# design 1

design_1/flops_by_reg.png
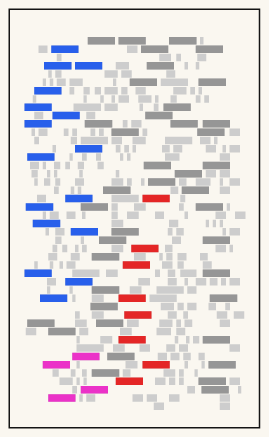

===== config.mk =====
export PLATFORM = sky130hd
export DESIGN_NAME = ps2_keystroke_flat
export DESIGN_NICKNAME = d
export VERILOG_FILES = /design/src/rtl/ps2_keystroke_if.sv /design/src/rtl/ps2_keystroke.sv /design/src/flat_wrapper.sv
export SDC_FILE = /design/constraint.sdc
export NUM_CORES = 1
export LEC_CHECK = 0
export CAP_MARGIN = 40
export CELL_PAD_IN_SITES_DETAIL_PLACEMENT = 1
export CELL_PAD_IN_SITES_GLOBAL_PLACEMENT = 1
export CORE_ASPECT_RATIO = 1.75
export CORE_MARGIN = 4
export CORE_UTILIZATION = 34
export DETAILED_ROUTE_END_ITERATION = 8
export PLACE_DENSITY_LB_ADDON = 0.08
export RECOVER_POWER = 100
export SYNTH_ARGS = -nofsm -noshare
export SYNTH_HDL_FRONTEND = slang
export SYNTH_SLANG_ARGS = --single-unit

===== constraint.sdc =====
create_clock -name clk -period 5.25 [get_ports clk]
set_input_delay 1.05 -clock clk [delete_from_list [all_inputs] [get_ports clk]]
set_output_delay 1.05 -clock clk [all_outputs]
set_load 0.03 [all_outputs]

===== src/rtl/ps2_keystroke_if.sv =====
// PS/2 pin and keystroke output bundle for ps2_keystroke.
// The keyboard side (master) drives the raw PS/2 lines; the decoder (slave) drives the results.
interface ps2_keystroke_if;
   logic        ps2_clk;
   logic        ps2_data;
   logic [11:0] keystroke;
   logic [7:0]  scan_code;
   logic        scan_valid;
   logic        frame_err;

   modport master (
      output ps2_clk, ps2_data,
      input  keystroke, scan_code, scan_valid, frame_err
   );

   modport slave (
      input  ps2_clk, ps2_data,
      output keystroke, scan_code, scan_valid, frame_err
   );
endinterface


===== src/rtl/ps2_keystroke.sv =====
// PS/2 scan-code-set-2 receiver and decoder producing the snake core's 12-bit keystroke vector.
// Optional macro PS2_PARITY_CHECK_EN enables odd-parity checking of received frames.
module ps2_keystroke #(
   parameter int FILTER_LEN = 8,
   parameter int TIMEOUT    = 50000
) (
   input logic             clk,
   input logic             rst_n,
   ps2_keystroke_if.slave  bus
);

`ifdef PS2_PARITY_CHECK_EN
   localparam bit PARITY_EN = 1'b1;
`else
   localparam bit PARITY_EN = 1'b0;
`endif

   localparam int FCW = $clog2(FILTER_LEN + 1);
   localparam int TW  = $clog2(TIMEOUT + 1);

   typedef enum logic [1:0] {IDLE, DATA, PARITY, STOP} state_t;

   logic [1:0]     clk_sync, data_sync;
   logic [FCW-1:0] clk_cnt, data_cnt;
   logic           clk_filt, data_filt, clk_filt_d;
   logic           fall;

   state_t         state;
   logic [2:0]     bit_cnt;
   logic [7:0]     shift_reg;
   logic           par_bit;
   logic [TW-1:0]  timer;
   logic [7:0]     scan_code_q;
   logic           scan_valid_q, frame_err_q;
   logic           frame_ok;

   logic           ext, brk;
   logic [7:0]     held_q;
   logic [3:0]     pulse_q;
   logic           held_hit, pulse_hit;
   logic [2:0]     held_idx;
   logic [1:0]     pulse_idx;

   // Everything clears to 0 so a line that is low at reset release can never look like a falling edge.
   always_ff @(posedge clk or negedge rst_n) begin
      if (!rst_n) begin
         clk_sync   <= '0;
         data_sync  <= '0;
         clk_cnt    <= '0;
         data_cnt   <= '0;
         clk_filt   <= 1'b0;
         data_filt  <= 1'b0;
         clk_filt_d <= 1'b0;
      end else begin
         clk_sync   <= {clk_sync[0], bus.ps2_clk};
         data_sync  <= {data_sync[0], bus.ps2_data};
         clk_filt_d <= clk_filt;
         if (clk_sync[1] == clk_filt) begin
            clk_cnt <= '0;
         end else if (clk_cnt == FCW'(FILTER_LEN - 1)) begin
            clk_filt <= clk_sync[1];
            clk_cnt  <= '0;
         end else begin
            clk_cnt <= clk_cnt + 1'b1;
         end
         if (data_sync[1] == data_filt) begin
            data_cnt <= '0;
         end else if (data_cnt == FCW'(FILTER_LEN - 1)) begin
            data_filt <= data_sync[1];
            data_cnt  <= '0;
         end else begin
            data_cnt <= data_cnt + 1'b1;
         end
      end
   end

   assign fall     = clk_filt_d & ~clk_filt;
   assign frame_ok = data_filt & (~PARITY_EN | (^{par_bit, shift_reg}));

   always_ff @(posedge clk or negedge rst_n) begin
      if (!rst_n) begin
         state        <= IDLE;
         bit_cnt      <= '0;
         shift_reg    <= '0;
         par_bit      <= 1'b0;
         timer        <= '0;
         scan_code_q  <= '0;
         scan_valid_q <= 1'b0;
         frame_err_q  <= 1'b0;
      end else begin
         scan_valid_q <= 1'b0;
         frame_err_q  <= 1'b0;
         if (state == IDLE || fall) timer <= '0;
         else                       timer <= timer + 1'b1;
         case (state)
            IDLE: if (fall) begin
               if (!data_filt) begin
                  state   <= DATA;
                  bit_cnt <= '0;
               end else begin
                  frame_err_q <= 1'b1;
               end
            end
            DATA: if (fall) begin
               shift_reg <= {data_filt, shift_reg[7:1]};
               bit_cnt   <= bit_cnt + 1'b1;
               if (bit_cnt == 3'd7) state <= PARITY;
            end
            PARITY: if (fall) begin
               par_bit <= data_filt;
               state   <= STOP;
            end
            STOP: if (fall) begin
               state <= IDLE;
               if (frame_ok) begin
                  scan_code_q  <= shift_reg;
                  scan_valid_q <= 1'b1;
               end else begin
                  frame_err_q <= 1'b1;
               end
            end
            default: state <= IDLE;
         endcase
         // A stalled keyboard clock abandons the frame so the next start bit is recognised.
         if (state != IDLE && !fall && timer == TW'(TIMEOUT - 1)) begin
            state       <= IDLE;
            frame_err_q <= 1'b1;
         end
      end
   end

   always_comb begin
      held_hit  = 1'b0;
      held_idx  = '0;
      pulse_hit = 1'b0;
      pulse_idx = '0;
      if (ext) begin
         case (scan_code_q)
            8'h6B: begin held_hit = 1'b1; held_idx = 3'd4; end
            8'h74: begin held_hit = 1'b1; held_idx = 3'd5; end
            8'h75: begin held_hit = 1'b1; held_idx = 3'd6; end
            8'h72: begin held_hit = 1'b1; held_idx = 3'd7; end
            default: ;
         endcase
      end else begin
         case (scan_code_q)
            8'h1C: begin held_hit  = 1'b1; held_idx  = 3'd0; end
            8'h23: begin held_hit  = 1'b1; held_idx  = 3'd1; end
            8'h1D: begin held_hit  = 1'b1; held_idx  = 3'd2; end
            8'h1B: begin held_hit  = 1'b1; held_idx  = 3'd3; end
            8'h2D: begin pulse_hit = 1'b1; pulse_idx = 2'd0; end
            8'h4D: begin pulse_hit = 1'b1; pulse_idx = 2'd1; end
            8'h55: begin pulse_hit = 1'b1; pulse_idx = 2'd2; end
            8'h4E: begin pulse_hit = 1'b1; pulse_idx = 2'd3; end
            default: ;
         endcase
      end
   end

   // Prefix bytes only set flags; any other byte consumes them, known or not.
   always_ff @(posedge clk or negedge rst_n) begin
      if (!rst_n) begin
         ext     <= 1'b0;
         brk     <= 1'b0;
         held_q  <= '0;
         pulse_q <= '0;
      end else begin
         pulse_q <= '0;
         if (frame_err_q) begin
            ext <= 1'b0;
            brk <= 1'b0;
         end else if (scan_valid_q) begin
            if (scan_code_q == 8'hE0) begin
               ext <= 1'b1;
            end else if (scan_code_q == 8'hF0) begin
               brk <= 1'b1;
            end else begin
               if (held_hit)          held_q[held_idx]   <= ~brk;
               if (pulse_hit && !brk) pulse_q[pulse_idx] <= 1'b1;
               ext <= 1'b0;
               brk <= 1'b0;
            end
         end
      end
   end

   assign bus.keystroke  = {pulse_q, held_q};
   assign bus.scan_code  = scan_code_q;
   assign bus.scan_valid = scan_valid_q;
   assign bus.frame_err  = frame_err_q;

endmodule


===== src/flat_wrapper.sv =====
// flat-port wrapper written by rule: the top's interface ports become plain ports
module ps2_keystroke_flat 
#(
   parameter int FILTER_LEN = 8,
   parameter int TIMEOUT    = 50000
)
  (clk, rst_n, bus_ps2_clk, bus_ps2_data, bus_keystroke, bus_scan_code, bus_scan_valid, bus_frame_err);
  ps2_keystroke_if bus_i ();
  input logic clk;
  input logic rst_n;
  input wire logic [$bits(bus_i.ps2_clk)-1:0] bus_ps2_clk;
  input wire logic [$bits(bus_i.ps2_data)-1:0] bus_ps2_data;
  output wire logic [$bits(bus_i.keystroke)-1:0] bus_keystroke;
  output wire logic [$bits(bus_i.scan_code)-1:0] bus_scan_code;
  output wire logic [$bits(bus_i.scan_valid)-1:0] bus_scan_valid;
  output wire logic [$bits(bus_i.frame_err)-1:0] bus_frame_err;
  assign bus_i.ps2_clk = bus_ps2_clk;
  assign bus_i.ps2_data = bus_ps2_data;
  assign bus_keystroke = bus_i.keystroke;
  assign bus_scan_code = bus_i.scan_code;
  assign bus_scan_valid = bus_i.scan_valid;
  assign bus_frame_err = bus_i.frame_err;
  ps2_keystroke #(.FILTER_LEN(FILTER_LEN), .TIMEOUT(TIMEOUT)) u_core (.clk(clk), .rst_n(rst_n), .bus(bus_i));
endmodule

# design 2

--- src/rtl/stack_alu_sequencer.sv ---
// stack_alu_sequencer: command sequencer/ALU that is the only master of a
// byte-wide LIFO stack without full/empty flags. Each host opcode becomes a
// series of single-cycle push/pop strobes. Depth is tracked locally.
//
// Ports:
//   clk, rst_n                 clock, asynchronous active-low reset
//   cmd_valid/cmd_ready        host command handshake (ready only in IDLE)
//   cmd_op, cmd_imm            opcode (PUSH,POP,ADD,SUB,AND,OR,XOR,DUP), immediate
//   res_valid                  one-cycle completion pulse
//   res_data, res_err          result byte and status (ok/underflow/overflow/timeout)
//   depth                      current stack entry count
//   stk_push, stk_pop          one-cycle strobes toward the stack
//   stk_wdata                  push data, held until the stack completes
//   stk_rdata                  pop data from the stack
//   stk_done                   stack idle level
module stack_alu_sequencer #(
  parameter int unsigned DEPTH   = 16,
  parameter int unsigned TIMEOUT = 15,
  localparam int unsigned DW     = $clog2(DEPTH + 1)
) (
  input  logic          clk,
  input  logic          rst_n,
  input  logic          cmd_valid,
  output logic          cmd_ready,
  input  logic [2:0]    cmd_op,
  input  logic [7:0]    cmd_imm,
  output logic          res_valid,
  output logic [7:0]    res_data,
  output logic [1:0]    res_err,
  output logic [DW-1:0] depth,
  output logic          stk_push,
  output logic          stk_pop,
  output logic [7:0]    stk_wdata,
  input  logic [7:0]    stk_rdata,
  input  logic          stk_done
);

  localparam int unsigned TW = $clog2(TIMEOUT + 1);

  typedef enum logic [3:0] {
    IDLE, CHECK, POP_B, WAIT_B, POP_A, WAIT_A, EXEC,
    PUSH1, WAIT_P1, PUSH2, WAIT_P2, RESP
  } state_e;

  typedef enum logic [2:0] {
    OP_PUSH, OP_POP, OP_ADD, OP_SUB, OP_AND, OP_OR, OP_XOR, OP_DUP
  } op_e;

  localparam logic [1:0] ERR_OK    = 2'd0;
  localparam logic [1:0] ERR_UNDER = 2'd1;
  localparam logic [1:0] ERR_OVER  = 2'd2;
  localparam logic [1:0] ERR_TMO   = 2'd3;

  state_e          state_q, state_n;
  op_e             op_q, op_n;
  logic [7:0]      imm_q, imm_n;
  logic [7:0]      a_q, a_n;
  logic [7:0]      b_q, b_n;
  logic [DW-1:0]   depth_q, depth_n;
  logic [TW-1:0]   tcnt_q, tcnt_n;
  logic [7:0]      wdata_q, wdata_n;
  logic            res_valid_q, res_valid_n;
  logic [7:0]      res_data_q, res_data_n;
  logic [1:0]      res_err_q, res_err_n;
  logic            started_q;

  logic [1:0]      need;
  logic            grows;
  logic [7:0]      alu_res;
  logic            in_wait;

  always_comb begin
    need  = 2'd2;
    grows = 1'b0;
    case (op_q)
      OP_PUSH: begin need = 2'd0; grows = 1'b1; end
      OP_POP:  need = 2'd1;
      OP_DUP:  begin need = 2'd1; grows = 1'b1; end
      default: need = 2'd2;
    endcase
  end

  always_comb begin
    case (op_q)
      OP_ADD:  alu_res = a_q + b_q;
      OP_SUB:  alu_res = a_q - b_q;
      OP_AND:  alu_res = a_q & b_q;
      OP_OR:   alu_res = a_q | b_q;
      OP_XOR:  alu_res = a_q ^ b_q;
      default: alu_res = a_q;
    endcase
  end

  assign in_wait = (state_q == WAIT_B) || (state_q == WAIT_A) ||
                   (state_q == WAIT_P1) || (state_q == WAIT_P2);

  // Strobe states last exactly one cycle and are only entered while
  // stk_done is high, so the strobes decode straight from the state register.
  always_comb begin
    state_n     = state_q;
    op_n        = op_q;
    imm_n       = imm_q;
    a_n         = a_q;
    b_n         = b_q;
    depth_n     = depth_q;
    tcnt_n      = tcnt_q;
    wdata_n     = wdata_q;
    res_valid_n = 1'b0;
    res_data_n  = res_data_q;
    res_err_n   = res_err_q;

    case (state_q)
      IDLE: begin
        if (cmd_valid && cmd_ready) begin
          op_n    = op_e'(cmd_op);
          imm_n   = cmd_imm;
          state_n = CHECK;
        end
      end
      CHECK: begin
        if (depth_q < DW'(need)) begin
          res_valid_n = 1'b1;
          res_err_n   = ERR_UNDER;
          res_data_n  = '0;
          state_n     = RESP;
        end else if (grows && (depth_q >= DW'(DEPTH))) begin
          res_valid_n = 1'b1;
          res_err_n   = ERR_OVER;
          res_data_n  = '0;
          state_n     = RESP;
        end else if (stk_done) begin
          tcnt_n = '0;
          case (op_q)
            OP_PUSH: begin wdata_n = imm_q; state_n = PUSH1; end
            OP_POP,
            OP_DUP:  state_n = POP_A;
            default: state_n = POP_B;
          endcase
        end
      end
      POP_B: state_n = WAIT_B;
      WAIT_B: begin
        if (stk_done) begin
          b_n     = stk_rdata;
          depth_n = depth_q - DW'(1);
          tcnt_n  = '0;
          state_n = POP_A;
        end
      end
      POP_A: state_n = WAIT_A;
      WAIT_A: begin
        if (stk_done) begin
          a_n     = stk_rdata;
          depth_n = depth_q - DW'(1);
          tcnt_n  = '0;
          case (op_q)
            OP_POP: begin
              res_valid_n = 1'b1;
              res_err_n   = ERR_OK;
              res_data_n  = stk_rdata;
              state_n     = RESP;
            end
            OP_DUP: begin
              wdata_n = stk_rdata;
              state_n = PUSH1;
            end
            default: state_n = EXEC;
          endcase
        end
      end
      EXEC: begin
        if (stk_done) begin
          wdata_n = alu_res;
          tcnt_n  = '0;
          state_n = PUSH1;
        end
      end
      PUSH1: state_n = WAIT_P1;
      WAIT_P1: begin
        if (stk_done) begin
          depth_n = depth_q + DW'(1);
          tcnt_n  = '0;
          if (op_q == OP_DUP) begin
            state_n = PUSH2;
          end else begin
            res_valid_n = 1'b1;
            res_err_n   = ERR_OK;
            res_data_n  = wdata_q;
            state_n     = RESP;
          end
        end
      end
      PUSH2: state_n = WAIT_P2;
      WAIT_P2: begin
        if (stk_done) begin
          depth_n     = depth_q + DW'(1);
          res_valid_n = 1'b1;
          res_err_n   = ERR_OK;
          res_data_n  = wdata_q;
          state_n     = RESP;
        end
      end
      RESP:    state_n = IDLE;
      default: state_n = IDLE;
    endcase

    // Shared timeout handling for every post-strobe wait; completed
    // strobes have already been folded into depth.
    if (in_wait && !stk_done) begin
      if (tcnt_q == TW'(TIMEOUT - 1)) begin
        res_valid_n = 1'b1;
        res_err_n   = ERR_TMO;
        res_data_n  = '0;
        state_n     = RESP;
      end else begin
        tcnt_n = tcnt_q + TW'(1);
      end
    end
  end

  always_ff @(posedge clk or negedge rst_n) begin
    if (!rst_n) begin
      state_q     <= IDLE;
      op_q        <= OP_PUSH;
      imm_q       <= '0;
      a_q         <= '0;
      b_q         <= '0;
      depth_q     <= '0;
      tcnt_q      <= '0;
      wdata_q     <= '0;
      res_valid_q <= 1'b0;
      res_data_q  <= '0;
      res_err_q   <= '0;
      started_q   <= 1'b0;
    end else begin
      state_q     <= state_n;
      op_q        <= op_n;
      imm_q       <= imm_n;
      a_q         <= a_n;
      b_q         <= b_n;
      depth_q     <= depth_n;
      tcnt_q      <= tcnt_n;
      wdata_q     <= wdata_n;
      res_valid_q <= res_valid_n;
      res_data_q  <= res_data_n;
      res_err_q   <= res_err_n;
      started_q   <= 1'b1;
    end
  end

  // started_q keeps cmd_ready low for the first cycle out of reset.
  assign cmd_ready = (state_q == IDLE) && started_q;
  assign res_valid = res_valid_q;
  assign res_data  = res_data_q;
  assign res_err   = res_err_q;
  assign depth     = depth_q;
  assign stk_push  = (state_q == PUSH1) || (state_q == PUSH2);
  assign stk_pop   = (state_q == POP_A) || (state_q == POP_B);
  assign stk_wdata = wdata_q;

endmodule

--- config.mk ---
export PLATFORM = sky130hd
export DESIGN_NAME = stack_alu_sequencer
export DESIGN_NICKNAME = d
export VERILOG_FILES = /design/src/rtl/stack_alu_sequencer.sv
export SDC_FILE = /design/constraint.sdc
export NUM_CORES = 1
export LEC_CHECK = 0
export ABC_AREA = 1
export CAP_MARGIN = 0
export CORE_UTILIZATION = 35
export CTS_BUF_LIST = sky130_fd_sc_hd__clkbuf_8
export CTS_CLUSTER_SIZE = 40
export DETAILED_ROUTE_END_ITERATION = 8
export GPL_ROUTABILITY_DRIVEN = 0
export GPL_TIMING_DRIVEN = 0
export PLACE_DENSITY_LB_ADDON = 0.1
export SLEW_MARGIN = 10
export SYNTH_ARGS = -nofsm -noshare
export SYNTH_HDL_FRONTEND = slang
export SYNTH_SLANG_ARGS = --single-unit
--- constraint.sdc ---
create_clock -name clk -period 2.58 [get_ports clk]
set_input_delay 0.774 -clock clk [delete_from_list [all_inputs] [get_ports clk]]
set_output_delay 0.774 -clock clk [all_outputs]
set_load 0.005 [all_outputs]
design_2/congestion.png
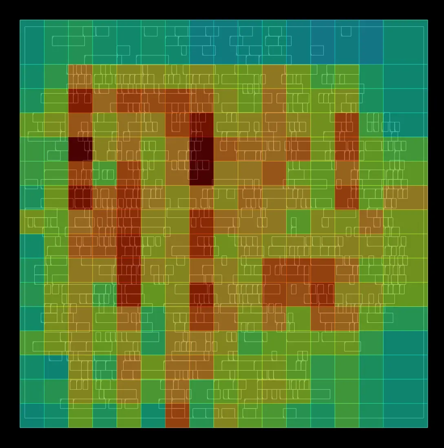
met2 usage: 0.380
DR WL/cell: 16.0 um
met1 usage: 0.275
Tot GR Track Use: 0.218

==> summary.txt, design 2 <==
impl run done, here's what came out: Layout fillers 1,339, main flop type dfrtp_1, Clock Latency Late Sink 350 ps, Setup WS pre-CTS 22.4 ps, Top cells excl fill/tap nand2_1, inv_1, dfrtp_1, PortBufs 48, Arrival @ worst endpoint 1710 ps, Slew Limit Fails 0, Yosys reg bits 60, DIE AREA 13,500 um^2, Syn Inst Count 634, # hold bufs at CTS 0, Cell variety after synth 47, Leak Pwr 2.76 nW, cell family with most CP delay buffers and inverters, DR pass1 iterations 5, TNS Setup 0 ps, FMAX 403 MHz, worst setup path startpoint state_q[2], FF-to-FF setup slack 180 ps, CTS clk-pin slew, worst paths 70 ps, final std cells w/o fill 870, Async SR Flop Fraction 1.00, flop share of the area 0.276, Pre-Place Util 0.360, number of global-route vias before repair 4,171, hold_sp imm_q[3], Hold WS 475 ps, Comb/total area 0.489, final core occ 0.431, min setup slack post-route 96.2 ps, Diodes inserted 0, number of enable flip-flop cells 0, Core Region 12,700 um^2, metal3 WL 543 um, Largest type area fraction 0.329, global-route wire length before repair 22.0 mm, logic area 2670 um^2, hold endpoint imm_q[3], Seq share, synth 0.329, Die H 116 um, Final nets 749, number of buffers created by CTS 9, pwr dens 1270 nW/um^2, status completed, post-DP HPWL 10.4 mm, WHS Path Cells 2, register area 1510 um^2, worst hold path type reg2reg, Yosys chip area 4560 um^2, Post-Syn Area 4560 um^2, Min Clock Period, post-route 2480 ps, Post-synth top cells nand2_1, inv_1, dfrtp_1, o21ai_0, nor2_1
[design 2: state kept, by name, indices dropped and copies added (netlist names), 2 cells and up]
signal	flops
stk_wdata	8
op_q	3
state_q	4
b_q	8
a_q	8
res_err	2
res_data	8
imm_q	8
tcnt_q	4
depth	5
[design 2: routing by layer]
metal  vias up  global-route usage
met1      2086               0.275
met5         -                   0
met4         0              0.0650
met2       101               0.380
li1       2187                   -
met3        15              0.0400
[design 2: report_power, final]
part / leakage, nW / switching [mW] / internal [mW]
Sequential: 0.746 / 0.454 / 1.35
Clock: 0.0976 / 0.396 / 0.386
Combinational: 1.92 / 2.67 / 1.71
Total: 2.76 / 3.52 / 3.44
[design 2: cells by family after synthesis]
kind of cell    share of synthesized area
fa+ha+maj                          0.0911
compound gates                      0.157
other cells                      0.000822
flops                               0.329
buf+inv                            0.0900
simple gates                        0.309
xor+xnor                           0.0231
[design 2: worst max path at each step]
stage | to | slack, ps | cells after the start
2_1_floorplan | stk_wdata[7] | 400 | 17
3_3_place_gp | tcnt_q[2] | -1370 | 1
3_5_place_dp | stk_wdata[7] | 20 | 16
4_1_cts | stk_push | 4 | 6
5_1_grt | stk_wdata[6] | 2 | 13
6_report | cmd_ready | 100 | 4
design_1/wires.png
Only two layers are drawn.
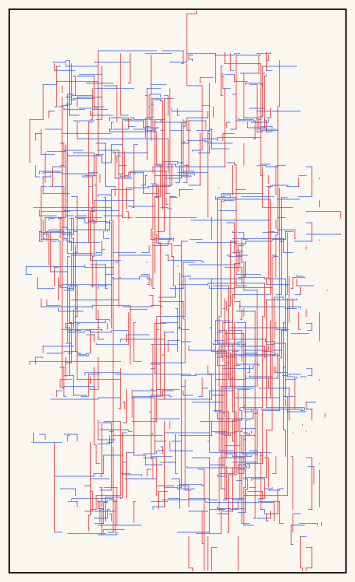
colour	layer	wire length
red	metal 2	3,880 um
blue	metal 1	2,710 um
DR WL/cell: 16.0 um
Vias: 2,196
Total Wirelength: 6.98 mm

About design_1/flops_by_reg.png:
colour	netlist name	flops
red	u_core.bus.scan_code	8
magenta	u_core.clk_cnt	4
blue	u_core.timer	16
not coloured	40
final core occ: 0.416
flop share of the area: 0.447
seq pwr: 0.636 mW

==> summary.txt, design 1 <==
impl run done, here's what came out: xor/xnor share of the synthesized area 0.0491, comb pwr 0.247 mW, worst path bufs/invs 1, nonclk inv count 12, Pwr Total 1.43 mW, CP Launch Type flop, Slew @ Worst Pin 1790 ps, Die H 137 um, Syn Inst Count 282, CTS sink cnt 68, status finished with violations, r2r endpoint u_core.state[1], clock share of power 0.384, aoi share 0.0748, Comb/total area 0.364, clk cell area share 0.0711, Async SR Flop Fraction 1.00, bufs w/o clock 26, PortBufs 25, Post-Synthesis Mean Instance Area 11.4 um^2, clock tree buffer depth 2, Seq share, synth 0.530, MUX share of area 0.0880, Warnings, synthesis 0, main flop type dfrtp_1, CTS clk-pin slew, worst paths 50 ps, P&R area growth vs syn 18.4%, I/O Pins 26, failing checks max-capacitance violations, max-slew violations, Post-Syn Area 3210 um^2, hold_sp u_core.clk_sync[0], Slew Limit Fails 33, CTS H-tree lvls 3, MaxCap Viol Count 1, Final GP Congestion 0.783, crit path DRT 4200 ps, Clock Latency Late Sink 320 ps, # Cells Yosys 282, row count 46, Seq pwr share 0.443, initial antenna violation count 0, Top cells excl fill/tap dfrtp_1, nor2_1, dlygate4sd3_1, Cell variety after synth 51, Largest area class, layout registers, WHS Path Cells 0, worst hold path type reg2reg, Worst path max stage delay 800 ps, global-route wire length before repair 11.8 mm, CTS tree done
## design 1: worst max-delay path by stage
stage,endpoint,startpoint,depth (start not counted)
after floorplan,u_core.held_q[4],u_core.bus.scan_code[4],6
after CTS,bus_scan_code[0],u_core.bus.scan_code[0],1
after global placement,bus_scan_code[4],u_core.bus.scan_code[4],1
after detailed placement,bus_scan_code[0],u_core.bus.scan_code[0],1
final,bus_scan_code[0],u_core.bus.scan_code[0],1
after global routing,u_core.timer[4],rst_n,2
## design 1: routing by layer
layer | vias up | track usage | wire (um)
li1 | 1059 | - | -
met3 | 13 | 0.0290 | 230
met2 | 34 | 0.251 | 3880
met5 | - | 0 | 0
met1 | 1090 | 0.154 | 2710
met4 | 0 | 0.0695 | 156
## design 1: stage by stage
stage,utilization,hold WS (ps),cell area [um^2],instances,setup WS (ps)
after floorplan,-,331,3210,282,3560
after global placement,0.392,333,3580,422,2870
after detailed placement,0.392,336,3580,422,2860
after CTS,0.421,348,3850,437,2510
after global routing,0.416,359,3800,437,2280
final,0.416,346,3800,437,2520

# design 3

design_3/power_grid.png
The bar under the picture is 20 um long. Pins as bars on the die edge. Tap cells in grey.
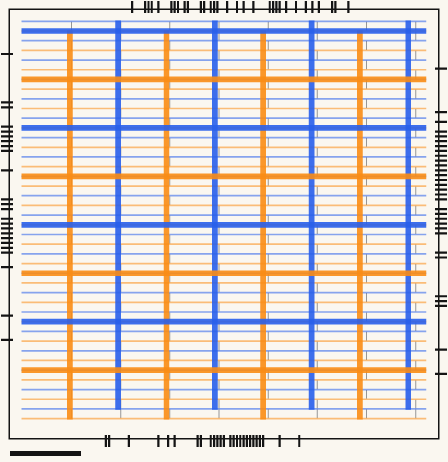

File: config.mk
export PLATFORM = sky130hd
export DESIGN_NAME = addr_seq_unit
export DESIGN_NICKNAME = d
export VERILOG_FILES = /design/src/rtl/addr_seq_unit.sv
export SDC_FILE = /design/constraint.sdc
export NUM_CORES = 1
export LEC_CHECK = 0
export CORE_MARGIN = 3
export CORE_UTILIZATION = 55
export CTS_BUF_LIST = sky130_fd_sc_hd__clkbuf_2
export DETAILED_ROUTE_END_ITERATION = 7
export GPL_TIMING_DRIVEN = 1
export PLACE_DENSITY = 0.83
export SLEW_MARGIN = 30
export SYNTH_ARGS = -nofsm -noshare
export SYNTH_HDL_FRONTEND = slang
export SYNTH_SLANG_ARGS = --single-unit
File: constraint.sdc
create_clock -name clk -period 2.35 [get_ports clk]
set_input_delay 0.47 -clock clk [delete_from_list [all_inputs] [get_ports clk]]
set_output_delay 0.47 -clock clk [all_outputs]
set_load 0.005 [all_outputs]
File: src/rtl/addr_seq_unit.sv
// addr_seq_unit
// Sequenced address-generation unit. Owns the program counter and the stack
// pointer and executes one control-flow or memory operation at a time. Ops that
// touch memory are run through a small state machine and a req/ack bus
// handshake. Only one bus transfer is ever outstanding.
//
// Ports
//   clk, rst_n          clock; synchronous active-low reset
//   op_valid/op_ready   decoder handshake (ready only while idle)
//   op, op_we           operation code; store/load select for MEM
//   dx, dy              address bytes, {dy,dx} is the absolute address
//   offs, longoffs      short memory offset / jump offset {offs,longoffs}
//   wdata               store / push data
//   pc, sp              program counter and stack pointer registers
//   mem_req, mem_we     bus request and write strobe
//   mem_addr, mem_wdata registered bus address and write data
//   mem_ack, mem_rdata  bus completion and read data
//   rdata, rdata_valid  last loaded/popped byte and its one-cycle strobe
module addr_seq_unit #(
  parameter int              DW         = 8,
  parameter int              AW         = 2*DW,
  parameter int              SOFFW      = 4,
  parameter int              LOFFW      = 8,
  parameter logic [DW-1:0]   STACK_PAGE = 8'hFF,
  parameter logic [AW-1:0]   RESET_PC   = '0,
  parameter logic [DW-1:0]   RESET_SP   = '0
) (
  input  logic             clk,
  input  logic             rst_n,
  input  logic             op_valid,
  output logic             op_ready,
  input  logic [2:0]       op,
  input  logic             op_we,
  input  logic [DW-1:0]    dx,
  input  logic [DW-1:0]    dy,
  input  logic [SOFFW-1:0] offs,
  input  logic [LOFFW-1:0] longoffs,
  input  logic [DW-1:0]    wdata,
  output logic [AW-1:0]    pc,
  output logic [DW-1:0]    sp,
  output logic             mem_req,
  output logic             mem_we,
  output logic [AW-1:0]    mem_addr,
  output logic [DW-1:0]    mem_wdata,
  input  logic             mem_ack,
  input  logic [DW-1:0]    mem_rdata,
  output logic [DW-1:0]    rdata,
  output logic             rdata_valid
);

  localparam logic [2:0] OP_STEP  = 3'd0;
  localparam logic [2:0] OP_JUMP  = 3'd1;
  localparam logic [2:0] OP_LJUMP = 3'd2;
  localparam logic [2:0] OP_MEM   = 3'd3;
  localparam logic [2:0] OP_PUSH  = 3'd4;
  localparam logic [2:0] OP_POP   = 3'd5;
  localparam logic [2:0] OP_CALL  = 3'd6;

  typedef enum logic [2:0] {
    S_IDLE, S_ACCESS, S_CALL_HI, S_CALL_LO, S_RET_LO, S_RET_HI
  } state_t;

  state_t          state_q, state_d;
  logic [2:0]      op_q;     // op being executed in S_ACCESS
  logic [AW-1:0]   tgt_q;    // CALL destination
  logic [DW-1:0]   byte_q;   // CALL: low return byte; RET: popped low byte
  logic            accept, ack;
  logic [AW-1:0]   pc_inc;
  logic [DW-1:0]   sp_dec1, sp_dec2, sp_inc1, sp_inc2;

  // Sign-extend the jump offset to address width.
  function automatic logic [AW-1:0] sext_jump(input logic signed [SOFFW+LOFFW-1:0] v);
    return AW'(v);
  endfunction

  // Sign-extend the short memory offset to address width.
  function automatic logic [AW-1:0] sext_short(input logic signed [SOFFW-1:0] v);
    return AW'(v);
  endfunction

  assign op_ready = (state_q == S_IDLE);
  assign accept   = op_valid && op_ready;
  // mem_req is high in every non-idle state, so an ack while idle is ignored.
  assign ack      = mem_ack && mem_req;
  assign pc_inc   = pc + AW'(1);
  assign sp_dec1  = sp - DW'(1);
  assign sp_dec2  = sp - DW'(2);
  assign sp_inc1  = sp + DW'(1);
  assign sp_inc2  = sp + DW'(2);

  always_ff @(posedge clk) begin
    if (!rst_n) state_q <= S_IDLE;
    else        state_q <= state_d;
  end

  always_comb begin
    state_d = state_q;
    case (state_q)
      S_IDLE: begin
        if (accept) begin
          case (op)
            OP_MEM, OP_PUSH, OP_POP: state_d = S_ACCESS;
            OP_CALL:                 state_d = S_CALL_HI;
            3'd7:                    state_d = S_RET_LO;
            default:                 state_d = S_IDLE;
          endcase
        end
      end
      S_ACCESS:  if (ack) state_d = S_IDLE;
      S_CALL_HI: if (ack) state_d = S_CALL_LO;
      S_CALL_LO: if (ack) state_d = S_IDLE;
      S_RET_LO:  if (ack) state_d = S_RET_HI;
      S_RET_HI:  if (ack) state_d = S_IDLE;
      default:   state_d = S_IDLE;
    endcase
  end

  // Operand holding registers; they need no reset because they are only
  // consumed after an accept has loaded them.
  always_ff @(posedge clk) begin
    if (accept) begin
      op_q   <= op;
      tgt_q  <= {dy, dx};
      byte_q <= pc_inc[DW-1:0];
    end else if (state_q == S_RET_LO && ack) begin
      byte_q <= mem_rdata;
    end
  end

  always_ff @(posedge clk) begin
    if (!rst_n) begin
      pc          <= RESET_PC;
      sp          <= RESET_SP;
      mem_req     <= 1'b0;
      mem_we      <= 1'b0;
      mem_addr    <= '0;
      mem_wdata   <= '0;
      rdata       <= '0;
      rdata_valid <= 1'b0;
    end else begin
      rdata_valid <= 1'b0;
      case (state_q)
        S_IDLE: begin
          if (accept) begin
            case (op)
              OP_STEP:  pc <= pc_inc;
              OP_JUMP:  pc <= pc + sext_jump($signed({offs, longoffs}));
              OP_LJUMP: pc <= {dy, dx};
              OP_MEM: begin
                mem_req   <= 1'b1;
                mem_we    <= op_we;
                mem_addr  <= {dy, dx} + sext_short($signed(offs));
                mem_wdata <= wdata;
              end
              OP_PUSH: begin
                mem_req   <= 1'b1;
                mem_we    <= 1'b1;
                mem_addr  <= {STACK_PAGE, sp_dec1};
                mem_wdata <= wdata;
              end
              OP_POP: begin
                mem_req  <= 1'b1;
                mem_we   <= 1'b0;
                mem_addr <= {STACK_PAGE, sp};
              end
              OP_CALL: begin
                // High return byte goes first, at the higher stack address.
                mem_req   <= 1'b1;
                mem_we    <= 1'b1;
                mem_addr  <= {STACK_PAGE, sp_dec1};
                mem_wdata <= pc_inc[AW-1:DW];
              end
              default: begin
                mem_req  <= 1'b1;
                mem_we   <= 1'b0;
                mem_addr <= {STACK_PAGE, sp};
              end
            endcase
          end
        end
        S_ACCESS: begin
          if (ack) begin
            mem_req <= 1'b0;
            mem_we  <= 1'b0;
            pc      <= pc_inc;
            if (op_q == OP_PUSH) sp <= sp_dec1;
            if (op_q == OP_POP)  sp <= sp_inc1;
            if (op_q == OP_POP || (op_q == OP_MEM && !mem_we)) begin
              rdata       <= mem_rdata;
              rdata_valid <= 1'b1;
            end
          end
        end
        S_CALL_HI: begin
          if (ack) begin
            mem_addr  <= {STACK_PAGE, sp_dec2};
            mem_wdata <= byte_q;
          end
        end
        S_CALL_LO: begin
          if (ack) begin
            mem_req <= 1'b0;
            mem_we  <= 1'b0;
            sp      <= sp_dec2;
            pc      <= tgt_q;
          end
        end
        S_RET_LO: begin
          if (ack) mem_addr <= {STACK_PAGE, sp_inc1};
        end
        S_RET_HI: begin
          if (ack) begin
            mem_req <= 1'b0;
            sp      <= sp_inc2;
            pc      <= {mem_rdata, byte_q};
          end
        end
        default: ;
      endcase
    end
  end

endmodule

# design 4

[config.mk]
export PLATFORM = sky130hd
export DESIGN_NAME = ecc_serial_port_flat
export DESIGN_NICKNAME = d
export VERILOG_FILES = /design/src/rtl/ecc_serial_port_if.sv /design/src/rtl/ecc_serial_port.sv /design/src/flat_wrapper.sv
export SDC_FILE = /design/constraint.sdc
export NUM_CORES = 1
export LEC_CHECK = 0
export ABC_AREA = 1
export CORE_MARGIN = 2
export CORE_UTILIZATION = 25
export DETAILED_ROUTE_END_ITERATION = 10
export SETUP_SLACK_MARGIN = 0.2
export SKIP_LAST_GASP = 1
export SLEW_MARGIN = 20
export SYNTH_ARGS = -nofsm -noshare
export SYNTH_HDL_FRONTEND = slang
export SYNTH_SLANG_ARGS = --single-unit
[constraint.sdc]
create_clock -name clk -period 4.6 [get_ports clk]
set_clock_uncertainty 0.05 [all_clocks]
set_input_delay 0.92 -clock clk [delete_from_list [all_inputs] [get_ports clk]]
set_output_delay 0.92 -clock clk [all_outputs]
set_load 0.1 [all_outputs]
[src/rtl/ecc_serial_port_if.sv]
// Signal bundle between the serial host, ecc_serial_port and the ECC core.
// The slave modport is the port's own view; master is the environment's view.
interface ecc_serial_port_if #(
    parameter int MAX_BITS = 128
);
    logic                i_data_valid;
    logic                i_mode;
    logic                i_a;
    logic                i_prime;
    logic                i_Px;
    logic                i_Py;
    logic                i_m;
    logic [MAX_BITS-1:0] core_a;
    logic [MAX_BITS-1:0] core_prime;
    logic [MAX_BITS-1:0] core_Px;
    logic [MAX_BITS-1:0] core_Py;
    logic [MAX_BITS-1:0] core_m;
    logic [1:0]          core_mode;
    logic                core_start;
    logic                core_full;
    logic                core_done;
    logic [MAX_BITS-1:0] core_Rx;
    logic [MAX_BITS-1:0] core_Ry;
    logic                o_data_valid;
    logic                o_Px;
    logic                o_Py;

    modport master (
        output i_data_valid, i_mode, i_a, i_prime, i_Px, i_Py, i_m,
        output core_done, core_Rx, core_Ry,
        input  core_a, core_prime, core_Px, core_Py, core_m,
        input  core_mode, core_start, core_full,
        input  o_data_valid, o_Px, o_Py
    );

    modport slave (
        input  i_data_valid, i_mode, i_a, i_prime, i_Px, i_Py, i_m,
        input  core_done, core_Rx, core_Ry,
        output core_a, core_prime, core_Px, core_Py, core_m,
        output core_mode, core_start, core_full,
        output o_data_valid, o_Px, o_Py
    );
endinterface

[src/rtl/ecc_serial_port.sv]
// Serial-to-parallel front end for an ECC core: deserialises operands,
// launches the core, and serialises the Rx/Ry result back out MSB first.
module ecc_serial_port #(
    parameter int MAX_BITS = 128
) (
    input  logic           clk,
    input  logic           rst,
    ecc_serial_port_if.slave bus
);
    localparam int CW = $clog2(MAX_BITS) + 1;
    typedef logic [CW-1:0] cnt_t;
    typedef logic [MAX_BITS-1:0] word_t;

    typedef enum logic [2:0] {
        IDLE,
        MODE1,
        MODE0,
        SHIFT,
        WAIT_CORE,
        SEND
    } state_t;

    state_t     state_q, state_d;
    logic       cfg_q, cfg_d;
    cnt_t       cnt_q, cnt_d;
    logic [1:0] mode_q, mode_d;
    word_t      a_q, a_d;
    word_t      prime_q, prime_d;
    word_t      px_q, px_d;
    word_t      py_q, py_d;
    word_t      m_q, m_d;
    word_t      rx_q, rx_d;
    word_t      ry_q, ry_d;
    logic       start_q, start_d;
    logic       full_q, full_d;
    logic       odv_q, odv_d;
    logic       opx_q, opx_d;
    logic       opy_q, opy_d;

    cnt_t nbits;
    cnt_t align;

    assign nbits = cnt_t'(16) << mode_q;
    assign align = cnt_t'(MAX_BITS) - nbits;

    always_comb begin
        state_d = state_q;
        cfg_d   = cfg_q;
        cnt_d   = cnt_q;
        mode_d  = mode_q;
        a_d     = a_q;
        prime_d = prime_q;
        px_d    = px_q;
        py_d    = py_q;
        m_d     = m_q;
        rx_d    = rx_q;
        ry_d    = ry_q;
        start_d = 1'b0;
        full_d  = full_q;
        odv_d   = 1'b0;
        opx_d   = 1'b0;
        opy_d   = 1'b0;

        unique case (state_q)
            IDLE: begin
                if (bus.i_data_valid) begin
                    cnt_d = '0;
                    if (cfg_q) begin
                        state_d = SHIFT;
                        full_d  = 1'b0;
                        px_d    = '0;
                        py_d    = '0;
                    end else begin
                        state_d = MODE1;
                        full_d  = 1'b1;
                    end
                end
            end
            MODE1: begin
                mode_d[1] = bus.i_mode;
                state_d   = MODE0;
            end
            MODE0: begin
                mode_d[0] = bus.i_mode;
                a_d       = '0;
                prime_d   = '0;
                px_d      = '0;
                py_d      = '0;
                m_d       = '0;
                state_d   = SHIFT;
            end
            SHIFT: begin
                px_d = {px_q[MAX_BITS-2:0], bus.i_Px};
                py_d = {py_q[MAX_BITS-2:0], bus.i_Py};
                if (full_q) begin
                    a_d     = {a_q[MAX_BITS-2:0], bus.i_a};
                    prime_d = {prime_q[MAX_BITS-2:0], bus.i_prime};
                    m_d     = {m_q[MAX_BITS-2:0], bus.i_m};
                end
                cnt_d = cnt_q + cnt_t'(1);
                if (cnt_q == nbits - cnt_t'(1)) begin
                    cnt_d   = '0;
                    start_d = 1'b1;
                    state_d = WAIT_CORE;
                end
            end
            WAIT_CORE: begin
                if (bus.core_done) begin
                    // Left-justify so the active MSB always sits at the top.
                    rx_d    = bus.core_Rx << align;
                    ry_d    = bus.core_Ry << align;
                    odv_d   = 1'b1;
                    opx_d   = rx_d[MAX_BITS-1];
                    opy_d   = ry_d[MAX_BITS-1];
                    cnt_d   = cnt_t'(1);
                    state_d = SEND;
                end
            end
            SEND: begin
                if (cnt_q == nbits) begin
                    cnt_d   = '0;
                    cfg_d   = 1'b1;
                    state_d = IDLE;
                end else begin
                    opx_d = rx_q[MAX_BITS-2];
                    opy_d = ry_q[MAX_BITS-2];
                    rx_d  = rx_q << 1;
                    ry_d  = ry_q << 1;
                    cnt_d = cnt_q + cnt_t'(1);
                end
            end
            default: state_d = IDLE;
        endcase
    end

    always_ff @(posedge clk or negedge rst) begin
        if (!rst) begin
            state_q <= IDLE;
            cfg_q   <= 1'b0;
            cnt_q   <= '0;
            mode_q  <= '0;
            a_q     <= '0;
            prime_q <= '0;
            px_q    <= '0;
            py_q    <= '0;
            m_q     <= '0;
            rx_q    <= '0;
            ry_q    <= '0;
            start_q <= 1'b0;
            full_q  <= 1'b0;
            odv_q   <= 1'b0;
            opx_q   <= 1'b0;
            opy_q   <= 1'b0;
        end else begin
            state_q <= state_d;
            cfg_q   <= cfg_d;
            cnt_q   <= cnt_d;
            mode_q  <= mode_d;
            a_q     <= a_d;
            prime_q <= prime_d;
            px_q    <= px_d;
            py_q    <= py_d;
            m_q     <= m_d;
            rx_q    <= rx_d;
            ry_q    <= ry_d;
            start_q <= start_d;
            full_q  <= full_d;
            odv_q   <= odv_d;
            opx_q   <= opx_d;
            opy_q   <= opy_d;
        end
    end

    assign bus.core_a       = a_q;
    assign bus.core_prime   = prime_q;
    assign bus.core_Px      = px_q;
    assign bus.core_Py      = py_q;
    assign bus.core_m       = m_q;
    assign bus.core_mode    = mode_q;
    assign bus.core_start   = start_q;
    assign bus.core_full    = full_q;
    assign bus.o_data_valid = odv_q;
    assign bus.o_Px         = opx_q;
    assign bus.o_Py         = opy_q;
endmodule

[src/flat_wrapper.sv]
// flat-port wrapper written by rule: the top's interface ports become plain ports
module ecc_serial_port_flat 
#(
    parameter int MAX_BITS = 128
)
  (clk, rst, bus_i_data_valid, bus_i_mode, bus_i_a, bus_i_prime, bus_i_Px, bus_i_Py, bus_i_m, bus_core_done, bus_core_Rx, bus_core_Ry, bus_core_a, bus_core_prime, bus_core_Px, bus_core_Py, bus_core_m, bus_core_mode, bus_core_start, bus_core_full, bus_o_data_valid, bus_o_Px, bus_o_Py);
  ecc_serial_port_if #(.MAX_BITS(MAX_BITS)) bus_i ();
  input  logic clk;
  input  logic rst;
  input wire logic [$bits(bus_i.i_data_valid)-1:0] bus_i_data_valid;
  input wire logic [$bits(bus_i.i_mode)-1:0] bus_i_mode;
  input wire logic [$bits(bus_i.i_a)-1:0] bus_i_a;
  input wire logic [$bits(bus_i.i_prime)-1:0] bus_i_prime;
  input wire logic [$bits(bus_i.i_Px)-1:0] bus_i_Px;
  input wire logic [$bits(bus_i.i_Py)-1:0] bus_i_Py;
  input wire logic [$bits(bus_i.i_m)-1:0] bus_i_m;
  input wire logic [$bits(bus_i.core_done)-1:0] bus_core_done;
  input wire logic [$bits(bus_i.core_Rx)-1:0] bus_core_Rx;
  input wire logic [$bits(bus_i.core_Ry)-1:0] bus_core_Ry;
  output wire logic [$bits(bus_i.core_a)-1:0] bus_core_a;
  output wire logic [$bits(bus_i.core_prime)-1:0] bus_core_prime;
  output wire logic [$bits(bus_i.core_Px)-1:0] bus_core_Px;
  output wire logic [$bits(bus_i.core_Py)-1:0] bus_core_Py;
  output wire logic [$bits(bus_i.core_m)-1:0] bus_core_m;
  output wire logic [$bits(bus_i.core_mode)-1:0] bus_core_mode;
  output wire logic [$bits(bus_i.core_start)-1:0] bus_core_start;
  output wire logic [$bits(bus_i.core_full)-1:0] bus_core_full;
  output wire logic [$bits(bus_i.o_data_valid)-1:0] bus_o_data_valid;
  output wire logic [$bits(bus_i.o_Px)-1:0] bus_o_Px;
  output wire logic [$bits(bus_i.o_Py)-1:0] bus_o_Py;
  assign bus_i.i_data_valid = bus_i_data_valid;
  assign bus_i.i_mode = bus_i_mode;
  assign bus_i.i_a = bus_i_a;
  assign bus_i.i_prime = bus_i_prime;
  assign bus_i.i_Px = bus_i_Px;
  assign bus_i.i_Py = bus_i_Py;
  assign bus_i.i_m = bus_i_m;
  assign bus_i.core_done = bus_core_done;
  assign bus_i.core_Rx = bus_core_Rx;
  assign bus_i.core_Ry = bus_core_Ry;
  assign bus_core_a = bus_i.core_a;
  assign bus_core_prime = bus_i.core_prime;
  assign bus_core_Px = bus_i.core_Px;
  assign bus_core_Py = bus_i.core_Py;
  assign bus_core_m = bus_i.core_m;
  assign bus_core_mode = bus_i.core_mode;
  assign bus_core_start = bus_i.core_start;
  assign bus_core_full = bus_i.core_full;
  assign bus_o_data_valid = bus_i.o_data_valid;
  assign bus_o_Px = bus_i.o_Px;
  assign bus_o_Py = bus_i.o_Py;
  ecc_serial_port #(.MAX_BITS(MAX_BITS)) u_core (.clk(clk), .rst(rst), .bus(bus_i));
endmodule
# design 5

**src/rtl/latch_cmp_pkg.sv**
```systemverilog
// Shared types and constants for the latch comparator sequencer.
package latch_cmp_pkg;

  typedef enum logic [2:0] {
    S_IDLE  = 3'd0,
    S_PRECH = 3'd1,
    S_EVAL  = 3'd2,
    S_CAPT  = 3'd3,
    S_DONE  = 3'd4
  } state_e;

  localparam int DEF_RST_CYCLES     = 2;
  localparam int DEF_TIMEOUT_CYCLES = 8;
  localparam int DEF_SYNC_STAGES    = 2;

  localparam int CNT_W   = 8;  // phase counter, covers RST_CYCLES and TIMEOUT_CYCLES
  localparam int BURST_W = 8;  // remaining comparisons and ones count
  localparam int VOTE_W  = 2;  // ones seen among the first two sub-strobes

  function automatic logic majority3(input logic [VOTE_W-1:0] votes, input logic last_vote);
    return ({1'b0, votes} + {2'b00, last_vote}) >= 3'd2;
  endfunction

endpackage

```
**src/rtl/cmp_sync.sv**
```systemverilog
// Multi-flop synchroniser for one asynchronous comparator output; resets to 0.
module cmp_sync #(
  parameter int STAGES = 2
) (
  input  logic clk,
  input  logic rst_n,
  input  logic d_i,
  output logic q_o
);

  logic [STAGES-1:0] sync_q;

  always_ff @(posedge clk or negedge rst_n) begin
    if (!rst_n) begin
      sync_q <= '0;
    end else begin
      sync_q <= {sync_q[STAGES-2:0], d_i};
    end
  end

  assign q_o = sync_q[STAGES-1];

endmodule

```
**src/rtl/latch_cmp_sequencer.sv**
```systemverilog
// Precharge/strobe sequencer for the dynamic latch comparator with burst bookkeeping.
// Optional macro CMP_MAJORITY_EN: each comparison becomes a 2-of-3 vote over three strobes.
module latch_cmp_sequencer
  import latch_cmp_pkg::*;
#(
  parameter int RST_CYCLES     = DEF_RST_CYCLES,
  parameter int TIMEOUT_CYCLES = DEF_TIMEOUT_CYCLES,
  parameter int SYNC_STAGES    = DEF_SYNC_STAGES
) (
  input  logic               clk,
  input  logic               rst_n,
  input  logic               ena,
  input  logic               start,
  input  logic [BURST_W-1:0] burst_len,
  input  logic               cmp_valid,
  input  logic               cmp_op,
  output logic               cmp_rst,
  output logic               cmp_en,
  output logic               busy,
  output logic               done,
  output logic               last_bit,
  output logic [BURST_W-1:0] ones_count,
  output logic               timeout
);

  localparam logic [2:0] ST_IDLE  = S_IDLE;
  localparam logic [2:0] ST_PRECH = S_PRECH;
  localparam logic [2:0] ST_EVAL  = S_EVAL;
  localparam logic [2:0] ST_CAPT  = S_CAPT;
  localparam logic [2:0] ST_DONE  = S_DONE;

  localparam logic [CNT_W-1:0]   PRECH_LAST = CNT_W'(RST_CYCLES - 1);
  localparam logic [CNT_W-1:0]   EVAL_LAST  = CNT_W'(TIMEOUT_CYCLES - 1);
  localparam logic [CNT_W-1:0]   CNT_ONE    = CNT_W'(1);
  localparam logic [BURST_W-1:0] BURST_ONE  = BURST_W'(1);

  logic [2:0]         state_q, state_d;
  logic [CNT_W-1:0]   cnt_q, cnt_d;
  logic [BURST_W-1:0] remaining_q, remaining_d;
  logic               suppress_q, suppress_d;
  logic               last_bit_q, last_bit_d;
  logic [BURST_W-1:0] ones_q, ones_d;
  logic               timeout_q, timeout_d;
  logic               cmp_rst_q, cmp_en_q, busy_q, done_q;
  logic               valid_s, op_s;

`ifdef CMP_MAJORITY_EN
  logic [1:0]        sub_q, sub_d;
  logic [VOTE_W-1:0] votes_q, votes_d;
  logic              cap_bit, maj_bit;
  assign cap_bit = op_s & ~suppress_q;
`endif

  cmp_sync #(.STAGES(SYNC_STAGES)) u_sync_valid (
    .clk   (clk),
    .rst_n (rst_n),
    .d_i   (cmp_valid),
    .q_o   (valid_s)
  );

  cmp_sync #(.STAGES(SYNC_STAGES)) u_sync_op (
    .clk   (clk),
    .rst_n (rst_n),
    .d_i   (cmp_op),
    .q_o   (op_s)
  );

  // start is a single-cycle request with no ready: it is taken only in IDLE with ena high,
  // otherwise dropped. done is a single-cycle valid with no backpressure.
  always_comb begin
    state_d     = state_q;
    cnt_d       = cnt_q;
    remaining_d = remaining_q;
    suppress_d  = suppress_q;
    last_bit_d  = last_bit_q;
    ones_d      = ones_q;
    timeout_d   = timeout_q;
`ifdef CMP_MAJORITY_EN
    sub_d       = sub_q;
    votes_d     = votes_q;
    maj_bit     = 1'b0;
`endif
    if (state_q != ST_IDLE && !ena) begin
      state_d = ST_IDLE;
    end else begin
      case (state_q)
        ST_IDLE: begin
          if (start && ena) begin
            remaining_d = burst_len;
            ones_d      = '0;
            timeout_d   = 1'b0;
            cnt_d       = '0;
`ifdef CMP_MAJORITY_EN
            sub_d       = '0;
            votes_d     = '0;
`endif
            state_d     = (burst_len == '0) ? ST_DONE : ST_PRECH;
          end
        end
        ST_PRECH: begin
          if (cnt_q == PRECH_LAST) begin
            cnt_d      = '0;
            suppress_d = 1'b0;
            state_d    = ST_EVAL;
          end else begin
            cnt_d = cnt_q + CNT_ONE;
          end
        end
        ST_EVAL: begin
          if (valid_s) begin
            cnt_d   = '0;
            state_d = ST_CAPT;
          end else if (cnt_q == EVAL_LAST) begin
            cnt_d      = '0;
            suppress_d = 1'b1;
            timeout_d  = 1'b1;
`ifndef CMP_MAJORITY_EN
            last_bit_d = 1'b0;
`endif
            state_d    = ST_CAPT;
          end else begin
            cnt_d = cnt_q + CNT_ONE;
          end
        end
        ST_CAPT: begin
`ifdef CMP_MAJORITY_EN
          if (sub_q != 2'd2) begin
            sub_d   = sub_q + 2'd1;
            votes_d = votes_q + {1'b0, cap_bit};
            state_d = ST_PRECH;
          end else begin
            maj_bit     = majority3(votes_q, cap_bit);
            sub_d       = '0;
            votes_d     = '0;
            last_bit_d  = maj_bit;
            ones_d      = ones_q + {{(BURST_W-1){1'b0}}, maj_bit};
            remaining_d = remaining_q - BURST_ONE;
            state_d     = (remaining_q == BURST_ONE) ? ST_DONE : ST_PRECH;
          end
`else
          if (!suppress_q) begin
            last_bit_d = op_s;
            ones_d     = ones_q + {{(BURST_W-1){1'b0}}, op_s};
          end
          remaining_d = remaining_q - BURST_ONE;
          state_d     = (remaining_q == BURST_ONE) ? ST_DONE : ST_PRECH;
`endif
        end
        ST_DONE: state_d = ST_IDLE;
        default: state_d = ST_IDLE;
      endcase
    end
  end

  // Phase outputs are registered from the next state so they change cleanly on the edge.
  always_ff @(posedge clk or negedge rst_n) begin
    if (!rst_n) begin
      state_q     <= ST_IDLE;
      cnt_q       <= '0;
      remaining_q <= '0;
      suppress_q  <= 1'b0;
      last_bit_q  <= 1'b0;
      ones_q      <= '0;
      timeout_q   <= 1'b0;
      cmp_rst_q   <= 1'b1;
      cmp_en_q    <= 1'b0;
      busy_q      <= 1'b0;
      done_q      <= 1'b0;
    end else begin
      state_q     <= state_d;
      cnt_q       <= cnt_d;
      remaining_q <= remaining_d;
      suppress_q  <= suppress_d;
      last_bit_q  <= last_bit_d;
      ones_q      <= ones_d;
      timeout_q   <= timeout_d;
      cmp_rst_q   <= (state_d != ST_EVAL);
      cmp_en_q    <= (state_d == ST_EVAL);
      busy_q      <= (state_d != ST_IDLE);
      done_q      <= (state_d == ST_DONE);
    end
  end

`ifdef CMP_MAJORITY_EN
  always_ff @(posedge clk or negedge rst_n) begin
    if (!rst_n) begin
      sub_q   <= '0;
      votes_q <= '0;
    end else begin
      sub_q   <= sub_d;
      votes_q <= votes_d;
    end
  end
`endif

  assign cmp_rst    = cmp_rst_q;
  assign cmp_en     = cmp_en_q;
  assign busy       = busy_q;
  assign done       = done_q;
  assign last_bit   = last_bit_q;
  assign ones_count = ones_q;
  assign timeout    = timeout_q;

endmodule

```
**config.mk**
```make
export PLATFORM = sky130hd
export DESIGN_NAME = latch_cmp_sequencer
export DESIGN_NICKNAME = d
export VERILOG_FILES = /design/src/rtl/latch_cmp_pkg.sv /design/src/rtl/cmp_sync.sv /design/src/rtl/latch_cmp_sequencer.sv
export SDC_FILE = /design/constraint.sdc
export NUM_CORES = 1
export LEC_CHECK = 0
export CORE_UTILIZATION = 31
export CTS_CLUSTER_DIAMETER = 200
export CTS_CLUSTER_SIZE = 10
export DETAILED_ROUTE_END_ITERATION = 16
export GPL_ROUTABILITY_DRIVEN = 0
export GPL_TIMING_DRIVEN = 0
export PLACE_DENSITY = 0.51
export SKIP_LAST_GASP = 1
export SYNTH_ARGS = -nofsm -noshare
export SYNTH_HDL_FRONTEND = slang
export SYNTH_SLANG_ARGS = --single-unit
```
**constraint.sdc**
```tcl
create_clock -name clk -period 2.2 [get_ports clk]
set_input_delay 0.66 -clock clk [delete_from_list [all_inputs] [get_ports clk]]
set_output_delay 0.66 -clock clk [all_outputs]
set_load 0.005 [all_outputs]
```
design_3/detail.png
Window x 78 to 103, y 18 to 43 um. Cells in grey, sequential cells in the stronger grey; small squares are vias.
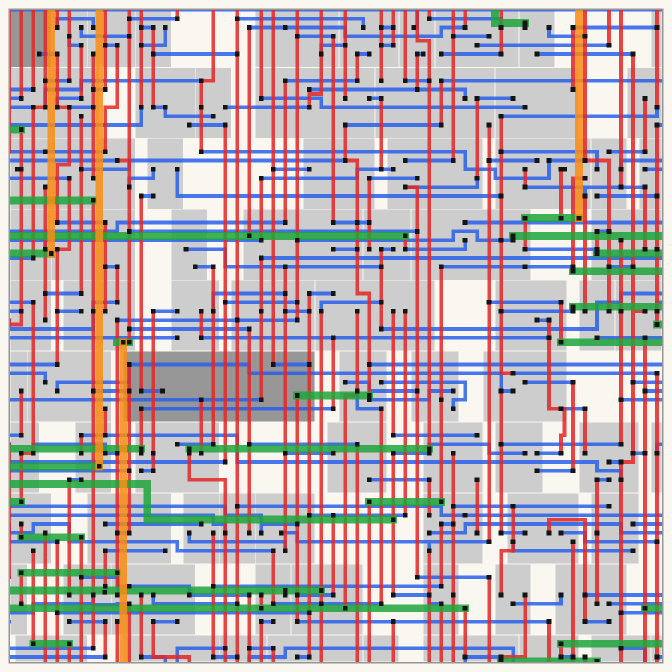
colour	layer
blue	metal 1
red	metal 2
green	metal 3
orange	metal 4
most frequent	nand2_1 (7), nor2_1 (6), xnor2_1 (6)
netlist names of flops here include	sp (1)
cells with their middle in the window	63
sequential cells in the window	1

Notes on design_3/power_grid.png above:
colour	net
blue	VDD
orange	VSS
signal pins	112
rows	41

==> summary.txt, design 3 <==
impl run done, here's what came out: fin area 9820 um^2, final setup fails 0, main flop type dfxtp_1, P&R area growth vs syn 37.0%, Tot GR Track Use 0.373, hold_sp mem_rdata[7], CTS tree done, CP Launch Type flop, MaxCap Viol Count 0, PortBufs 111, Seq pwr share 0.406, cell with the most instances after synthesis a21oi_1, clock tree buffer depth 2, Simple Share, Synth 0.194, aoi share 0.331, Comb pwr share 0.410, number of buffers created by CTS 9, FMAX 435 MHz, Pre-Place Util 0.565, status completed, Adder Area Share 0.0667, # Cells Yosys 888, final hold violation count 0, initial antenna violation count 0, pwr dens 461 nW/um^2, critical path endpoint category output port, Clock Root Buffer clkbuf_2, die width 120 um, Total Wirelength 27.2 mm, Post-synth top cells a21oi_1, nand2_1, nor2_1, dfxtp_1, o21ai_0, Clock Latency Late Sink 680 ps, post-DP HPWL 21.4 mm, Leak Pwr 3.99 nW, Yosys chip area 7160 um^2, Iter 0 DRT Violations 1,021, logic area 4820 um^2, Post-Syn Area 7160 um^2, critical path class reg2out, Internal 2.78 mW, Final GP Congestion 1.02, global-route wire length before repair 42.6 mm, Setup WS pre-CTS -613 ps, vias per cell 6.40, fin crit share 0.977, placed cell count 1,295
==> design 3: metal layers <==
metal  wire length [um]  vias to the layer above  track usage
met4                959                        0        0.145
li1                   -                     3880            -
met5                  0                        -            0
met3               2950                       75       0.0886
met2              12400                      539        0.589
met1              10900                     3917        0.495
==> design 3: cell type report <==
cell class	instances	area share
multi-input cells	719	0.491
repair buffers	290	0.254
flip-flops and latches	89	0.211
well taps	172	0.0219
inverters	27	0.0103
clock inverters	7	0.00688
clock buffers	9	0.00459
diodes	1	0.000255
==> design 3: through the flow <==
stage / TNS [ps] / power, mW
5_1_grt: -46.2 / 4.72
3_5_place_dp: -9810 / 3.64
2_1_floorplan: 0 / 2.76
4_1_cts: 0 / 4.45
3_3_place_gp: -8450 / 3.60
6_report: 0 / 4.52
==> design 3: sequential cells by signal, indices dropped and copies added, names as in the netlist <==
register / cells
rdata_valid: 1
mem_req: 1
tgt_q: 16
state_q: 3
op_q: 3
rdata: 8
byte_q: 8
sp: 8
pc: 16
mem_addr: 16
mem_wdata: 8
mem_we: 1
==> design 3: worst max-delay path, cell delays in order, from the launching register on <==
cell and delay [ps]:
dfxtp_1 430, buf_4 200, clkdlybuf4s50_1 520
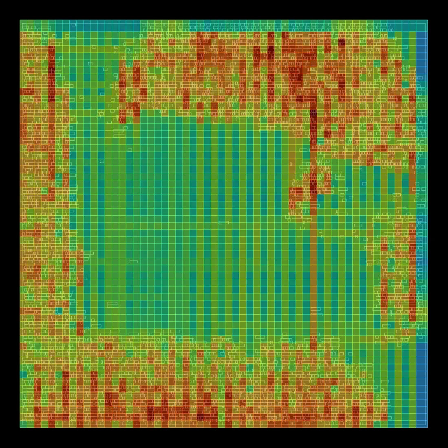
design_4/congestion.png
routing usage on met3: 0.0520
grt peak-use layer: met2
DR WL/cell: 20.3 um

design_4/layer_met4.png
Cells faint in the background.
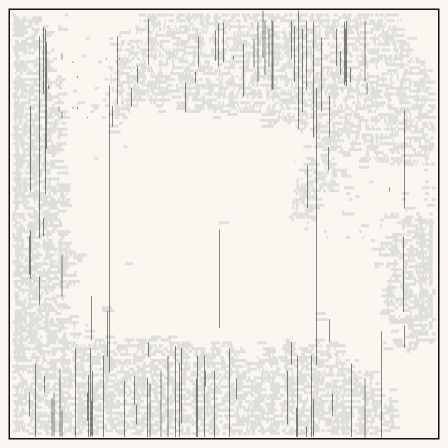
share of all routed wire	3.7%
wire length on this layer	5,470 um
longest straight run	267 um
nets with wire on the layer	81
Vias: 34,000
Total Wirelength: 147 mm

==> summary.txt, design 4 <==
impl run done, here's what came out: status completed, # Taps 2,044, CTS tree done, Post-Syn Area 38,700 um^2, crit path DRT 3630 ps, number of enable flip-flop cells 0, Clock Latency Late Sink 740 ps, I/O Pins 913, tool warnings 57, Post-Synthesis Mean Instance Area 8.94 um^2, Setup WS pre-CTS 952 ps, Warnings, synthesis 0, die width 398 um, CP Launch Type flop, pin count of the biggest net entering global routing 175, Slew Limit Fails 0, RSZ-0062 raised after global routing false, Slew HR 0.222, Final nets 5,370, Dominant combinational family AND-OR/OR-AND gates, Worst path depth 1, Worst path max stage delay 1250 ps, Flops 913, CTS clk-pin slew, worst paths 60 ps, r2r worst-path depth 6, Slew @ Worst Pin 1160 ps, P&R area growth vs syn 37.7%, largest cells by area after synthesis dfrtp_1, o22ai_1, nand2_1, Syn Inst Count 4,335, worst setup path startpoint u_core.bus.core_mode[1], CP Capture Point bus_core_mode[1], Cell variety after synth 35, Post-Syn Nets 4,603, # Cells Yosys 4,335, pwr dens 368 nW/um^2, worst path bufs/invs 1, grt ovf 0, Simple Share, Synth 0.143, worst hold path type in2async, Seq share, synth 0.590, final core occ 0.346, register area 22,800 um^2, critical path endpoint category output port, CTS sink cnt 913, Hold WS 202 ps, worst path cell trace clkdlybuf4s50_1, critical path class reg2out, global-route wire length before repair 218 mm, aoi share 0.160, min setup slack post-route 1060 ps, Final GP Congestion 0.892, Diodes inserted 11, Worst path slowest cell clkdlybuf4s50_1, final-layout non-clock buffer area share 0.185
-- design 4: routing by layer --
metal / wire [um] / vias up / track usage
met1: 62500 / 16700 / 0.236
met4: 5470 / 24 / 0.0737
met3: 11500 / 255 / 0.0520
li1: - / 15800 / -
met2: 67400 / 1169 / 0.279
met5: 150 / - / 0
-- design 4: cells in the mapped netlist (2+ instances only) --
| master | instances |
|---|---|
| a21oi_1 | 92 |
| inv_2 | 5 |
| buf_6 | 9 |
| clkbuf_2 | 8 |
| xor2_1 | 2 |
| nand2_1 | 1021 |
| nand2_2 | 3 |
| buf_1 | 20 |
| nor3_1 | 19 |
| o21ai_0 | 229 |
| nor2_1 | 42 |
| inv_1 | 703 |
| ha_1 | 2 |
| clkbuf_1 | 134 |
| o22ai_1 | 630 |
| o21ai_1 | 26 |
| nand3_1 | 246 |
| or2_2 | 19 |
| nand4_1 | 2 |
| buf_2 | 123 |
| a22o_1 | 34 |
| o211ai_1 | 29 |
| dfrtp_1 | 913 |
| buf_4 | 13 |
-- design 4: power by group --
group,total [mW],internal (mW),switching (mW),leakage (nW)
Clock,8.53,4.83,3.70,1.73
Combinational,2.78,0.710,2.07,11.4
Sequential,8.32,8.20,0.121,11.6
Total,19.6,13.7,5.89,24.8
design_5/congestion.png
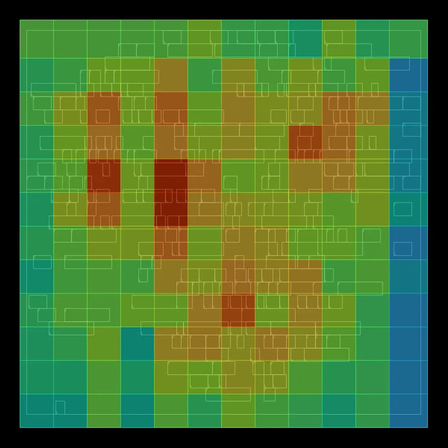
routing usage on met3: 0.0336
Tot GR Track Use: 0.151
grt peak-use layer: met2

design_5/wires.png
Only two layers are drawn.
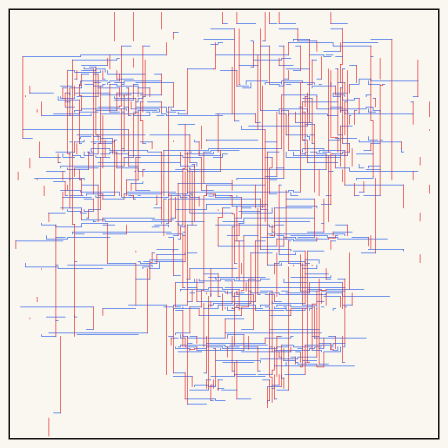
colour	layer	wire length
red	metal 2	2,160 um
blue	metal 1	2,410 um

==> summary.txt, design 5 <==
impl run done, here's what came out: status completed, Routed Antenna Nets 0, CTS resizes 3, worst hold path type in2async, CTS tree done, clock skew 9.44 ps, Warnings, synthesis 0, Leak Pwr 1.08 nW, final std cells w/o fill 336, CTS clk-pin slew, worst paths 80 ps, die width 83.8 um, final core occ 0.410, crit path DRT 2430 ps, RSZ-0062 raised after global routing true, Worst path slowest cell or4_1, clock tree buffer depth 2, Yosys reg bits 38, clock share of power 0.271, top power group sequential cells, register area 952 um^2, share of layout cells above drive strength 1 0.112, DR WL met2 2.16 mm, crit path max fanout 2, final setup fails 0, highest metal used met4, wl on met1 2.41 mm, grt ovf 0, Post-Synthesis Mean Instance Area 9.46 um^2, Iter 0 DRT Violations 69, Dominant combinational family simple AND/OR/NAND/NOR gates, nonclk inv count 7, Core Region 6390 um^2, main flop type dfrtp_1, Hold WS 236 ps, Sw Ratio 0.340, Slew Limit Fails 0, r2r startpoint state_q[0], Post-Syn Area 2070 um^2, Clock Latency Late Sink 290 ps, P&R area growth vs syn 26.5%, Slew HR 0.656, Pre-Place Util 0.324, comb pwr 0.664 mW, DR pass1 iterations 4, worst path bufs/invs 1, Flops 38, vias per cell 5.20, Min Clock Period, post-route 2180 ps, # Taps 77, Largest area class, layout multi-input combinational cells, PortBufs 27, number of buffers created by CTS 5, I/O Pins 28, CTS H-tree lvls 2, Comb/total area 0.411, min setup slack post-route 19.1 ps, Clock Root Buffer clkbuf_8, met2 usage 0.239, Diodes inserted 0, # Post-CTS Setup Buffers 1
[design 5: flip-flops by register name, indices dropped and copies added, names as in the netlist]
signal and cells:
cmp_en 1, u_sync_op.sync_q 2, remaining_q 8, timeout 1
state_q 3, last_bit 1, cmp_rst 1, u_sync_valid.sync_q 2
done 1, ones_count 8, busy 1, suppress_q 1
cnt_q 8
[design 5: how the worst max path moves through the flow]
stage | cells after the start | end | start
floorplan | 4 | ones_count[5] | start
global placement | 1 | ones_count[1] | rst_n
detailed placement | 6 | cnt_q[2] | ena
CTS | 6 | cnt_q[2] | ena
global route | 6 | remaining_q[3] | start
finish | 5 | ones_count[5] | start
[design 5: worst register-to-register path: stages, from the launching register on]
cell	delay, ps
dfrtp_1	440
clkbuf_1	220
nor3b_1	410
a2bb2oi_1	230
o21bai_1	190
a22oi_1	240
[design 5: cells in the mapped netlist (3+ instances only)]
master / instances
a21oi_1: 12
a22oi_1: 8
a31oi_1: 3
and3_1: 3
clkbuf_1: 6
dfrtp_1: 37
ha_1: 6
inv_1: 7
nand2_1: 14
nand3_1: 8
nor2_1: 21
nor2b_1: 3
nor3_1: 5
nor4_1: 5
o21ai_0: 19
o2bb2ai_1: 3
or3_1: 4
or4_1: 5
xnor2_1: 6

# design 6

**config.mk**
```make
export PLATFORM = sky130hd
export DESIGN_NAME = aux_irq_conditioner
export DESIGN_NICKNAME = d
export VERILOG_FILES = /design/src/rtl/aux_irq_conditioner_pkg.sv /design/src/rtl/aux_debouncer.sv /design/src/rtl/aux_irq_conditioner.sv
export SDC_FILE = /design/constraint.sdc
export NUM_CORES = 1
export LEC_CHECK = 0
export CORE_MARGIN = 4
export CORE_UTILIZATION = 52
export CTS_CLUSTER_DIAMETER = 50
export DETAILED_ROUTE_END_ITERATION = 16
export PLACE_DENSITY = 0.74
export SYNTH_ARGS = -nofsm -noshare
export SYNTH_HDL_FRONTEND = slang
export SYNTH_SLANG_ARGS = --single-unit
export TNS_END_PERCENT = 20
```
**constraint.sdc**
```tcl
create_clock -name clk -period 1.9 [get_ports clk]
set_clock_uncertainty 0.1 [all_clocks]
set_input_delay 0.38 -clock clk [delete_from_list [all_inputs] [get_ports clk]]
set_output_delay 0.38 -clock clk [all_outputs]
set_load 0.1 [all_outputs]
```
**src/rtl/aux_irq_conditioner_pkg.sv**
```systemverilog
// Shared constants and helpers for the push-button interrupt conditioner.
// Default channel count, default debounce length, and a ms-to-count helper.
package aux_irq_conditioner_pkg;

    localparam int IRQ_CHANNELS     = 3;
    localparam int IRQ_DEBOUNCE_CNT = 16;
    localparam int IRQ_CNT_BIT      = 16;

    // Converts a debounce time in milliseconds to clk cycles for a given core clock.
    function automatic int unsigned cnt_from_ms(input int unsigned clk_hz, input int unsigned ms);
        return (clk_hz / 1000) * ms;
    endfunction

endpackage

```
**src/rtl/aux_debouncer.sv**
```systemverilog
// One interrupt line: a 2-flop synchroniser, a stability counter and the debounced level.
// Emits a single-cycle rise pulse in the cycle the debounced level toggles from 0 to 1.
module aux_debouncer #(
    parameter int DebounceCnt = 16,
    parameter int CntBit      = 16
) (
    input  logic clk,
    input  logic rst,
    input  logic raw,
    output logic rise
);

    localparam logic [CntBit-1:0] CntLast = CntBit'(DebounceCnt - 1);

    logic              s1;
    logic              s2;
    logic              stable;
    logic [CntBit-1:0] cnt;
    logic              toggle;

    assign toggle = (s2 != stable) && (cnt == CntLast);
    assign rise   = toggle && s2;

    always_ff @(posedge clk or posedge rst) begin
        if (rst) begin
            s1     <= 1'b0;
            s2     <= 1'b0;
            stable <= 1'b0;
            cnt    <= '0;
        end else begin
            s1 <= raw;
            s2 <= s1;
            if (s2 == stable) begin
                cnt <= '0;
            end else if (toggle) begin
                stable <= ~stable;
                cnt    <= '0;
            end else begin
                cnt <= cnt + CntBit'(1);
            end
        end
    end

endmodule

```
**src/rtl/aux_irq_conditioner.sv**
```systemverilog
// Debounces push-button lines into pending requests held until acknowledged, with overrun flags.
// Define IRQ_ONEHOT_EN to present only the lowest-indexed pending request on irq_type.
module aux_irq_conditioner
    import aux_irq_conditioner_pkg::*;
#(
    parameter int Channels    = IRQ_CHANNELS,
    parameter int DebounceCnt = IRQ_DEBOUNCE_CNT,
    parameter int CntBit      = IRQ_CNT_BIT
) (
    input  logic                clk,
    input  logic                rst,
    input  logic [Channels-1:0] irq_raw,
    input  logic [Channels-1:0] irq_ack,
    input  logic                ovr_clr,
    output logic [Channels-1:0] irq_type,
    output logic [Channels-1:0] irq_pending,
    output logic [Channels-1:0] irq_ovr,
    output logic                irq_any
);

    logic [Channels-1:0] rise;

    for (genvar i = 0; i < Channels; i++) begin : g_ch
        aux_debouncer #(
            .DebounceCnt (DebounceCnt),
            .CntBit      (CntBit)
        ) u_deb (
            .clk  (clk),
            .rst  (rst),
            .raw  (irq_raw[i]),
            .rise (rise[i])
        );
    end

    // A rise beats a simultaneous ack; only a rise onto an unacked pending bit is an overrun.
    always_ff @(posedge clk or posedge rst) begin
        if (rst) begin
            irq_pending <= '0;
            irq_ovr     <= '0;
        end else begin
            irq_pending <= rise | (irq_pending & ~irq_ack);
            irq_ovr     <= (rise & irq_pending & ~irq_ack) | (ovr_clr ? '0 : irq_ovr);
        end
    end

    assign irq_any = |irq_pending;

`ifdef IRQ_ONEHOT_EN
    assign irq_type = irq_pending & (~irq_pending + Channels'(1));
`else
    assign irq_type = irq_pending;
`endif

endmodule
```
# design 7

==> config.mk <==
export PLATFORM = sky130hd
export DESIGN_NAME = traffic_light_ctrl_multi_flat
export DESIGN_NICKNAME = d
export VERILOG_FILES = /design/src/rtl/traffic_light_ctrl_multi_if.sv /design/src/rtl/traffic_light_ctrl_multi.sv /design/src/flat_wrapper.sv
export SDC_FILE = /design/constraint.sdc
export NUM_CORES = 1
export LEC_CHECK = 0
export ABC_AREA = 1
export CELL_PAD_IN_SITES_DETAIL_PLACEMENT = 1
export CELL_PAD_IN_SITES_GLOBAL_PLACEMENT = 2
export CORE_UTILIZATION = 33
export DETAILED_ROUTE_END_ITERATION = 10
export HOLD_SLACK_MARGIN = 0.03
export PLACE_DENSITY = 0.89
export SLEW_MARGIN = 5
export SYNTH_ARGS = -nofsm -noshare
export SYNTH_HDL_FRONTEND = slang
export SYNTH_SLANG_ARGS = --single-unit
==> constraint.sdc <==
create_clock -name clk -period 3.5 [get_ports clk]
set_input_delay 0.7 -clock clk [delete_from_list [all_inputs] [get_ports clk]]
set_output_delay 0.7 -clock clk [all_outputs]
set_load 0.02 [all_outputs]
==> src/rtl/traffic_light_ctrl_multi_if.sv <==
// Lamp-side interface of the multi-direction traffic-light controller:
// run/demand inputs in, per-direction lamps and phase status out.
interface traffic_light_ctrl_multi_if #(
  parameter int NUM_DIR = 4,
  parameter int DIR_W   = $clog2(NUM_DIR)
);
  logic                   enable;
  logic [NUM_DIR-1:0]     dir_req;
  logic [3*NUM_DIR-1:0]   light;
  logic [DIR_W-1:0]       active_dir;
  logic [1:0]             phase;
  logic                   grant_pulse;

  modport master (
    output enable, dir_req,
    input  light, active_dir, phase, grant_pulse
  );

  modport slave (
    input  enable, dir_req,
    output light, active_dir, phase, grant_pulse
  );
endinterface

==> src/rtl/traffic_light_ctrl_multi.sv <==
// N-direction traffic-light controller: round-robin green among demanding
// directions, with yellow and all-red clearance between grants.
module traffic_light_ctrl_multi #(
  parameter int NUM_DIR    = 4,
  parameter int GREEN_CYC  = 8,
  parameter int YELLOW_CYC = 3,
  parameter int ALLRED_CYC = 2,
  parameter int CNT_W      = 16,
  parameter int DIR_W      = $clog2(NUM_DIR)
) (
  input  logic                        clk,
  input  logic                        reset,
  traffic_light_ctrl_multi_if.slave   bus
);

  typedef enum logic [1:0] {
    PH_ALLRED = 2'd0,
    PH_GREEN  = 2'd1,
    PH_YELLOW = 2'd2
  } phase_e;

  localparam logic [2:0] LAMP_RED = 3'b100;
  localparam logic [2:0] LAMP_YEL = 3'b010;
  localparam logic [2:0] LAMP_GRN = 3'b001;

  phase_e               state;
  logic [CNT_W-1:0]     cnt;
  logic [DIR_W-1:0]     active_dir;
  logic [DIR_W-1:0]     next_dir;
  logic [3*NUM_DIR-1:0] light;
  logic                 grant_pulse;

  logic                 req_found;
  logic [DIR_W-1:0]     req_dir;

  // Lamp pattern for a phase: only the owning direction may leave red.
  function automatic logic [3*NUM_DIR-1:0] lamps(input phase_e ph,
                                                 input logic [DIR_W-1:0] dir);
    logic [3*NUM_DIR-1:0] v;
    for (int d = 0; d < NUM_DIR; d++) begin
      v[3*d +: 3] = LAMP_RED;
      if (DIR_W'(d) == dir) begin
        if (ph == PH_GREEN)       v[3*d +: 3] = LAMP_GRN;
        else if (ph == PH_YELLOW) v[3*d +: 3] = LAMP_YEL;
      end
    end
    return v;
  endfunction

  // Round-robin search starting just after the current owner; the owner's
  // own request never counts, so a lone requester keeps its green.
  always_comb begin
    logic [DIR_W-1:0] idx;
    // NOTE: every always_comb output gets a default first so no path can infer a latch.
    req_found = 1'b0;
    req_dir   = active_dir;
    idx       = '0;
    for (int k = 1; k < NUM_DIR; k++) begin
      idx = DIR_W'((int'(active_dir) + k) % NUM_DIR);
      if (!req_found && bus.dir_req[idx]) begin
        req_found = 1'b1;
        req_dir   = idx;
      end
    end
  end

  // NOTE: sequential state uses non-blocking assignments only, so every
  // register samples pre-edge values regardless of statement order.
  always_ff @(posedge clk) begin
    if (reset) begin
      state       <= PH_ALLRED;
      cnt         <= CNT_W'(ALLRED_CYC - 1);
      active_dir  <= '0;
      next_dir    <= '0;
      light       <= lamps(PH_ALLRED, '0);
      grant_pulse <= 1'b0;
    end else if (!bus.enable) begin
      grant_pulse <= 1'b0;
    end else begin
      grant_pulse <= 1'b0;
      unique case (state)
        PH_ALLRED: begin
          if (cnt == '0) begin
            state       <= PH_GREEN;
            active_dir  <= next_dir;
            cnt         <= CNT_W'(GREEN_CYC - 1);
            grant_pulse <= 1'b1;
            light       <= lamps(PH_GREEN, next_dir);
          end else begin
            cnt <= cnt - 1'b1;
          end
        end
        PH_GREEN: begin
          // With no competing demand the counter parks at zero and the
          // search repeats every cycle (green extension).
          if (cnt != '0) begin
            cnt <= cnt - 1'b1;
          end else if (req_found) begin
            next_dir <= req_dir;
            state    <= PH_YELLOW;
            cnt      <= CNT_W'(YELLOW_CYC - 1);
            light    <= lamps(PH_YELLOW, active_dir);
          end
        end
        PH_YELLOW: begin
          if (cnt == '0) begin
            state <= PH_ALLRED;
            cnt   <= CNT_W'(ALLRED_CYC - 1);
            light <= lamps(PH_ALLRED, active_dir);
          end else begin
            cnt <= cnt - 1'b1;
          end
        end
        default: begin
          state <= PH_ALLRED;
          cnt   <= CNT_W'(ALLRED_CYC - 1);
          light <= lamps(PH_ALLRED, active_dir);
        end
      endcase
    end
  end

  assign bus.light       = light;
  assign bus.active_dir  = active_dir;
  assign bus.phase       = state;
  assign bus.grant_pulse = grant_pulse;

endmodule

==> src/flat_wrapper.sv <==
// flat-port wrapper written by rule: the top's interface ports become plain ports
module traffic_light_ctrl_multi_flat 
#(
  parameter int NUM_DIR    = 4,
  parameter int GREEN_CYC  = 8,
  parameter int YELLOW_CYC = 3,
  parameter int ALLRED_CYC = 2,
  parameter int CNT_W      = 16,
  parameter int DIR_W      = $clog2(NUM_DIR)
)
  (clk, reset, bus_enable, bus_dir_req, bus_light, bus_active_dir, bus_phase, bus_grant_pulse);
  traffic_light_ctrl_multi_if #(.NUM_DIR(NUM_DIR), .DIR_W(DIR_W)) bus_i ();
  input  logic clk;
  input  logic reset;
  input wire logic [$bits(bus_i.enable)-1:0] bus_enable;
  input wire logic [$bits(bus_i.dir_req)-1:0] bus_dir_req;
  output wire logic [$bits(bus_i.light)-1:0] bus_light;
  output wire logic [$bits(bus_i.active_dir)-1:0] bus_active_dir;
  output wire logic [$bits(bus_i.phase)-1:0] bus_phase;
  output wire logic [$bits(bus_i.grant_pulse)-1:0] bus_grant_pulse;
  assign bus_i.enable = bus_enable;
  assign bus_i.dir_req = bus_dir_req;
  assign bus_light = bus_i.light;
  assign bus_active_dir = bus_i.active_dir;
  assign bus_phase = bus_i.phase;
  assign bus_grant_pulse = bus_i.grant_pulse;
  traffic_light_ctrl_multi #(.NUM_DIR(NUM_DIR), .GREEN_CYC(GREEN_CYC), .YELLOW_CYC(YELLOW_CYC), .ALLRED_CYC(ALLRED_CYC), .CNT_W(CNT_W), .DIR_W(DIR_W)) u_core (.clk(clk), .reset(reset), .bus(bus_i));
endmodule
# design 8

==> config.mk <==
export PLATFORM = sky130hd
export DESIGN_NAME = regfile_16bit
export DESIGN_NICKNAME = d
export VERILOG_FILES = /design/src/rtl/regfile_16bit_pkg.sv /design/src/rtl/regfile_16bit_regjistri.sv /design/src/rtl/regfile_16bit.sv
export SDC_FILE = /design/constraint.sdc
export NUM_CORES = 1
export LEC_CHECK = 0
export CORE_MARGIN = 10
export CORE_UTILIZATION = 43
export DETAILED_ROUTE_END_ITERATION = 8
export GPL_TIMING_DRIVEN = 0
export PLACE_DENSITY = 0.63
export SYNTH_ARGS = -nofsm -noshare
export SYNTH_HDL_FRONTEND = slang
export SYNTH_SLANG_ARGS = --single-unit
==> constraint.sdc <==
create_clock -name Clock -period 2 [get_ports Clock]
set_clock_uncertainty 0.2 [all_clocks]
set_input_delay 0.3 -clock Clock [delete_from_list [all_inputs] [get_ports Clock]]
set_output_delay 0.3 -clock Clock [all_outputs]
set_load 0.03 [all_outputs]
==> src/rtl/regfile_16bit_pkg.sv <==
`default_nettype none
// ============================================================================
// Module   : regfile_16bit_pkg
// Brief    : Shared widths, register count and address constants for the
//            16-bit CPU register file.
// Revision : 1.0
// ============================================================================
package regfile_16bit_pkg;

    localparam int DATA_W   = 16;
    localparam int ADDR_W   = 3;
    localparam int NUM_REGS = 8;

    typedef logic [DATA_W-1:0] data_t;
    typedef logic [ADDR_W-1:0] addr_t;

    localparam addr_t ZERO_REG = 3'd0;

endpackage
`default_nettype wire

==> src/rtl/regfile_16bit_regjistri.sv <==
`default_nettype none
// ============================================================================
// Module   : regjistri_16bit
// Brief    : Single register with synchronous active-high clear and load
//            enable; clear wins over load.
// Revision : 1.0
// ============================================================================
module regjistri_16bit #(
    parameter int DATA_W = 16
) (
    input  logic              clk,
    input  logic              rst,
    input  logic              i_load,
    input  logic [DATA_W-1:0] i_d,
    output logic [DATA_W-1:0] o_q
);

    logic [DATA_W-1:0] r_value_q;
    logic [DATA_W-1:0] w_value_d;

    always_comb begin
        w_value_d = r_value_q;
        if (i_load) begin
            w_value_d = i_d;
        end
    end

    always_ff @(posedge clk) begin
        if (rst) begin
            r_value_q <= '0;
        end else begin
            r_value_q <= w_value_d;
        end
    end

    assign o_q = r_value_q;

endmodule
`default_nettype wire

==> src/rtl/regfile_16bit.sv <==
`default_nettype none
// ============================================================================
// Module   : regfile_16bit
// Brief    : 8 x 16-bit register file, two combinational read ports, one
//            synchronous write port, R0 hardwired to zero.
//            Optional macro REGFILE_BYPASS_EN forwards write data to a read
//            port addressing the register being written in the same cycle.
// Revision : 1.0
// ============================================================================
module regfile_16bit #(
    parameter int DATA_W = regfile_16bit_pkg::DATA_W,
    parameter int ADDR_W = regfile_16bit_pkg::ADDR_W
) (
    input  logic              Clock,
    input  logic              Reset,
    input  logic              RegWrite,
    input  logic [ADDR_W-1:0] AdresaW,
    input  logic [DATA_W-1:0] HyrjaW,
    input  logic [ADDR_W-1:0] AdresaA,
    input  logic [ADDR_W-1:0] AdresaB,
    output logic [DATA_W-1:0] DaljaA,
    output logic [DATA_W-1:0] DaljaB
);

    import regfile_16bit_pkg::*;

    localparam int c_num_regs = 2**ADDR_W;
    localparam logic [ADDR_W-1:0] c_zero_addr = ADDR_W'(ZERO_REG);

    logic [c_num_regs-1:0][DATA_W-1:0] w_regs;
    logic [DATA_W-1:0]                 w_dalja_a;
    logic [DATA_W-1:0]                 w_dalja_b;

    // R0 has no storage; it is a constant zero in the read mux.
    assign w_regs[0] = '0;

    genvar i;
    generate
        for (i = 1; i < c_num_regs; i++) begin : g_regs
            logic w_load;
            assign w_load = RegWrite && (AdresaW == ADDR_W'(i));

            regjistri_16bit #(
                .DATA_W (DATA_W)
            ) u_reg (
                .clk    (Clock),
                .rst    (Reset),
                .i_load (w_load),
                .i_d    (HyrjaW),
                .o_q    (w_regs[i])
            );
        end
    endgenerate

    always_comb begin
        w_dalja_a = w_regs[AdresaA];
        w_dalja_b = w_regs[AdresaB];
`ifdef REGFILE_BYPASS_EN
        if (RegWrite && !Reset && (AdresaW != c_zero_addr)) begin
            if (AdresaW == AdresaA) begin
                w_dalja_a = HyrjaW;
            end
            if (AdresaW == AdresaB) begin
                w_dalja_b = HyrjaW;
            end
        end
`endif
    end

    assign DaljaA = w_dalja_a;
    assign DaljaB = w_dalja_b;

endmodule
`default_nettype wire
# design 9

$ cat src/rtl/vga_fb_scan_if.sv
// Framebuffer read port and video output bundle for the VGA framebuffer scanner.
// fb_rd/fb_addr form a request with no backpressure; fb_data must be valid exactly RD_LAT clocks after it.
interface vga_fb_scan_if #(
    parameter int ADDR_W = 15
);
    logic              fb_rd;
    logic [ADDR_W-1:0] fb_addr;
    logic [7:0]        fb_data;
    logic              hsync;
    logic              vsync;
    logic              sync_b;
    logic              blank_b;
    logic [7:0]        r;
    logic [7:0]        g;
    logic [7:0]        b;
    logic              frame_start;

    modport master (
        output fb_rd, fb_addr, hsync, vsync, sync_b, blank_b, r, g, b, frame_start,
        input  fb_data
    );

    modport slave (
        input  fb_rd, fb_addr, hsync, vsync, sync_b, blank_b, r, g, b, frame_start,
        output fb_data
    );
endinterface

$ cat src/rtl/vga_fb_scan.sv
// VGA timing generator that scans an integer-upscaled greyscale framebuffer
// through a fixed-latency read port and emits fully registered video.
module vga_fb_scan #(
    parameter int         H_ACTIVE   = 640,
    parameter int         H_FP       = 16,
    parameter int         H_SYNC     = 96,
    parameter int         H_BP       = 48,
    parameter int         V_ACTIVE   = 480,
    parameter int         V_FP       = 10,
    parameter int         V_SYNC     = 2,
    parameter int         V_BP       = 33,
    parameter int         SYNC_POL   = 0,
    parameter int         FB_W       = 160,
    parameter int         FB_H       = 120,
    parameter int         SCALE_LOG2 = 2,
    parameter int         RD_LAT     = 2,
    parameter logic [7:0] BORDER     = 8'h20
) (
    input logic           vgaclk,
    input logic           reset_b,
    vga_fb_scan_if.master bus
);
    localparam int HTOT   = H_ACTIVE + H_FP + H_SYNC + H_BP;
    localparam int VTOT   = V_ACTIVE + V_FP + V_SYNC + V_BP;
    localparam int HW     = $clog2(HTOT);
    localparam int VW     = $clog2(VTOT);
    localparam int ADDR_W = $clog2(FB_W * FB_H);
    // The image window is clipped to the visible area up front.
    localparam int WIN_W  = ((FB_W << SCALE_LOG2) < H_ACTIVE) ? (FB_W << SCALE_LOG2) : H_ACTIVE;
    localparam int WIN_H  = ((FB_H << SCALE_LOG2) < V_ACTIVE) ? (FB_H << SCALE_LOG2) : V_ACTIVE;
    localparam int ROW_LIM = (((FB_H - 1) << SCALE_LOG2) < (VTOT - 1)) ?
                             ((FB_H - 1) << SCALE_LOG2) : (VTOT - 1);

    localparam logic [HW-1:0]     H_LAST   = HW'(HTOT - 1);
    localparam logic [HW-1:0]     H_ACT_C  = HW'(H_ACTIVE);
    localparam logic [HW-1:0]     H_WIN_C  = HW'(WIN_W);
    localparam logic [HW-1:0]     HS_BEG   = HW'(H_ACTIVE + H_FP);
    localparam logic [HW-1:0]     HS_END   = HW'(H_ACTIVE + H_FP + H_SYNC);
    localparam logic [VW-1:0]     V_LAST   = VW'(VTOT - 1);
    localparam logic [VW-1:0]     V_ACT_C  = VW'(V_ACTIVE);
    localparam logic [VW-1:0]     V_WIN_C  = VW'(WIN_H);
    localparam logic [VW-1:0]     VS_BEG   = VW'(V_ACTIVE + V_FP);
    localparam logic [VW-1:0]     VS_END   = VW'(V_ACTIVE + V_FP + V_SYNC);
    localparam logic [VW-1:0]     V_SUB    = VW'((1 << SCALE_LOG2) - 1);
    localparam logic [VW-1:0]     ROW_STOP = VW'(ROW_LIM);
    localparam logic [ADDR_W-1:0] FB_W_C   = ADDR_W'(FB_W);
    localparam logic              POL      = (SYNC_POL != 0);

    typedef struct packed {
        logic active;
        logic window;
        logic hs;
        logic vs;
        logic first;
    } ctl_t;

    logic [HW-1:0]     hcnt;
    logic [VW-1:0]     vcnt;
    logic [ADDR_W-1:0] row_base;
    logic [ADDR_W-1:0] col;
    logic              h_wrap;
    logic              v_wrap;
    logic              row_step;
    ctl_t              ctl_now;
    ctl_t              pipe [RD_LAT];
    ctl_t              tail;
    logic              hsync_q;
    logic              vsync_q;
    logic              sync_b_q;
    logic              blank_q;
    logic              fs_q;
    logic [7:0]        pix_q;

    assign h_wrap   = (hcnt == H_LAST);
    assign v_wrap   = (vcnt == V_LAST);
    // Row base advances after the last line of each upscaled source row.
    assign row_step = ((vcnt & V_SUB) == V_SUB) && (vcnt < ROW_STOP);

    always_ff @(posedge vgaclk or negedge reset_b) begin
        if (!reset_b) begin
            hcnt     <= '0;
            vcnt     <= '0;
            row_base <= '0;
        end else begin
            hcnt <= h_wrap ? '0 : hcnt + HW'(1);
            if (h_wrap) begin
                if (v_wrap) begin
                    vcnt     <= '0;
                    row_base <= '0;
                end else begin
                    vcnt <= vcnt + VW'(1);
                    if (row_step) begin
                        row_base <= row_base + FB_W_C;
                    end
                end
            end
        end
    end

    always_comb begin
        ctl_now        = '0;
        ctl_now.active = (hcnt < H_ACT_C) && (vcnt < V_ACT_C);
        ctl_now.window = (hcnt < H_WIN_C) && (vcnt < V_WIN_C);
        ctl_now.hs     = (hcnt >= HS_BEG) && (hcnt < HS_END);
        ctl_now.vs     = (vcnt >= VS_BEG) && (vcnt < VS_END);
        ctl_now.first  = (hcnt == '0) && (vcnt == '0);
    end

    assign col         = ADDR_W'(hcnt >> SCALE_LOG2);
    assign bus.fb_rd   = ctl_now.window;
    assign bus.fb_addr = ctl_now.window ? (row_base + col) : '0;

    // Control delay line keeps timing flags aligned with the returning read data.
    always_ff @(posedge vgaclk or negedge reset_b) begin
        if (!reset_b) begin
            for (int i = 0; i < RD_LAT; i++) begin
                pipe[i] <= '0;
            end
        end else begin
            pipe[0] <= ctl_now;
            for (int i = 1; i < RD_LAT; i++) begin
                pipe[i] <= pipe[i-1];
            end
        end
    end

    assign tail = pipe[RD_LAT-1];

    always_ff @(posedge vgaclk or negedge reset_b) begin
        if (!reset_b) begin
            hsync_q  <= ~POL;
            vsync_q  <= ~POL;
            sync_b_q <= 1'b1;
            blank_q  <= 1'b0;
            fs_q     <= 1'b0;
            pix_q    <= 8'h00;
        end else begin
            hsync_q  <= tail.hs ? POL : ~POL;
            vsync_q  <= tail.vs ? POL : ~POL;
            sync_b_q <= ~(tail.hs | tail.vs);
            blank_q  <= tail.active;
            fs_q     <= tail.first;
            pix_q    <= tail.window ? bus.fb_data : (tail.active ? BORDER : 8'h00);
        end
    end

    assign bus.hsync       = hsync_q;
    assign bus.vsync       = vsync_q;
    assign bus.sync_b      = sync_b_q;
    assign bus.blank_b     = blank_q;
    assign bus.frame_start = fs_q;
    assign bus.r           = pix_q;
    assign bus.g           = pix_q;
    assign bus.b           = pix_q;
endmodule

$ cat src/flat_wrapper.sv
// flat-port wrapper written by rule: the top's interface ports become plain ports
module vga_fb_scan_flat 
#(
    parameter int         H_ACTIVE   = 640,
    parameter int         H_FP       = 16,
    parameter int         H_SYNC     = 96,
    parameter int         H_BP       = 48,
    parameter int         V_ACTIVE   = 480,
    parameter int         V_FP       = 10,
    parameter int         V_SYNC     = 2,
    parameter int         V_BP       = 33,
    parameter int         SYNC_POL   = 0,
    parameter int         FB_W       = 160,
    parameter int         FB_H       = 120,
    parameter int         SCALE_LOG2 = 2,
    parameter int         RD_LAT     = 2,
    parameter logic [7:0] BORDER     = 8'h20
)
  (vgaclk, reset_b, bus_fb_rd, bus_fb_addr, bus_hsync, bus_vsync, bus_sync_b, bus_blank_b, bus_r, bus_g, bus_b, bus_frame_start, bus_fb_data);
  vga_fb_scan_if #(.ADDR_W(3)) bus_i ();
  input logic vgaclk;
  input logic reset_b;
  output wire logic [$bits(bus_i.fb_rd)-1:0] bus_fb_rd;
  output wire logic [$bits(bus_i.fb_addr)-1:0] bus_fb_addr;
  output wire logic [$bits(bus_i.hsync)-1:0] bus_hsync;
  output wire logic [$bits(bus_i.vsync)-1:0] bus_vsync;
  output wire logic [$bits(bus_i.sync_b)-1:0] bus_sync_b;
  output wire logic [$bits(bus_i.blank_b)-1:0] bus_blank_b;
  output wire logic [$bits(bus_i.r)-1:0] bus_r;
  output wire logic [$bits(bus_i.g)-1:0] bus_g;
  output wire logic [$bits(bus_i.b)-1:0] bus_b;
  output wire logic [$bits(bus_i.frame_start)-1:0] bus_frame_start;
  input wire logic [$bits(bus_i.fb_data)-1:0] bus_fb_data;
  assign bus_fb_rd = bus_i.fb_rd;
  assign bus_fb_addr = bus_i.fb_addr;
  assign bus_hsync = bus_i.hsync;
  assign bus_vsync = bus_i.vsync;
  assign bus_sync_b = bus_i.sync_b;
  assign bus_blank_b = bus_i.blank_b;
  assign bus_r = bus_i.r;
  assign bus_g = bus_i.g;
  assign bus_b = bus_i.b;
  assign bus_frame_start = bus_i.frame_start;
  assign bus_i.fb_data = bus_fb_data;
  vga_fb_scan #(.H_ACTIVE(H_ACTIVE), .H_FP(H_FP), .H_SYNC(H_SYNC), .H_BP(H_BP), .V_ACTIVE(V_ACTIVE), .V_FP(V_FP), .V_SYNC(V_SYNC), .V_BP(V_BP), .SYNC_POL(SYNC_POL), .FB_W(FB_W), .FB_H(FB_H), .SCALE_LOG2(SCALE_LOG2), .RD_LAT(RD_LAT), .BORDER(BORDER)) u_core (.vgaclk(vgaclk), .reset_b(reset_b), .bus(bus_i));
endmodule
$ cat config.mk
export PLATFORM = sky130hd
export DESIGN_NAME = vga_fb_scan_flat
export DESIGN_NICKNAME = d
export VERILOG_FILES = /design/src/rtl/vga_fb_scan_if.sv /design/src/rtl/vga_fb_scan.sv /design/src/flat_wrapper.sv
export SDC_FILE = /design/constraint.sdc
export NUM_CORES = 1
export LEC_CHECK = 0
export CAP_MARGIN = 40
export CORE_ASPECT_RATIO = 0.7
export CORE_MARGIN = 4
export CORE_UTILIZATION = 58
export DETAILED_ROUTE_END_ITERATION = 6
export DONT_BUFFER_PORTS = 1
export PLACE_DENSITY = 0.8
export RECOVER_POWER = 25
export SYNTH_ARGS = -nofsm -noshare
export SYNTH_HDL_FRONTEND = slang
export SYNTH_SLANG_ARGS = --single-unit
$ cat constraint.sdc
create_clock -name vgaclk -period 2 [get_ports vgaclk]
set_input_delay 0.2 -clock vgaclk [delete_from_list [all_inputs] [get_ports vgaclk]]
set_output_delay 0.2 -clock vgaclk [all_outputs]
set_load 0.05 [all_outputs]
design_7/power_grid.png
The bar under the picture is 20 um long. Pins as bars on the die edge. Tap cells in grey.
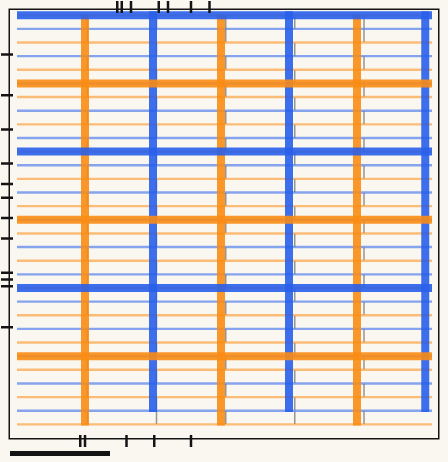
colour	net
orange	VSS
blue	VDD
met1 rails	31
rows	30
met5 straps	6
met4 straps	6

design_7/flops_by_reg.png
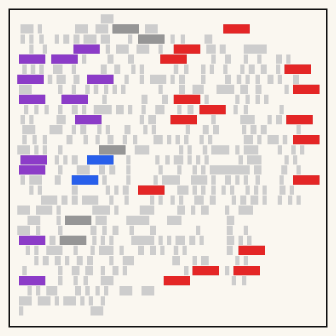
colour	netlist name	flops
purple	u_core.bus.light	12
red	u_core.cnt	16
blue	u_core.next_dir	2
not coloured	5
register area: 701 um^2
final core occ: 0.393
seq pwr: 0.448 mW
flop share of the area: 0.264

==> summary.txt, design 7 <==
impl run done, here's what came out: Cell variety after synth 32, WHS Path Cells 2, routing usage on met3 0.0350, Layout fillers 924, final std cells w/o fill 459, Clock Latency Late Sink 290 ps, DR WL/cell 13.4 um, met2 usage 0.356, final-layout non-clock buffer area share 0.0896, logic area 1320 um^2, worst-case vdd ir drop 0.166 mV, worst path bufs/invs 3, placed cell count 452, hold endpoint u_core.bus.light[6], final setup fails 0, cell family with most CP delay simple AND/OR/NAND/NOR gates, status completed, CTS sink cnt 35, Yosys reg bits 35, global-route wire length before repair 10.9 mm, # Cells Yosys 359, CTS clk-pin slew, worst paths 70 ps, Final nets 391, Iter 0 DRT Violations 64, Pre-Place Util 0.339, pin count of the biggest net entering global routing 26, row count 30, Post-Syn Nets 371, main flop type dfxtp_1, Pwr Total 1.08 mW, Yosys chip area 2290 um^2, Warnings, synthesis 0
-- design 7: cells by family (layout without fill, tap and decap cells) --
family	count (synthesis)	after routing	share of synthesized area
simple gates	212	212	0.435
xor+xnor	4	4	0.0153
fa+ha+maj	5	5	0.0273
buf+inv	61	81	0.119
flops	35	35	0.306
compound gates	42	42	0.0977
-- design 7: flip-flops by register name, indices dropped and copies added (netlist names) --
signal,count
u_core.cnt,16
u_core.bus.light,12
u_core.bus.active_dir,2
u_core.bus.phase,2
u_core.next_dir,2
u_core.bus.grant_pulse,1
-- design 7: cells in the mapped netlist, types with 5 or more instances --
cell	n	share of area
nand4_1	6	0.016
nand3b_1	6	0.020
inv_1	45	0.074
dfxtp_1	35	0.31
nand3_1	19	0.041
nand2_1	105	0.17
nor2_4	6	0.029
a21oi_1	26	0.057
ha_1	5	0.027
nor2_1	52	0.085
o21ai_0	9	0.020
-- design 7: report_power, final --
group	internal (mW)	switching, mW
Sequential	0.421	0.0268
Combinational	0.0991	0.172
Clock	0.209	0.155
Total	0.729	0.354
-- design 7: through the flow --
stage	setup slack, ps	area [um^2]
CTS	1100	2650
finish	1150	2650
detailed placement	998	2550
floorplan	1430	2290
global placement	1040	2550
global route	862	2650
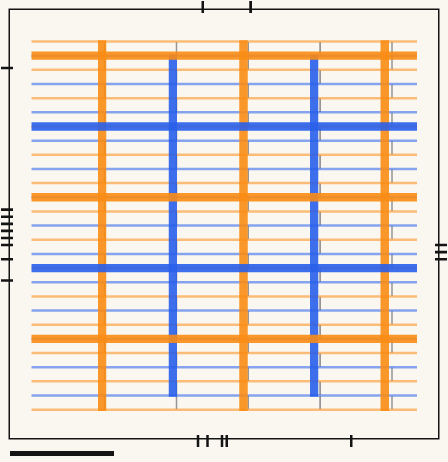
design_6/power_grid.png
The bar under the picture is 20 um long. Pins as bars on the die edge. Tap cells in grey.
colour	net
orange	VSS
blue	VDD
met4 straps	5
rows	26
signal pins	19
tap cells	70

design_6/wires.png
Only two layers are drawn.
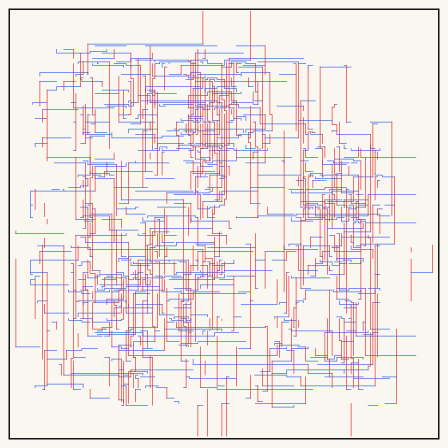
colour	layer	wire length
red	metal 2	2,620 um
blue	metal 1	2,490 um
Vias: 2,066
Total Wirelength: 5.36 mm
Tot GR Track Use: 0.187
DR WL/cell: 13.9 um

==> summary.txt, design 6 <==
impl run done, here's what came out: cell with the most instances after synthesis dfrtp_1, tool warnings 26, area leader, netlist dfrtp_1, status completed, # Cells Yosys 275, row count 26, post-DP HPWL 3.90 mm, Placed Area 3310 um^2, WHS Path Cells 0, r2r startpoint g_ch[0].u_deb.cnt[0], Slew HR 0.732, Layout fillers 399, PortBufs 18, MaxCap Viol Count 0, logic area 1210 um^2, Yosys chip area 2860 um^2, number of enable flip-flop cells 0, Arrival @ worst endpoint 1360 ps, highest metal used met4, FMAX 543 MHz, Syn Inst Count 275, Post-Syn Area 2860 um^2, final std cells w/o fill 384, die width 82.2 um, Yosys reg bits 63, RSZ-0062 raised after global routing false, vias per cell 5.38, CTS tree done, r2r endpoint irq_ovr[0], DRC 0, r2r worst-path depth 5, number of buffers created by CTS 9, Slew @ Worst Pin 402 ps, met2 usage 0.302, most frequent logic cell in the layout dfrtp_1, Setup WS pre-CTS 156 ps, Routed Antenna Nets 0, Min Clock Period, post-route 1840 ps, worst setup path startpoint irq_pending[2], worst hold path type reg2reg
design 6: power groups by stage:
stage,Combinational [mW],Clock (mW),Sequential (mW)
global route,0.126,1.41,1.39
finish,0.109,1.32,1.38
detailed placement,0.113,0,1.41
floorplan,0.0578,0,1.40
global placement,0.111,0,1.41
CTS,0.114,1.35,1.38
design 6: through the flow:
stage / hold WS, ps / total power, mW
after floorplan: 231 / 1.46
after global placement: 234 / 1.52
after detailed placement: 239 / 1.52
after CTS: 258 / 2.85
after global routing: 270 / 2.93
final: 255 / 2.81
design 6: logic make-up after synthesis:
family / count (synthesis) / share of synthesized area
xor gates and xnor gates: 44 / 0.135
adders and majority gates: 3 / 0.0131
AOI/OAI and AO/OA: 5 / 0.0131
DFF: 63 / 0.550
muxes: 3 / 0.0118
buffers and inverters: 17 / 0.0275
and+or+nand+nor: 140 / 0.249
design 6: registers in the layout, indices dropped and copies added, names as in the netlist:
register	flops
g_ch.u_deb.cnt	48
irq_ovr	3
g_ch.u_deb.stable	3
g_ch.u_deb.s2	3
irq_pending	3
g_ch.u_deb.s1	3
design 6: what timing repair did:
item	4_1_cts	5_1_grt
buffers inserted	1	1
resized	2	0
hold buffers	0	0
endpoints found under the setup margin	1	1
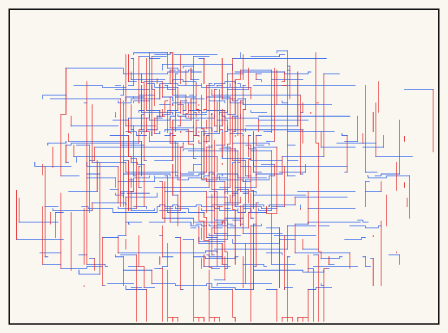
design_9/wires.png
Only two layers are drawn.
colour	layer	wire length
red	metal 2	1,620 um
blue	metal 1	1,470 um

==> summary.txt, design 9 <==
impl run done, here's what came out: bufs w/o clock 17, Post-Syn Nets 185, Placed Area 1900 um^2, clock skew 3.30 ps, hold_sp bus_fb_data[2], final std cells w/o fill 211, Largest type area fraction 0.512, Top cells excl fill/tap dfrtp_1, buf_4, and2_1, FF-to-FF setup slack 100 ps, Largest area class, layout registers, MaxCap Viol Count 0, Comb gates 102, final hold violation count 0, DRC 0, Final GP Congestion 0.878, DIE AREA 4180 um^2, vias per cell 5.82, # Taps 36, Seq share, synth 0.555, WHS Path Cells 1, final-layout non-clock buffer area share 0.0753, DR pass1 iterations 4, Syn Inst Count 170, critical path endpoint category flop, Slew Limit Fails 0, die width 75.6 um, CP Capture Point u_core.vcnt[9], critical path class reg2reg, share of layout cells above drive strength 1 0.189, status completed, min setup slack post-route 105 ps, RSZ-0062 raised after global routing false, FMAX 528 MHz, Routed Antenna Nets 0, top power group sequential cells, number of global-route vias before repair 1,278, Tot GR Track Use 0.193, Hold WS 38.4 ps, Layout fillers 213, worst-case vdd ir drop 0.559 mV, area leader, netlist dfrtp_1, CTS resizes 0, tool warnings 28, Sw Ratio 0.241, Leak Pwr 0.902 nW, I/O Pins 43, CTS sink cnt 41, crit path max fanout 7, placed cell count 201, Yosys chip area 1860 um^2, logic area 667 um^2, Post-Syn Area 1860 um^2, fin area 2030 um^2, worst hold path type in2reg, Clock Root Buffer clkbuf_8, Worst path slowest cell or4_4, worst setup path startpoint u_core.hcnt[7]
[design 9: per-layer routing]
metal,vias to the layer above,track usage,wire (um)
met1,585,0.268,1470
met2,60,0.267,1620
met5,-,0,0
met3,14,0.0580,283
met4,0,0.102,101
li1,568,-,-
[design 9: cells in the mapped netlist (all sizes together)]
master	n
xor2	5
buf	19
conb	1
a21oi	2
nand3	8
nor2b	1
o41ai	1
and4	2
mux2	1
and4b	1
dfstp	3
nor3b	1
o31ai	1
or4	1
nor2	11
ha	5
or3	3
dfrtp	38
and2	12
nand4	6
and3	3
nand2	10
a32oi	1
nor4	2
a41oi	1
or2	1
nand4b	2
xnor2	7
inv	7
clkbuf	1
nor3	3
a31oi	2
o21ai	8
[design 9: critical path: cells and delay by family (launching register included)]
family             cells  cell delay, ps
and+or+nand+nor        3            1180
DFF                    1             460
AOI/OAI and AO/OA      1             180
[design 9: kinds of logic after synthesis]
kind of cell / Yosys count / share of synthesized area
AND-OR/OR-AND: 16 / 0.0519
XOR/XNOR: 12 / 0.0566
adder cells (fa/ha/maj): 5 / 0.0337
buffers and inverters: 27 / 0.0924
flip-flops: 41 / 0.555
multiplexers: 1 / 0.00607
other: 1 / 0.00202
AND/OR/NAND/NOR: 67 / 0.202
design_8/power_grid.png
The bar under the picture is 50 um long. Pins as bars on the die edge. Tap cells in grey.
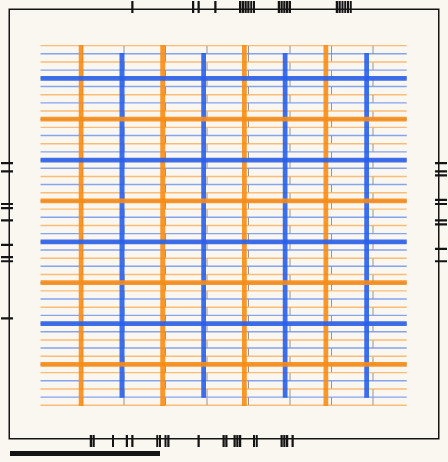
colour	net
blue	VDD
orange	VSS
met1 rails	45
signal pins	60
tap cells	184
met4 straps	8

design_8/detail.png
Window x 94 to 119, y 23 to 48 um. Cells in grey, sequential cells in the stronger grey; small squares are vias.
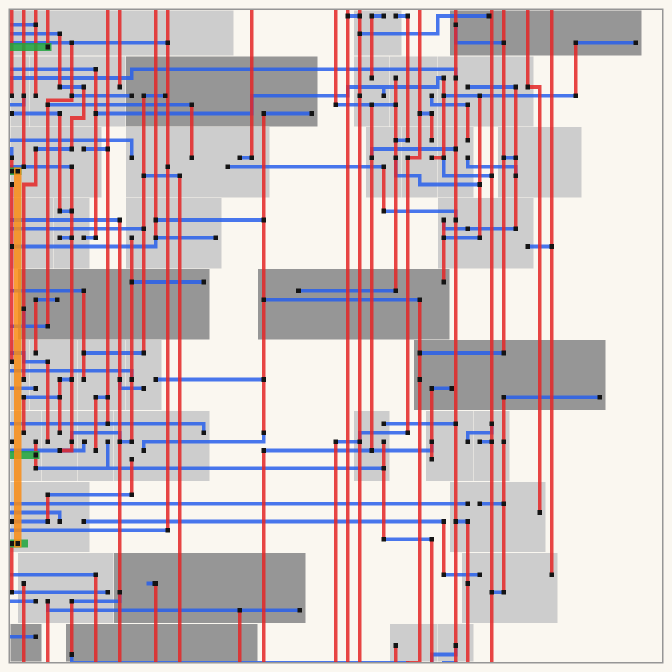
colour	layer
blue	metal 1
orange	metal 4
green	metal 3
red	metal 2
sequential cells in the window	7
cells with their middle in the window	39
netlist names of flops here include	g_regs.u_reg.o_q (7)
most frequent	nand2_1 (13), mux2i_1 (8), dfxtp_1 (7)

==> summary.txt, design 8 <==
impl run done, here's what came out: status finished with violations, critical path class reg2out, Diodes inserted 0, nonclk inv count 0, Warnings, synthesis 0, flop share of the area 0.276, Tot GR Track Use 0.195, logic area 4200 um^2, Vias 5,463, final core occ 0.562, vias per cell 5.73, pin count of the biggest net entering global routing 19, post-DP HPWL 14.9 mm, r2r startpoint g_regs[4].u_reg.o_q[8], Leak Pwr 2.93 nW, failing checks negative setup slack, Arrival @ worst endpoint 1570 ps, # Taps 184, Hold WS 46.4 ps, PortBufs 52, Min Clock Period, post-route 2070 ps, Layout fillers 1,229, Post-Syn Nets 728, Final GP Congestion 0.904, clk cell area share 0.0413, CP Capture Point DaljaB[5], Setup WS pre-CTS -588 ps, Post-Synthesis Mean Instance Area 9.21 um^2, worst hold path type in2reg, Final nets 792, DRC 0, Comb/total area 0.512, Sw Pwr 1.54 mW, final hold violation count 0, min setup slack post-route -74.4 ps, Placed Area 7230 um^2, final-layout non-clock buffer area share 0.142, Pwr Total 5.42 mW, # Post-CTS Setup Buffers 0, max reg flops 112, Seq share, synth 0.348, Largest area class, layout multi-input combinational cells, clock buffer count 11, hold endpoint g_regs[7].u_reg.o_q[15], global-route wire length before repair 31.5 mm, final setup fails 21, seq pwr 2.32 mW
[design 8: metal layers]
| layer | vias to the layer above | global-route usage | part of all wire |
|---|---|---|---|
| li1 | 2611 | - | - |
| met1 | 2662 | 0.258 | 0.45 |
| met2 | 164 | 0.309 | 0.47 |
| met3 | 26 | 0.0421 | 0.057 |
| met4 | 0 | 0.0634 | 0.022 |
| met5 | - | 0 | 0 |
[design 8: cells by family (layout without fill, tap and decap cells)]
| logic type | after synthesis | count (layout) | synth area share |
|---|---|---|---|
| DFF | 112 | 112 | 0.348 |
| AOI/OAI and AO/OA | 176 | 176 | 0.230 |
| buffers and inverters | 72 | 141 | 0.0911 |
| muxes | 96 | 96 | 0.167 |
| and+or+nand+nor | 244 | 244 | 0.164 |
[design 8: Yosys cell counts, drive strengths merged]
cell type    n  area (um^2)
and4b        3         30.0
dfxtp      112         2240
nand4        1         6.26
buf         58          528
nand4b       3         45.0
mux2i       64          641
and4bb       3         37.5
nor2b        4         40.0
nand2      224          841
and2         2         12.5
a21oi      112          692
mux2        32          435
and4         1         8.76
a221oi      64          792
nand4bb      3         33.8
clkbuf      14         58.8

==> gallery <==
Track usage over the die.
shot_01.png
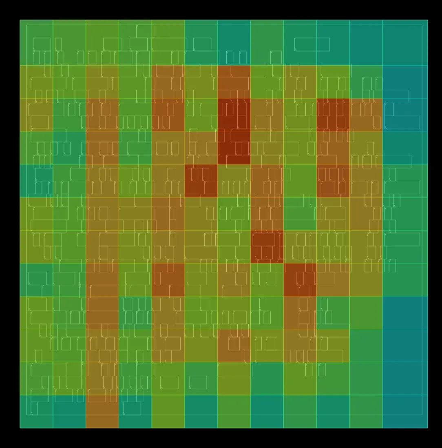
shot_02.png
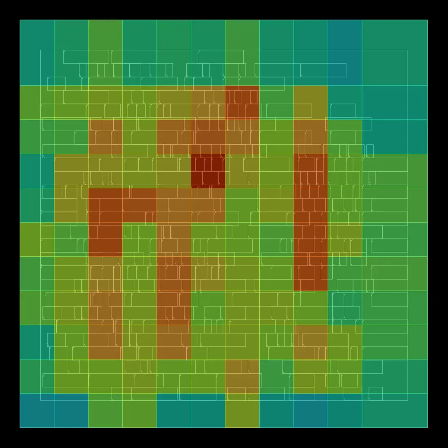
shot_03.png
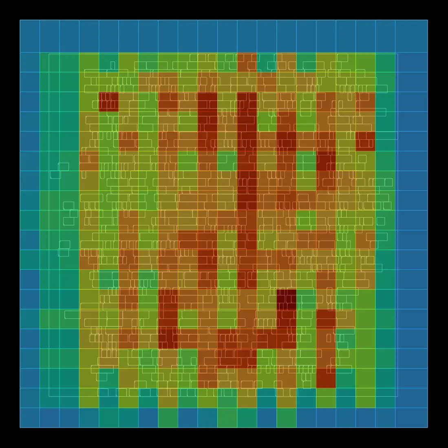
Of these, highest utilization: shot_02.png
shot_01.png is design 7.
shot_02.png is design 6.
shot_03.png is design 8.


# design 10

<file path="src/rtl/apu_cmd_rx_pkg.sv">
//------------------------------------------------------------------------------
// apu_cmd_rx_pkg
// Shared definitions for the APU serial command receiver:
//   - RX (byte recovery) and pair (address/data) state encodings
//   - command byte layout: address flag bit and APU register address width
//   - oversampling ratio, mid-bit sample index and the divider computation
// No ports (package).
//------------------------------------------------------------------------------
`timescale 1ns/1ps

package apu_cmd_rx_pkg;

    // Command byte layout: [7] address flag, [6:5] must be zero, [4:0] address
    localparam int ADDR_FLAG  = 7;
    localparam int APU_ADDR_W = 5;

    // Each serial bit is split into OVERSAMPLE ticks; the bit value is taken
    // at SAMPLE_MID, which sits at the centre of the bit.
    localparam int         OVERSAMPLE = 16;
    localparam logic [3:0] SAMPLE_MID = 4'd7;
    localparam logic [3:0] SAMPLE_END = 4'd15;

    typedef enum logic [2:0] {
        RX_IDLE  = 3'd0,
        RX_START = 3'd1,
        RX_DATA  = 3'd2,
        RX_STOP  = 3'd3,
        RX_BREAK = 3'd4
    } rx_state_t;

    typedef enum logic {
        PAIR_WAIT_ADDR = 1'b0,
        PAIR_WAIT_DATA = 1'b1
    } pair_state_t;

    // Clocks per oversample tick, rounded to nearest.
    function automatic int calc_div(input int clkrate, input int baudrate);
        return (clkrate + (OVERSAMPLE / 2) * baudrate) / (OVERSAMPLE * baudrate);
    endfunction

endpackage

</file>
<file path="src/rtl/apu_cmd_rx_uart_rx_core.sv">
//------------------------------------------------------------------------------
// uart_rx_core
// 8N1 serial byte receiver with 16x oversampling.
//   clk        in   system clock
//   rst_n      in   asynchronous active-low reset
//   rx         in   serial input, idle high, asynchronous to clk
//   rx_byte    out  last received byte (stable while byte_valid is high)
//   byte_valid out  one-clk strobe: a byte with a good stop bit was received
//   frame_err  out  one-clk strobe: false start or bad (low) stop bit
//   busy       out  high from start detect until the stop sample is taken
//   tick       out  oversample tick, only active while not idle
//------------------------------------------------------------------------------
`timescale 1ns/1ps

module uart_rx_core #(
    parameter int CLKRATE  = 3_579_545,
    parameter int BAUDRATE = 9_600
) (
    input  logic       clk,
    input  logic       rst_n,
    input  logic       rx,
    output logic [7:0] rx_byte,
    output logic       byte_valid,
    output logic       frame_err,
    output logic       busy,
    output logic       tick
);
    import apu_cmd_rx_pkg::*;

    localparam int               DIV      = calc_div(CLKRATE, BAUDRATE);
    localparam int               DIV_W    = $clog2(DIV + 1);
    localparam logic [DIV_W-1:0] DIV_LAST = DIV_W'(DIV - 1);

    // Two-flop synchroniser plus one history flop for falling-edge detect.
    // All preset to 1 so reset never looks like a start bit.
    logic rx_meta_reg;
    logic rxs_reg;
    logic rxs_d_reg;

    rx_state_t        state_reg, state_next;
    logic [DIV_W-1:0] div_cnt_reg;
    logic [3:0]       samp_cnt_reg, samp_next;
    logic [2:0]       bit_cnt_reg, bit_next;
    logic [7:0]       shift_reg, shift_next;
    logic             valid_reg, valid_next;
    logic             ferr_reg, ferr_next;

    logic start_det;
    logic mid_sample;

    always_ff @(posedge clk or negedge rst_n) begin
        if (!rst_n) begin
            rx_meta_reg <= 1'b1;
            rxs_reg     <= 1'b1;
            rxs_d_reg   <= 1'b1;
        end else begin
            rx_meta_reg <= rx;
            rxs_reg     <= rx_meta_reg;
            rxs_d_reg   <= rxs_reg;
        end
    end

    assign start_det = (state_reg == RX_IDLE) && rxs_d_reg && !rxs_reg;

    // Divider is held at zero while idle, so it restarts from zero on the
    // clock that leaves IDLE: the first tick lands DIV clocks after start detect.
    always_ff @(posedge clk or negedge rst_n) begin
        if (!rst_n) begin
            div_cnt_reg <= '0;
        end else if ((state_reg == RX_IDLE) || tick) begin
            div_cnt_reg <= '0;
        end else begin
            div_cnt_reg <= div_cnt_reg + 1'b1;
        end
    end

    assign tick       = (state_reg != RX_IDLE) && (div_cnt_reg == DIV_LAST);
    assign mid_sample = tick && (samp_cnt_reg == SAMPLE_MID);

    always_ff @(posedge clk or negedge rst_n) begin
        if (!rst_n) begin
            state_reg    <= RX_IDLE;
            samp_cnt_reg <= '0;
            bit_cnt_reg  <= '0;
            shift_reg    <= '0;
            valid_reg    <= 1'b0;
            ferr_reg     <= 1'b0;
        end else begin
            state_reg    <= state_next;
            samp_cnt_reg <= samp_next;
            bit_cnt_reg  <= bit_next;
            shift_reg    <= shift_next;
            valid_reg    <= valid_next;
            ferr_reg     <= ferr_next;
        end
    end

    // The sample counter free-runs modulo 16 from start detect, so every
    // bit (start, data, stop) is sampled at the same phase, index 7.
    always_comb begin
        state_next = state_reg;
        samp_next  = tick ? (samp_cnt_reg + 4'd1) : samp_cnt_reg;
        bit_next   = bit_cnt_reg;
        shift_next = shift_reg;
        valid_next = 1'b0;
        ferr_next  = 1'b0;
        case (state_reg)
            RX_IDLE: begin
                samp_next = '0;
                if (start_det) begin
                    state_next = RX_START;
                end
            end
            RX_START: begin
                if (mid_sample) begin
                    if (rxs_reg) begin
                        // Line came back high before mid-bit: a glitch.
                        ferr_next  = 1'b1;
                        state_next = RX_IDLE;
                    end else begin
                        bit_next   = '0;
                        state_next = RX_DATA;
                    end
                end
            end
            RX_DATA: begin
                if (mid_sample) begin
                    shift_next = {rxs_reg, shift_reg[7:1]};  // LSB first
                    bit_next   = bit_cnt_reg + 3'd1;
                    if (bit_cnt_reg == 3'd7) begin
                        state_next = RX_STOP;
                    end
                end
            end
            RX_STOP: begin
                if (mid_sample) begin
                    if (rxs_reg) begin
                        valid_next = 1'b1;
                        state_next = RX_IDLE;
                    end else begin
                        ferr_next  = 1'b1;
                        state_next = RX_BREAK;
                    end
                end
            end
            RX_BREAK: begin
                // Wait out a held-low line so it is not taken as a new start.
                if (rxs_reg) begin
                    state_next = RX_IDLE;
                end
            end
            default: begin
                state_next = RX_IDLE;
            end
        endcase
    end

    assign rx_byte    = shift_reg;
    assign byte_valid = valid_reg;
    assign frame_err  = ferr_reg;
    assign busy       = (state_reg == RX_START) || (state_reg == RX_DATA) ||
                        (state_reg == RX_STOP);

endmodule

</file>
<file path="src/rtl/apu_cmd_rx.sv">
//------------------------------------------------------------------------------
// apu_cmd_rx
// UART command receiver for the chiptune APU register file. Received bytes
// are paired as (address, data) and turned into single-cycle register writes.
//   clk        in   system clock (same as the chiptune core)
//   rst_n      in   asynchronous active-low reset
//   rx         in   serial data, 8N1, idle high, asynchronous
//   reg_we     out  one-clk register write strobe
//   reg_addr   out  register address, updated with reg_we and held
//   reg_data   out  register data, updated with reg_we and held
//   frame_err  out  one-clk pulse on false start or bad stop bit
//   busy       out  high while a frame is being received
//------------------------------------------------------------------------------
`timescale 1ns/1ps

module apu_cmd_rx
    import apu_cmd_rx_pkg::*;
#(
    parameter int CLKRATE  = 3_579_545,
    parameter int BAUDRATE = 9_600,
    parameter int TIMEOUT  = 20
) (
    input  logic                  clk,
    input  logic                  rst_n,
    input  logic                  rx,
    output logic                  reg_we,
    output logic [APU_ADDR_W-1:0] reg_addr,
    output logic [7:0]            reg_data,
    output logic                  frame_err,
    output logic                  busy
);

    localparam int               DIV      = calc_div(CLKRATE, BAUDRATE);
    localparam int               DIV_W    = $clog2(DIV + 1);
    localparam logic [DIV_W-1:0] DIV_LAST = DIV_W'(DIV - 1);
    localparam int               TMO_W    = $clog2(TIMEOUT + 1);
    localparam logic [TMO_W-1:0] TMO_MAX  = TMO_W'(TIMEOUT);

    logic [7:0] rx_byte;
    logic       byte_valid;
    logic       core_ferr;
    logic       core_busy;
    logic       core_tick;

    uart_rx_core #(
        .CLKRATE  (CLKRATE),
        .BAUDRATE (BAUDRATE)
    ) u_rx_core (
        .clk        (clk),
        .rst_n      (rst_n),
        .rx         (rx),
        .rx_byte    (rx_byte),
        .byte_valid (byte_valid),
        .frame_err  (core_ferr),
        .busy       (core_busy),
        .tick       (core_tick)
    );

    // The receiver only ticks while a frame is in flight, but the pairing
    // timeout must also advance while the line sits idle. A local divider
    // supplies ticks in that case. While the pair FSM waits for data the
    // receiver is never in BREAK (a frame error abandons the pair), so the
    // two sources never overlap.
    logic [DIV_W-1:0] idle_div_reg;
    logic             idle_tick;
    logic             bt_tick;

    assign idle_tick = !core_busy && (idle_div_reg == DIV_LAST);
    assign bt_tick   = core_busy ? core_tick : idle_tick;

    always_ff @(posedge clk or negedge rst_n) begin
        if (!rst_n) begin
            idle_div_reg <= '0;
        end else if (core_busy || idle_tick) begin
            idle_div_reg <= '0;
        end else begin
            idle_div_reg <= idle_div_reg + 1'b1;
        end
    end

    pair_state_t           pair_reg, pair_next;
    logic [APU_ADDR_W-1:0] addr_reg, addr_next;
    logic [TMO_W-1:0]      tmo_cnt_reg, tmo_cnt_next;
    logic [3:0]            tmo_samp_reg, tmo_samp_next;
    logic                  we_reg, we_next;
    logic [APU_ADDR_W-1:0] out_addr_reg, out_addr_next;
    logic [7:0]            out_data_reg, out_data_next;

    logic is_addr_byte;
    assign is_addr_byte = rx_byte[ADDR_FLAG] &&
                          (rx_byte[ADDR_FLAG-1:APU_ADDR_W] == '0);

    always_ff @(posedge clk or negedge rst_n) begin
        if (!rst_n) begin
            pair_reg     <= PAIR_WAIT_ADDR;
            addr_reg     <= '0;
            tmo_cnt_reg  <= '0;
            tmo_samp_reg <= '0;
            we_reg       <= 1'b0;
            out_addr_reg <= '0;
            out_data_reg <= '0;
        end else begin
            pair_reg     <= pair_next;
            addr_reg     <= addr_next;
            tmo_cnt_reg  <= tmo_cnt_next;
            tmo_samp_reg <= tmo_samp_next;
            we_reg       <= we_next;
            out_addr_reg <= out_addr_next;
            out_data_reg <= out_data_next;
        end
    end

    always_comb begin
        pair_next     = pair_reg;
        addr_next     = addr_reg;
        tmo_cnt_next  = tmo_cnt_reg;
        tmo_samp_next = tmo_samp_reg;
        we_next       = 1'b0;
        out_addr_next = out_addr_reg;
        out_data_next = out_data_reg;
        case (pair_reg)
            PAIR_WAIT_ADDR: begin
                // Anything that is not a well-formed address byte is ignored.
                if (byte_valid && is_addr_byte) begin
                    addr_next     = rx_byte[APU_ADDR_W-1:0];
                    tmo_cnt_next  = '0;
                    tmo_samp_next = '0;
                    pair_next     = PAIR_WAIT_DATA;
                end
            end
            PAIR_WAIT_DATA: begin
                if (byte_valid) begin
                    // Data byte is taken verbatim, including bit 7.
                    we_next       = 1'b1;
                    out_addr_next = addr_reg;
                    out_data_next = rx_byte;
                    pair_next     = PAIR_WAIT_ADDR;
                end else if (core_ferr || (tmo_cnt_reg == TMO_MAX)) begin
                    pair_next = PAIR_WAIT_ADDR;
                end else if (bt_tick) begin
                    tmo_samp_next = tmo_samp_reg + 4'd1;
                    if ((tmo_samp_reg == SAMPLE_END) && (tmo_cnt_reg != TMO_MAX)) begin
                        tmo_cnt_next = tmo_cnt_reg + 1'b1;
                    end
                end
            end
            default: begin
                pair_next = PAIR_WAIT_ADDR;
            end
        endcase
    end

    assign reg_we    = we_reg;
    assign reg_addr  = out_addr_reg;
    assign reg_data  = out_data_reg;
    assign frame_err = core_ferr;
    assign busy      = core_busy;

endmodule

</file>
<file path="config.mk">
export PLATFORM = sky130hd
export DESIGN_NAME = apu_cmd_rx
export DESIGN_NICKNAME = d
export VERILOG_FILES = /design/src/rtl/apu_cmd_rx_pkg.sv /design/src/rtl/apu_cmd_rx_uart_rx_core.sv /design/src/rtl/apu_cmd_rx.sv
export SDC_FILE = /design/constraint.sdc
export NUM_CORES = 1
export LEC_CHECK = 0
export CORE_MARGIN = 2
export CORE_UTILIZATION = 58
export DETAILED_ROUTE_END_ITERATION = 16
export GPL_TIMING_DRIVEN = 0
export PLACE_DENSITY = 0.81
export SLEW_MARGIN = 20
export SYNTH_ARGS = -nofsm -noshare
export SYNTH_HDL_FRONTEND = slang
export SYNTH_SLANG_ARGS = --single-unit
</file>
<file path="constraint.sdc">
create_clock -name clk -period 2.2 [get_ports clk]
set_clock_uncertainty 0.15 [all_clocks]
set_input_delay 0.44 -clock clk [delete_from_list [all_inputs] [get_ports clk]]
set_output_delay 0.44 -clock clk [all_outputs]
set_load 0.01 [all_outputs]
</file>
design_10/wires.png
Only two layers are drawn.
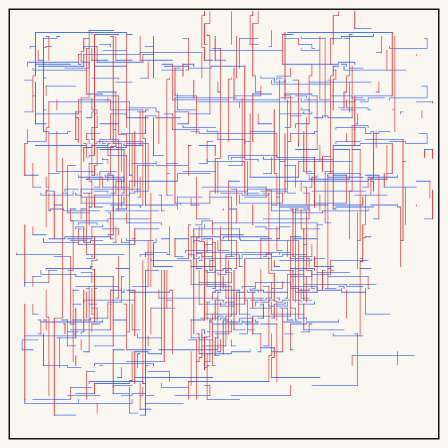
colour	layer	wire length
red	metal 2	2,360 um
blue	metal 1	2,210 um

==> summary.txt <==
impl run done, here's what came out: logic area 1160 um^2, Clock Latency Late Sink 340 ps, # Post-CTS Setup Buffers 1, critical path class reg2reg, Clock Root Buffer clkbuf_8, Post-Syn Nets 250, Final nets 285, wl on met1 2.21 mm, Async SR Flop Fraction 1.00, CTS clk-pin slew, worst paths 70 ps, Diodes inserted 0, CTS resizes 1, Largest type area fraction 0.529, hold_sp u_rx_core.rx_meta_reg, Seq share, synth 0.557, Comb/total area 0.347, flop share of the area 0.465, # Cells Yosys 237, Tot GR Track Use 0.209, critical path endpoint category flop, Post-Synthesis Mean Instance Area 11.8 um^2, Sw Ratio 0.235, Largest area class, layout registers, Slew Limit Fails 0, Vias 1,869, crit path DRT 2280 ps, Flops 62, grt ovf 0, bufs w/o clock 32, xor/xnor share of the synthesized area 0.0314, I/O Pins 19, Arrival @ worst endpoint 2200 ps, met1 usage 0.275, FF-to-FF setup slack 80 ps, cell family with most CP delay simple AND/OR/NAND/NOR gates, status completed, r2r endpoint u_rx_core.rx_byte[3], aoi share 0.0690, fin area 3350 um^2
design_10/detail.png
Window x 43 to 68, y 6 to 31 um. Cells in grey, sequential cells in the stronger grey; small squares are vias.
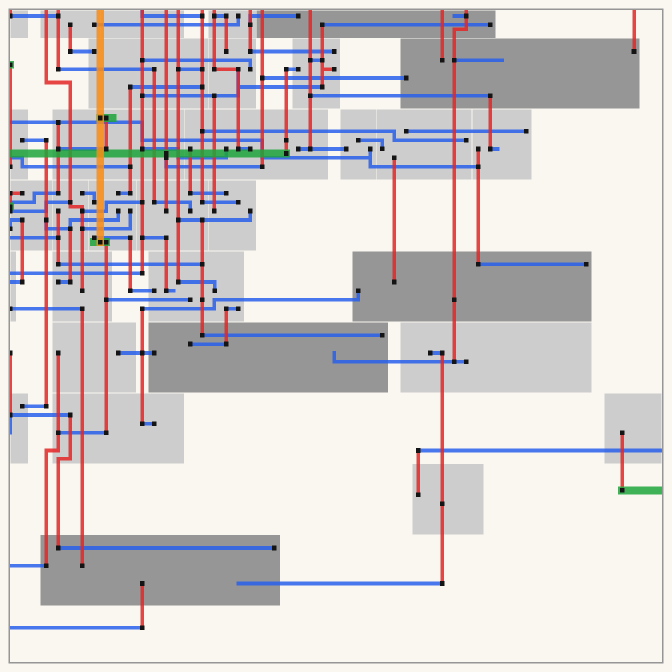
colour	layer
red	metal 2
green	metal 3
orange	metal 4
blue	metal 1
netlist names of flops here include	tmo_samp_reg (2)
sequential cells in the window	4
cells with their middle in the window	24
most frequent	dfrtp_1 (4), nand3_1 (3)

-- synth_stat cells (3+ instances only) --
library cell / instances
dfrtp_1: 59
nand2_1: 25
mux2_2: 22
nor2_1: 19
nand3_1: 12
ha_1: 10
inv_1: 9
xor2_1: 6
nand4_1: 5
a31oi_1: 4
and3_1: 4
buf_2: 4
mux2i_1: 4
xnor2_1: 4
a21oi_1: 3
and2_1: 3
dfstp_2: 3
nand4b_1: 3
nor3_1: 3
nor3b_1: 3
-- cells in the final DEF (no fill, tap or decap), types with 3 or more instances in the layout --
| master | instances |
|---|---|
| nor3_1 | 3 |
| ha_1 | 10 |
| and2_1 | 3 |
| nand4_1 | 5 |
| a31oi_1 | 4 |
| dfrtp_1 | 58 |
| mux2i_1 | 4 |
| clkdlybuf4s50_1 | 16 |
| xnor2_1 | 4 |
| dfstp_2 | 3 |
| buf_2 | 4 |
| mux2_2 | 22 |
| nand3_1 | 12 |
| nand4b_1 | 3 |
| buf_4 | 6 |
| clkbuf_8 | 9 |
| xor2_1 | 6 |
| nand2_1 | 25 |
| bufinv_16 | 3 |
| inv_1 | 9 |
| a21oi_1 | 3 |
| nor2_1 | 19 |
| and3_1 | 4 |
| nor3b_1 | 3 |


==> layout pictures side by side <==
Track usage over the die.
picture 1
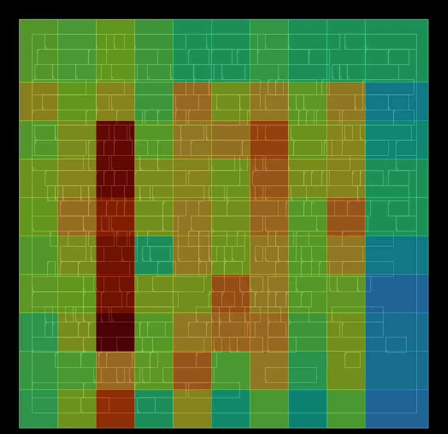
picture 2
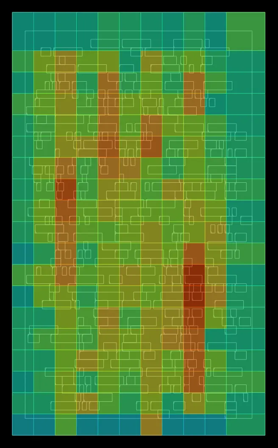
picture 3
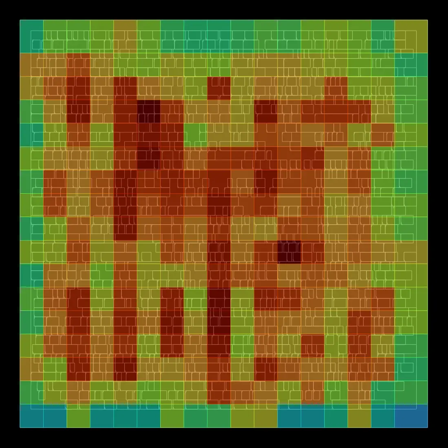
- most wire per cell: picture 3
Picture 3 is design 3.
Picture 1 is design 10.
Picture 2 is design 1.


==> notes/layouts.md <==
Pictures saved along the way, in no particular order.

Close-up of the layout.
(a)
Window x 49 to 74, y 8 to 33 um. Cells in grey, sequential cells in the stronger grey; small squares are vias.
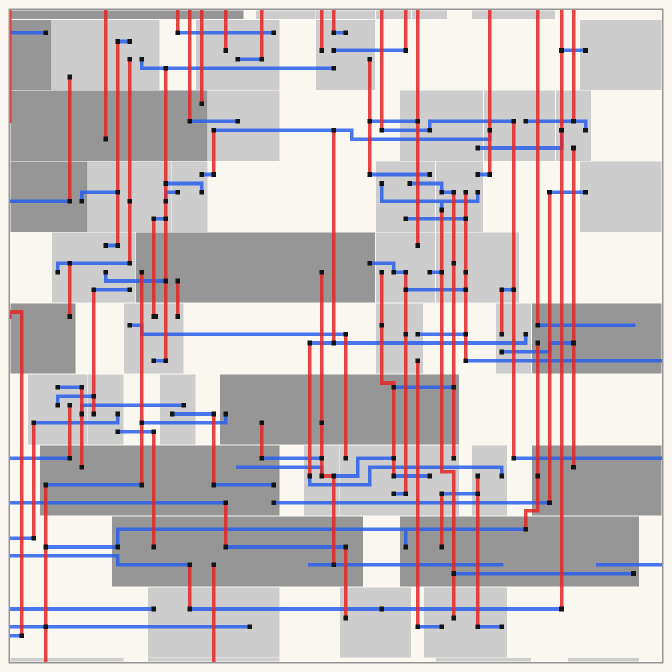
(b)
Window x 75 to 100, y 17 to 42 um. Cells in grey, sequential cells in the stronger grey; small squares are vias.
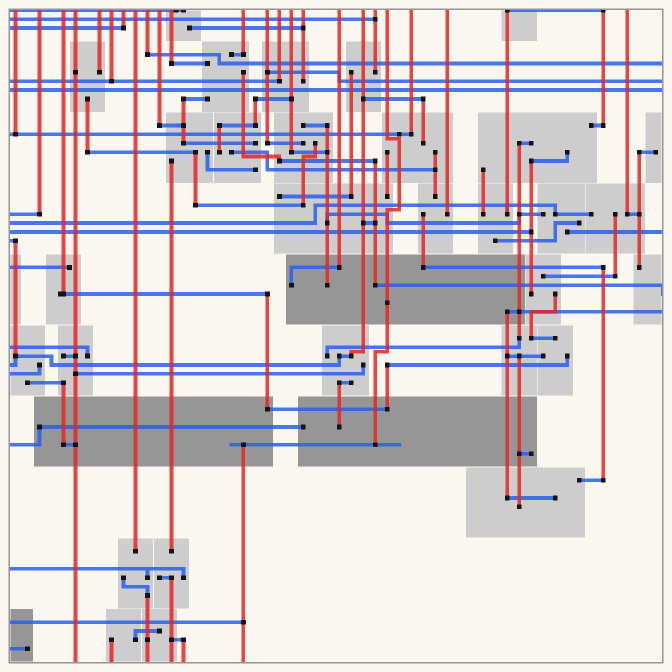
(c)
Window x 50 to 75, y 8 to 33 um. Cells in grey, sequential cells in the stronger grey; small squares are vias.
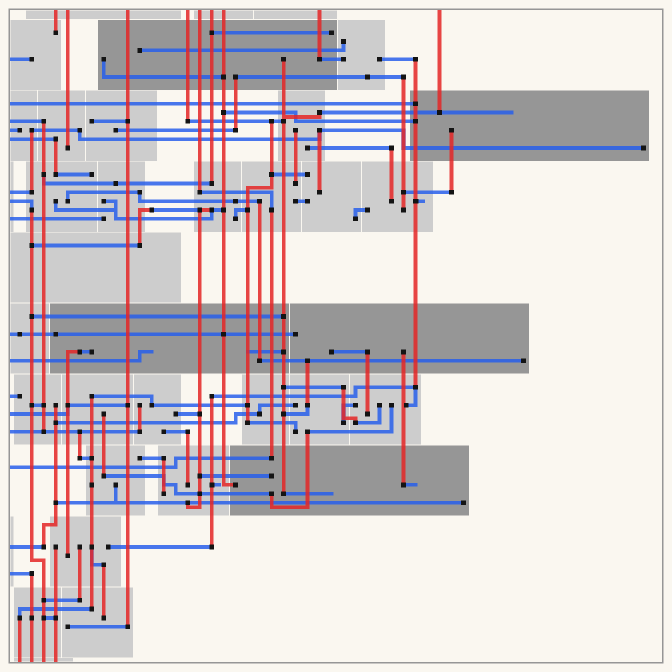
(d)
Window x 52 to 77, y 9 to 34 um. Cells in grey, sequential cells in the stronger grey; small squares are vias.
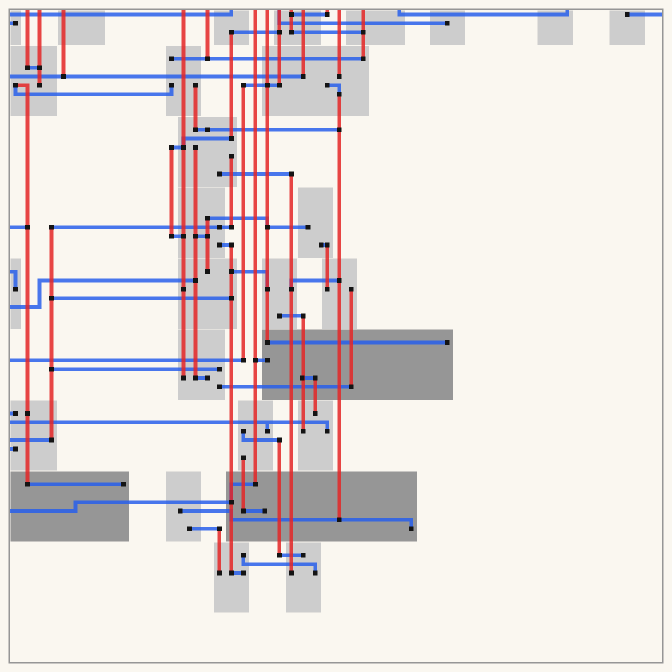
(b): design 2
(c): design 5
(d): design 7
(a): design 6

Key to (c):
colour	layer
red	metal 2
blue	metal 1
sequential cells in the window	5
most frequent	dfrtp_1 (5), o21ai_0 (4), a22oi_1 (4)
cells with their middle in the window	28
netlist names of flops here include	cnt_q (5)

Power is estimated from default activity; no workload was simulated.
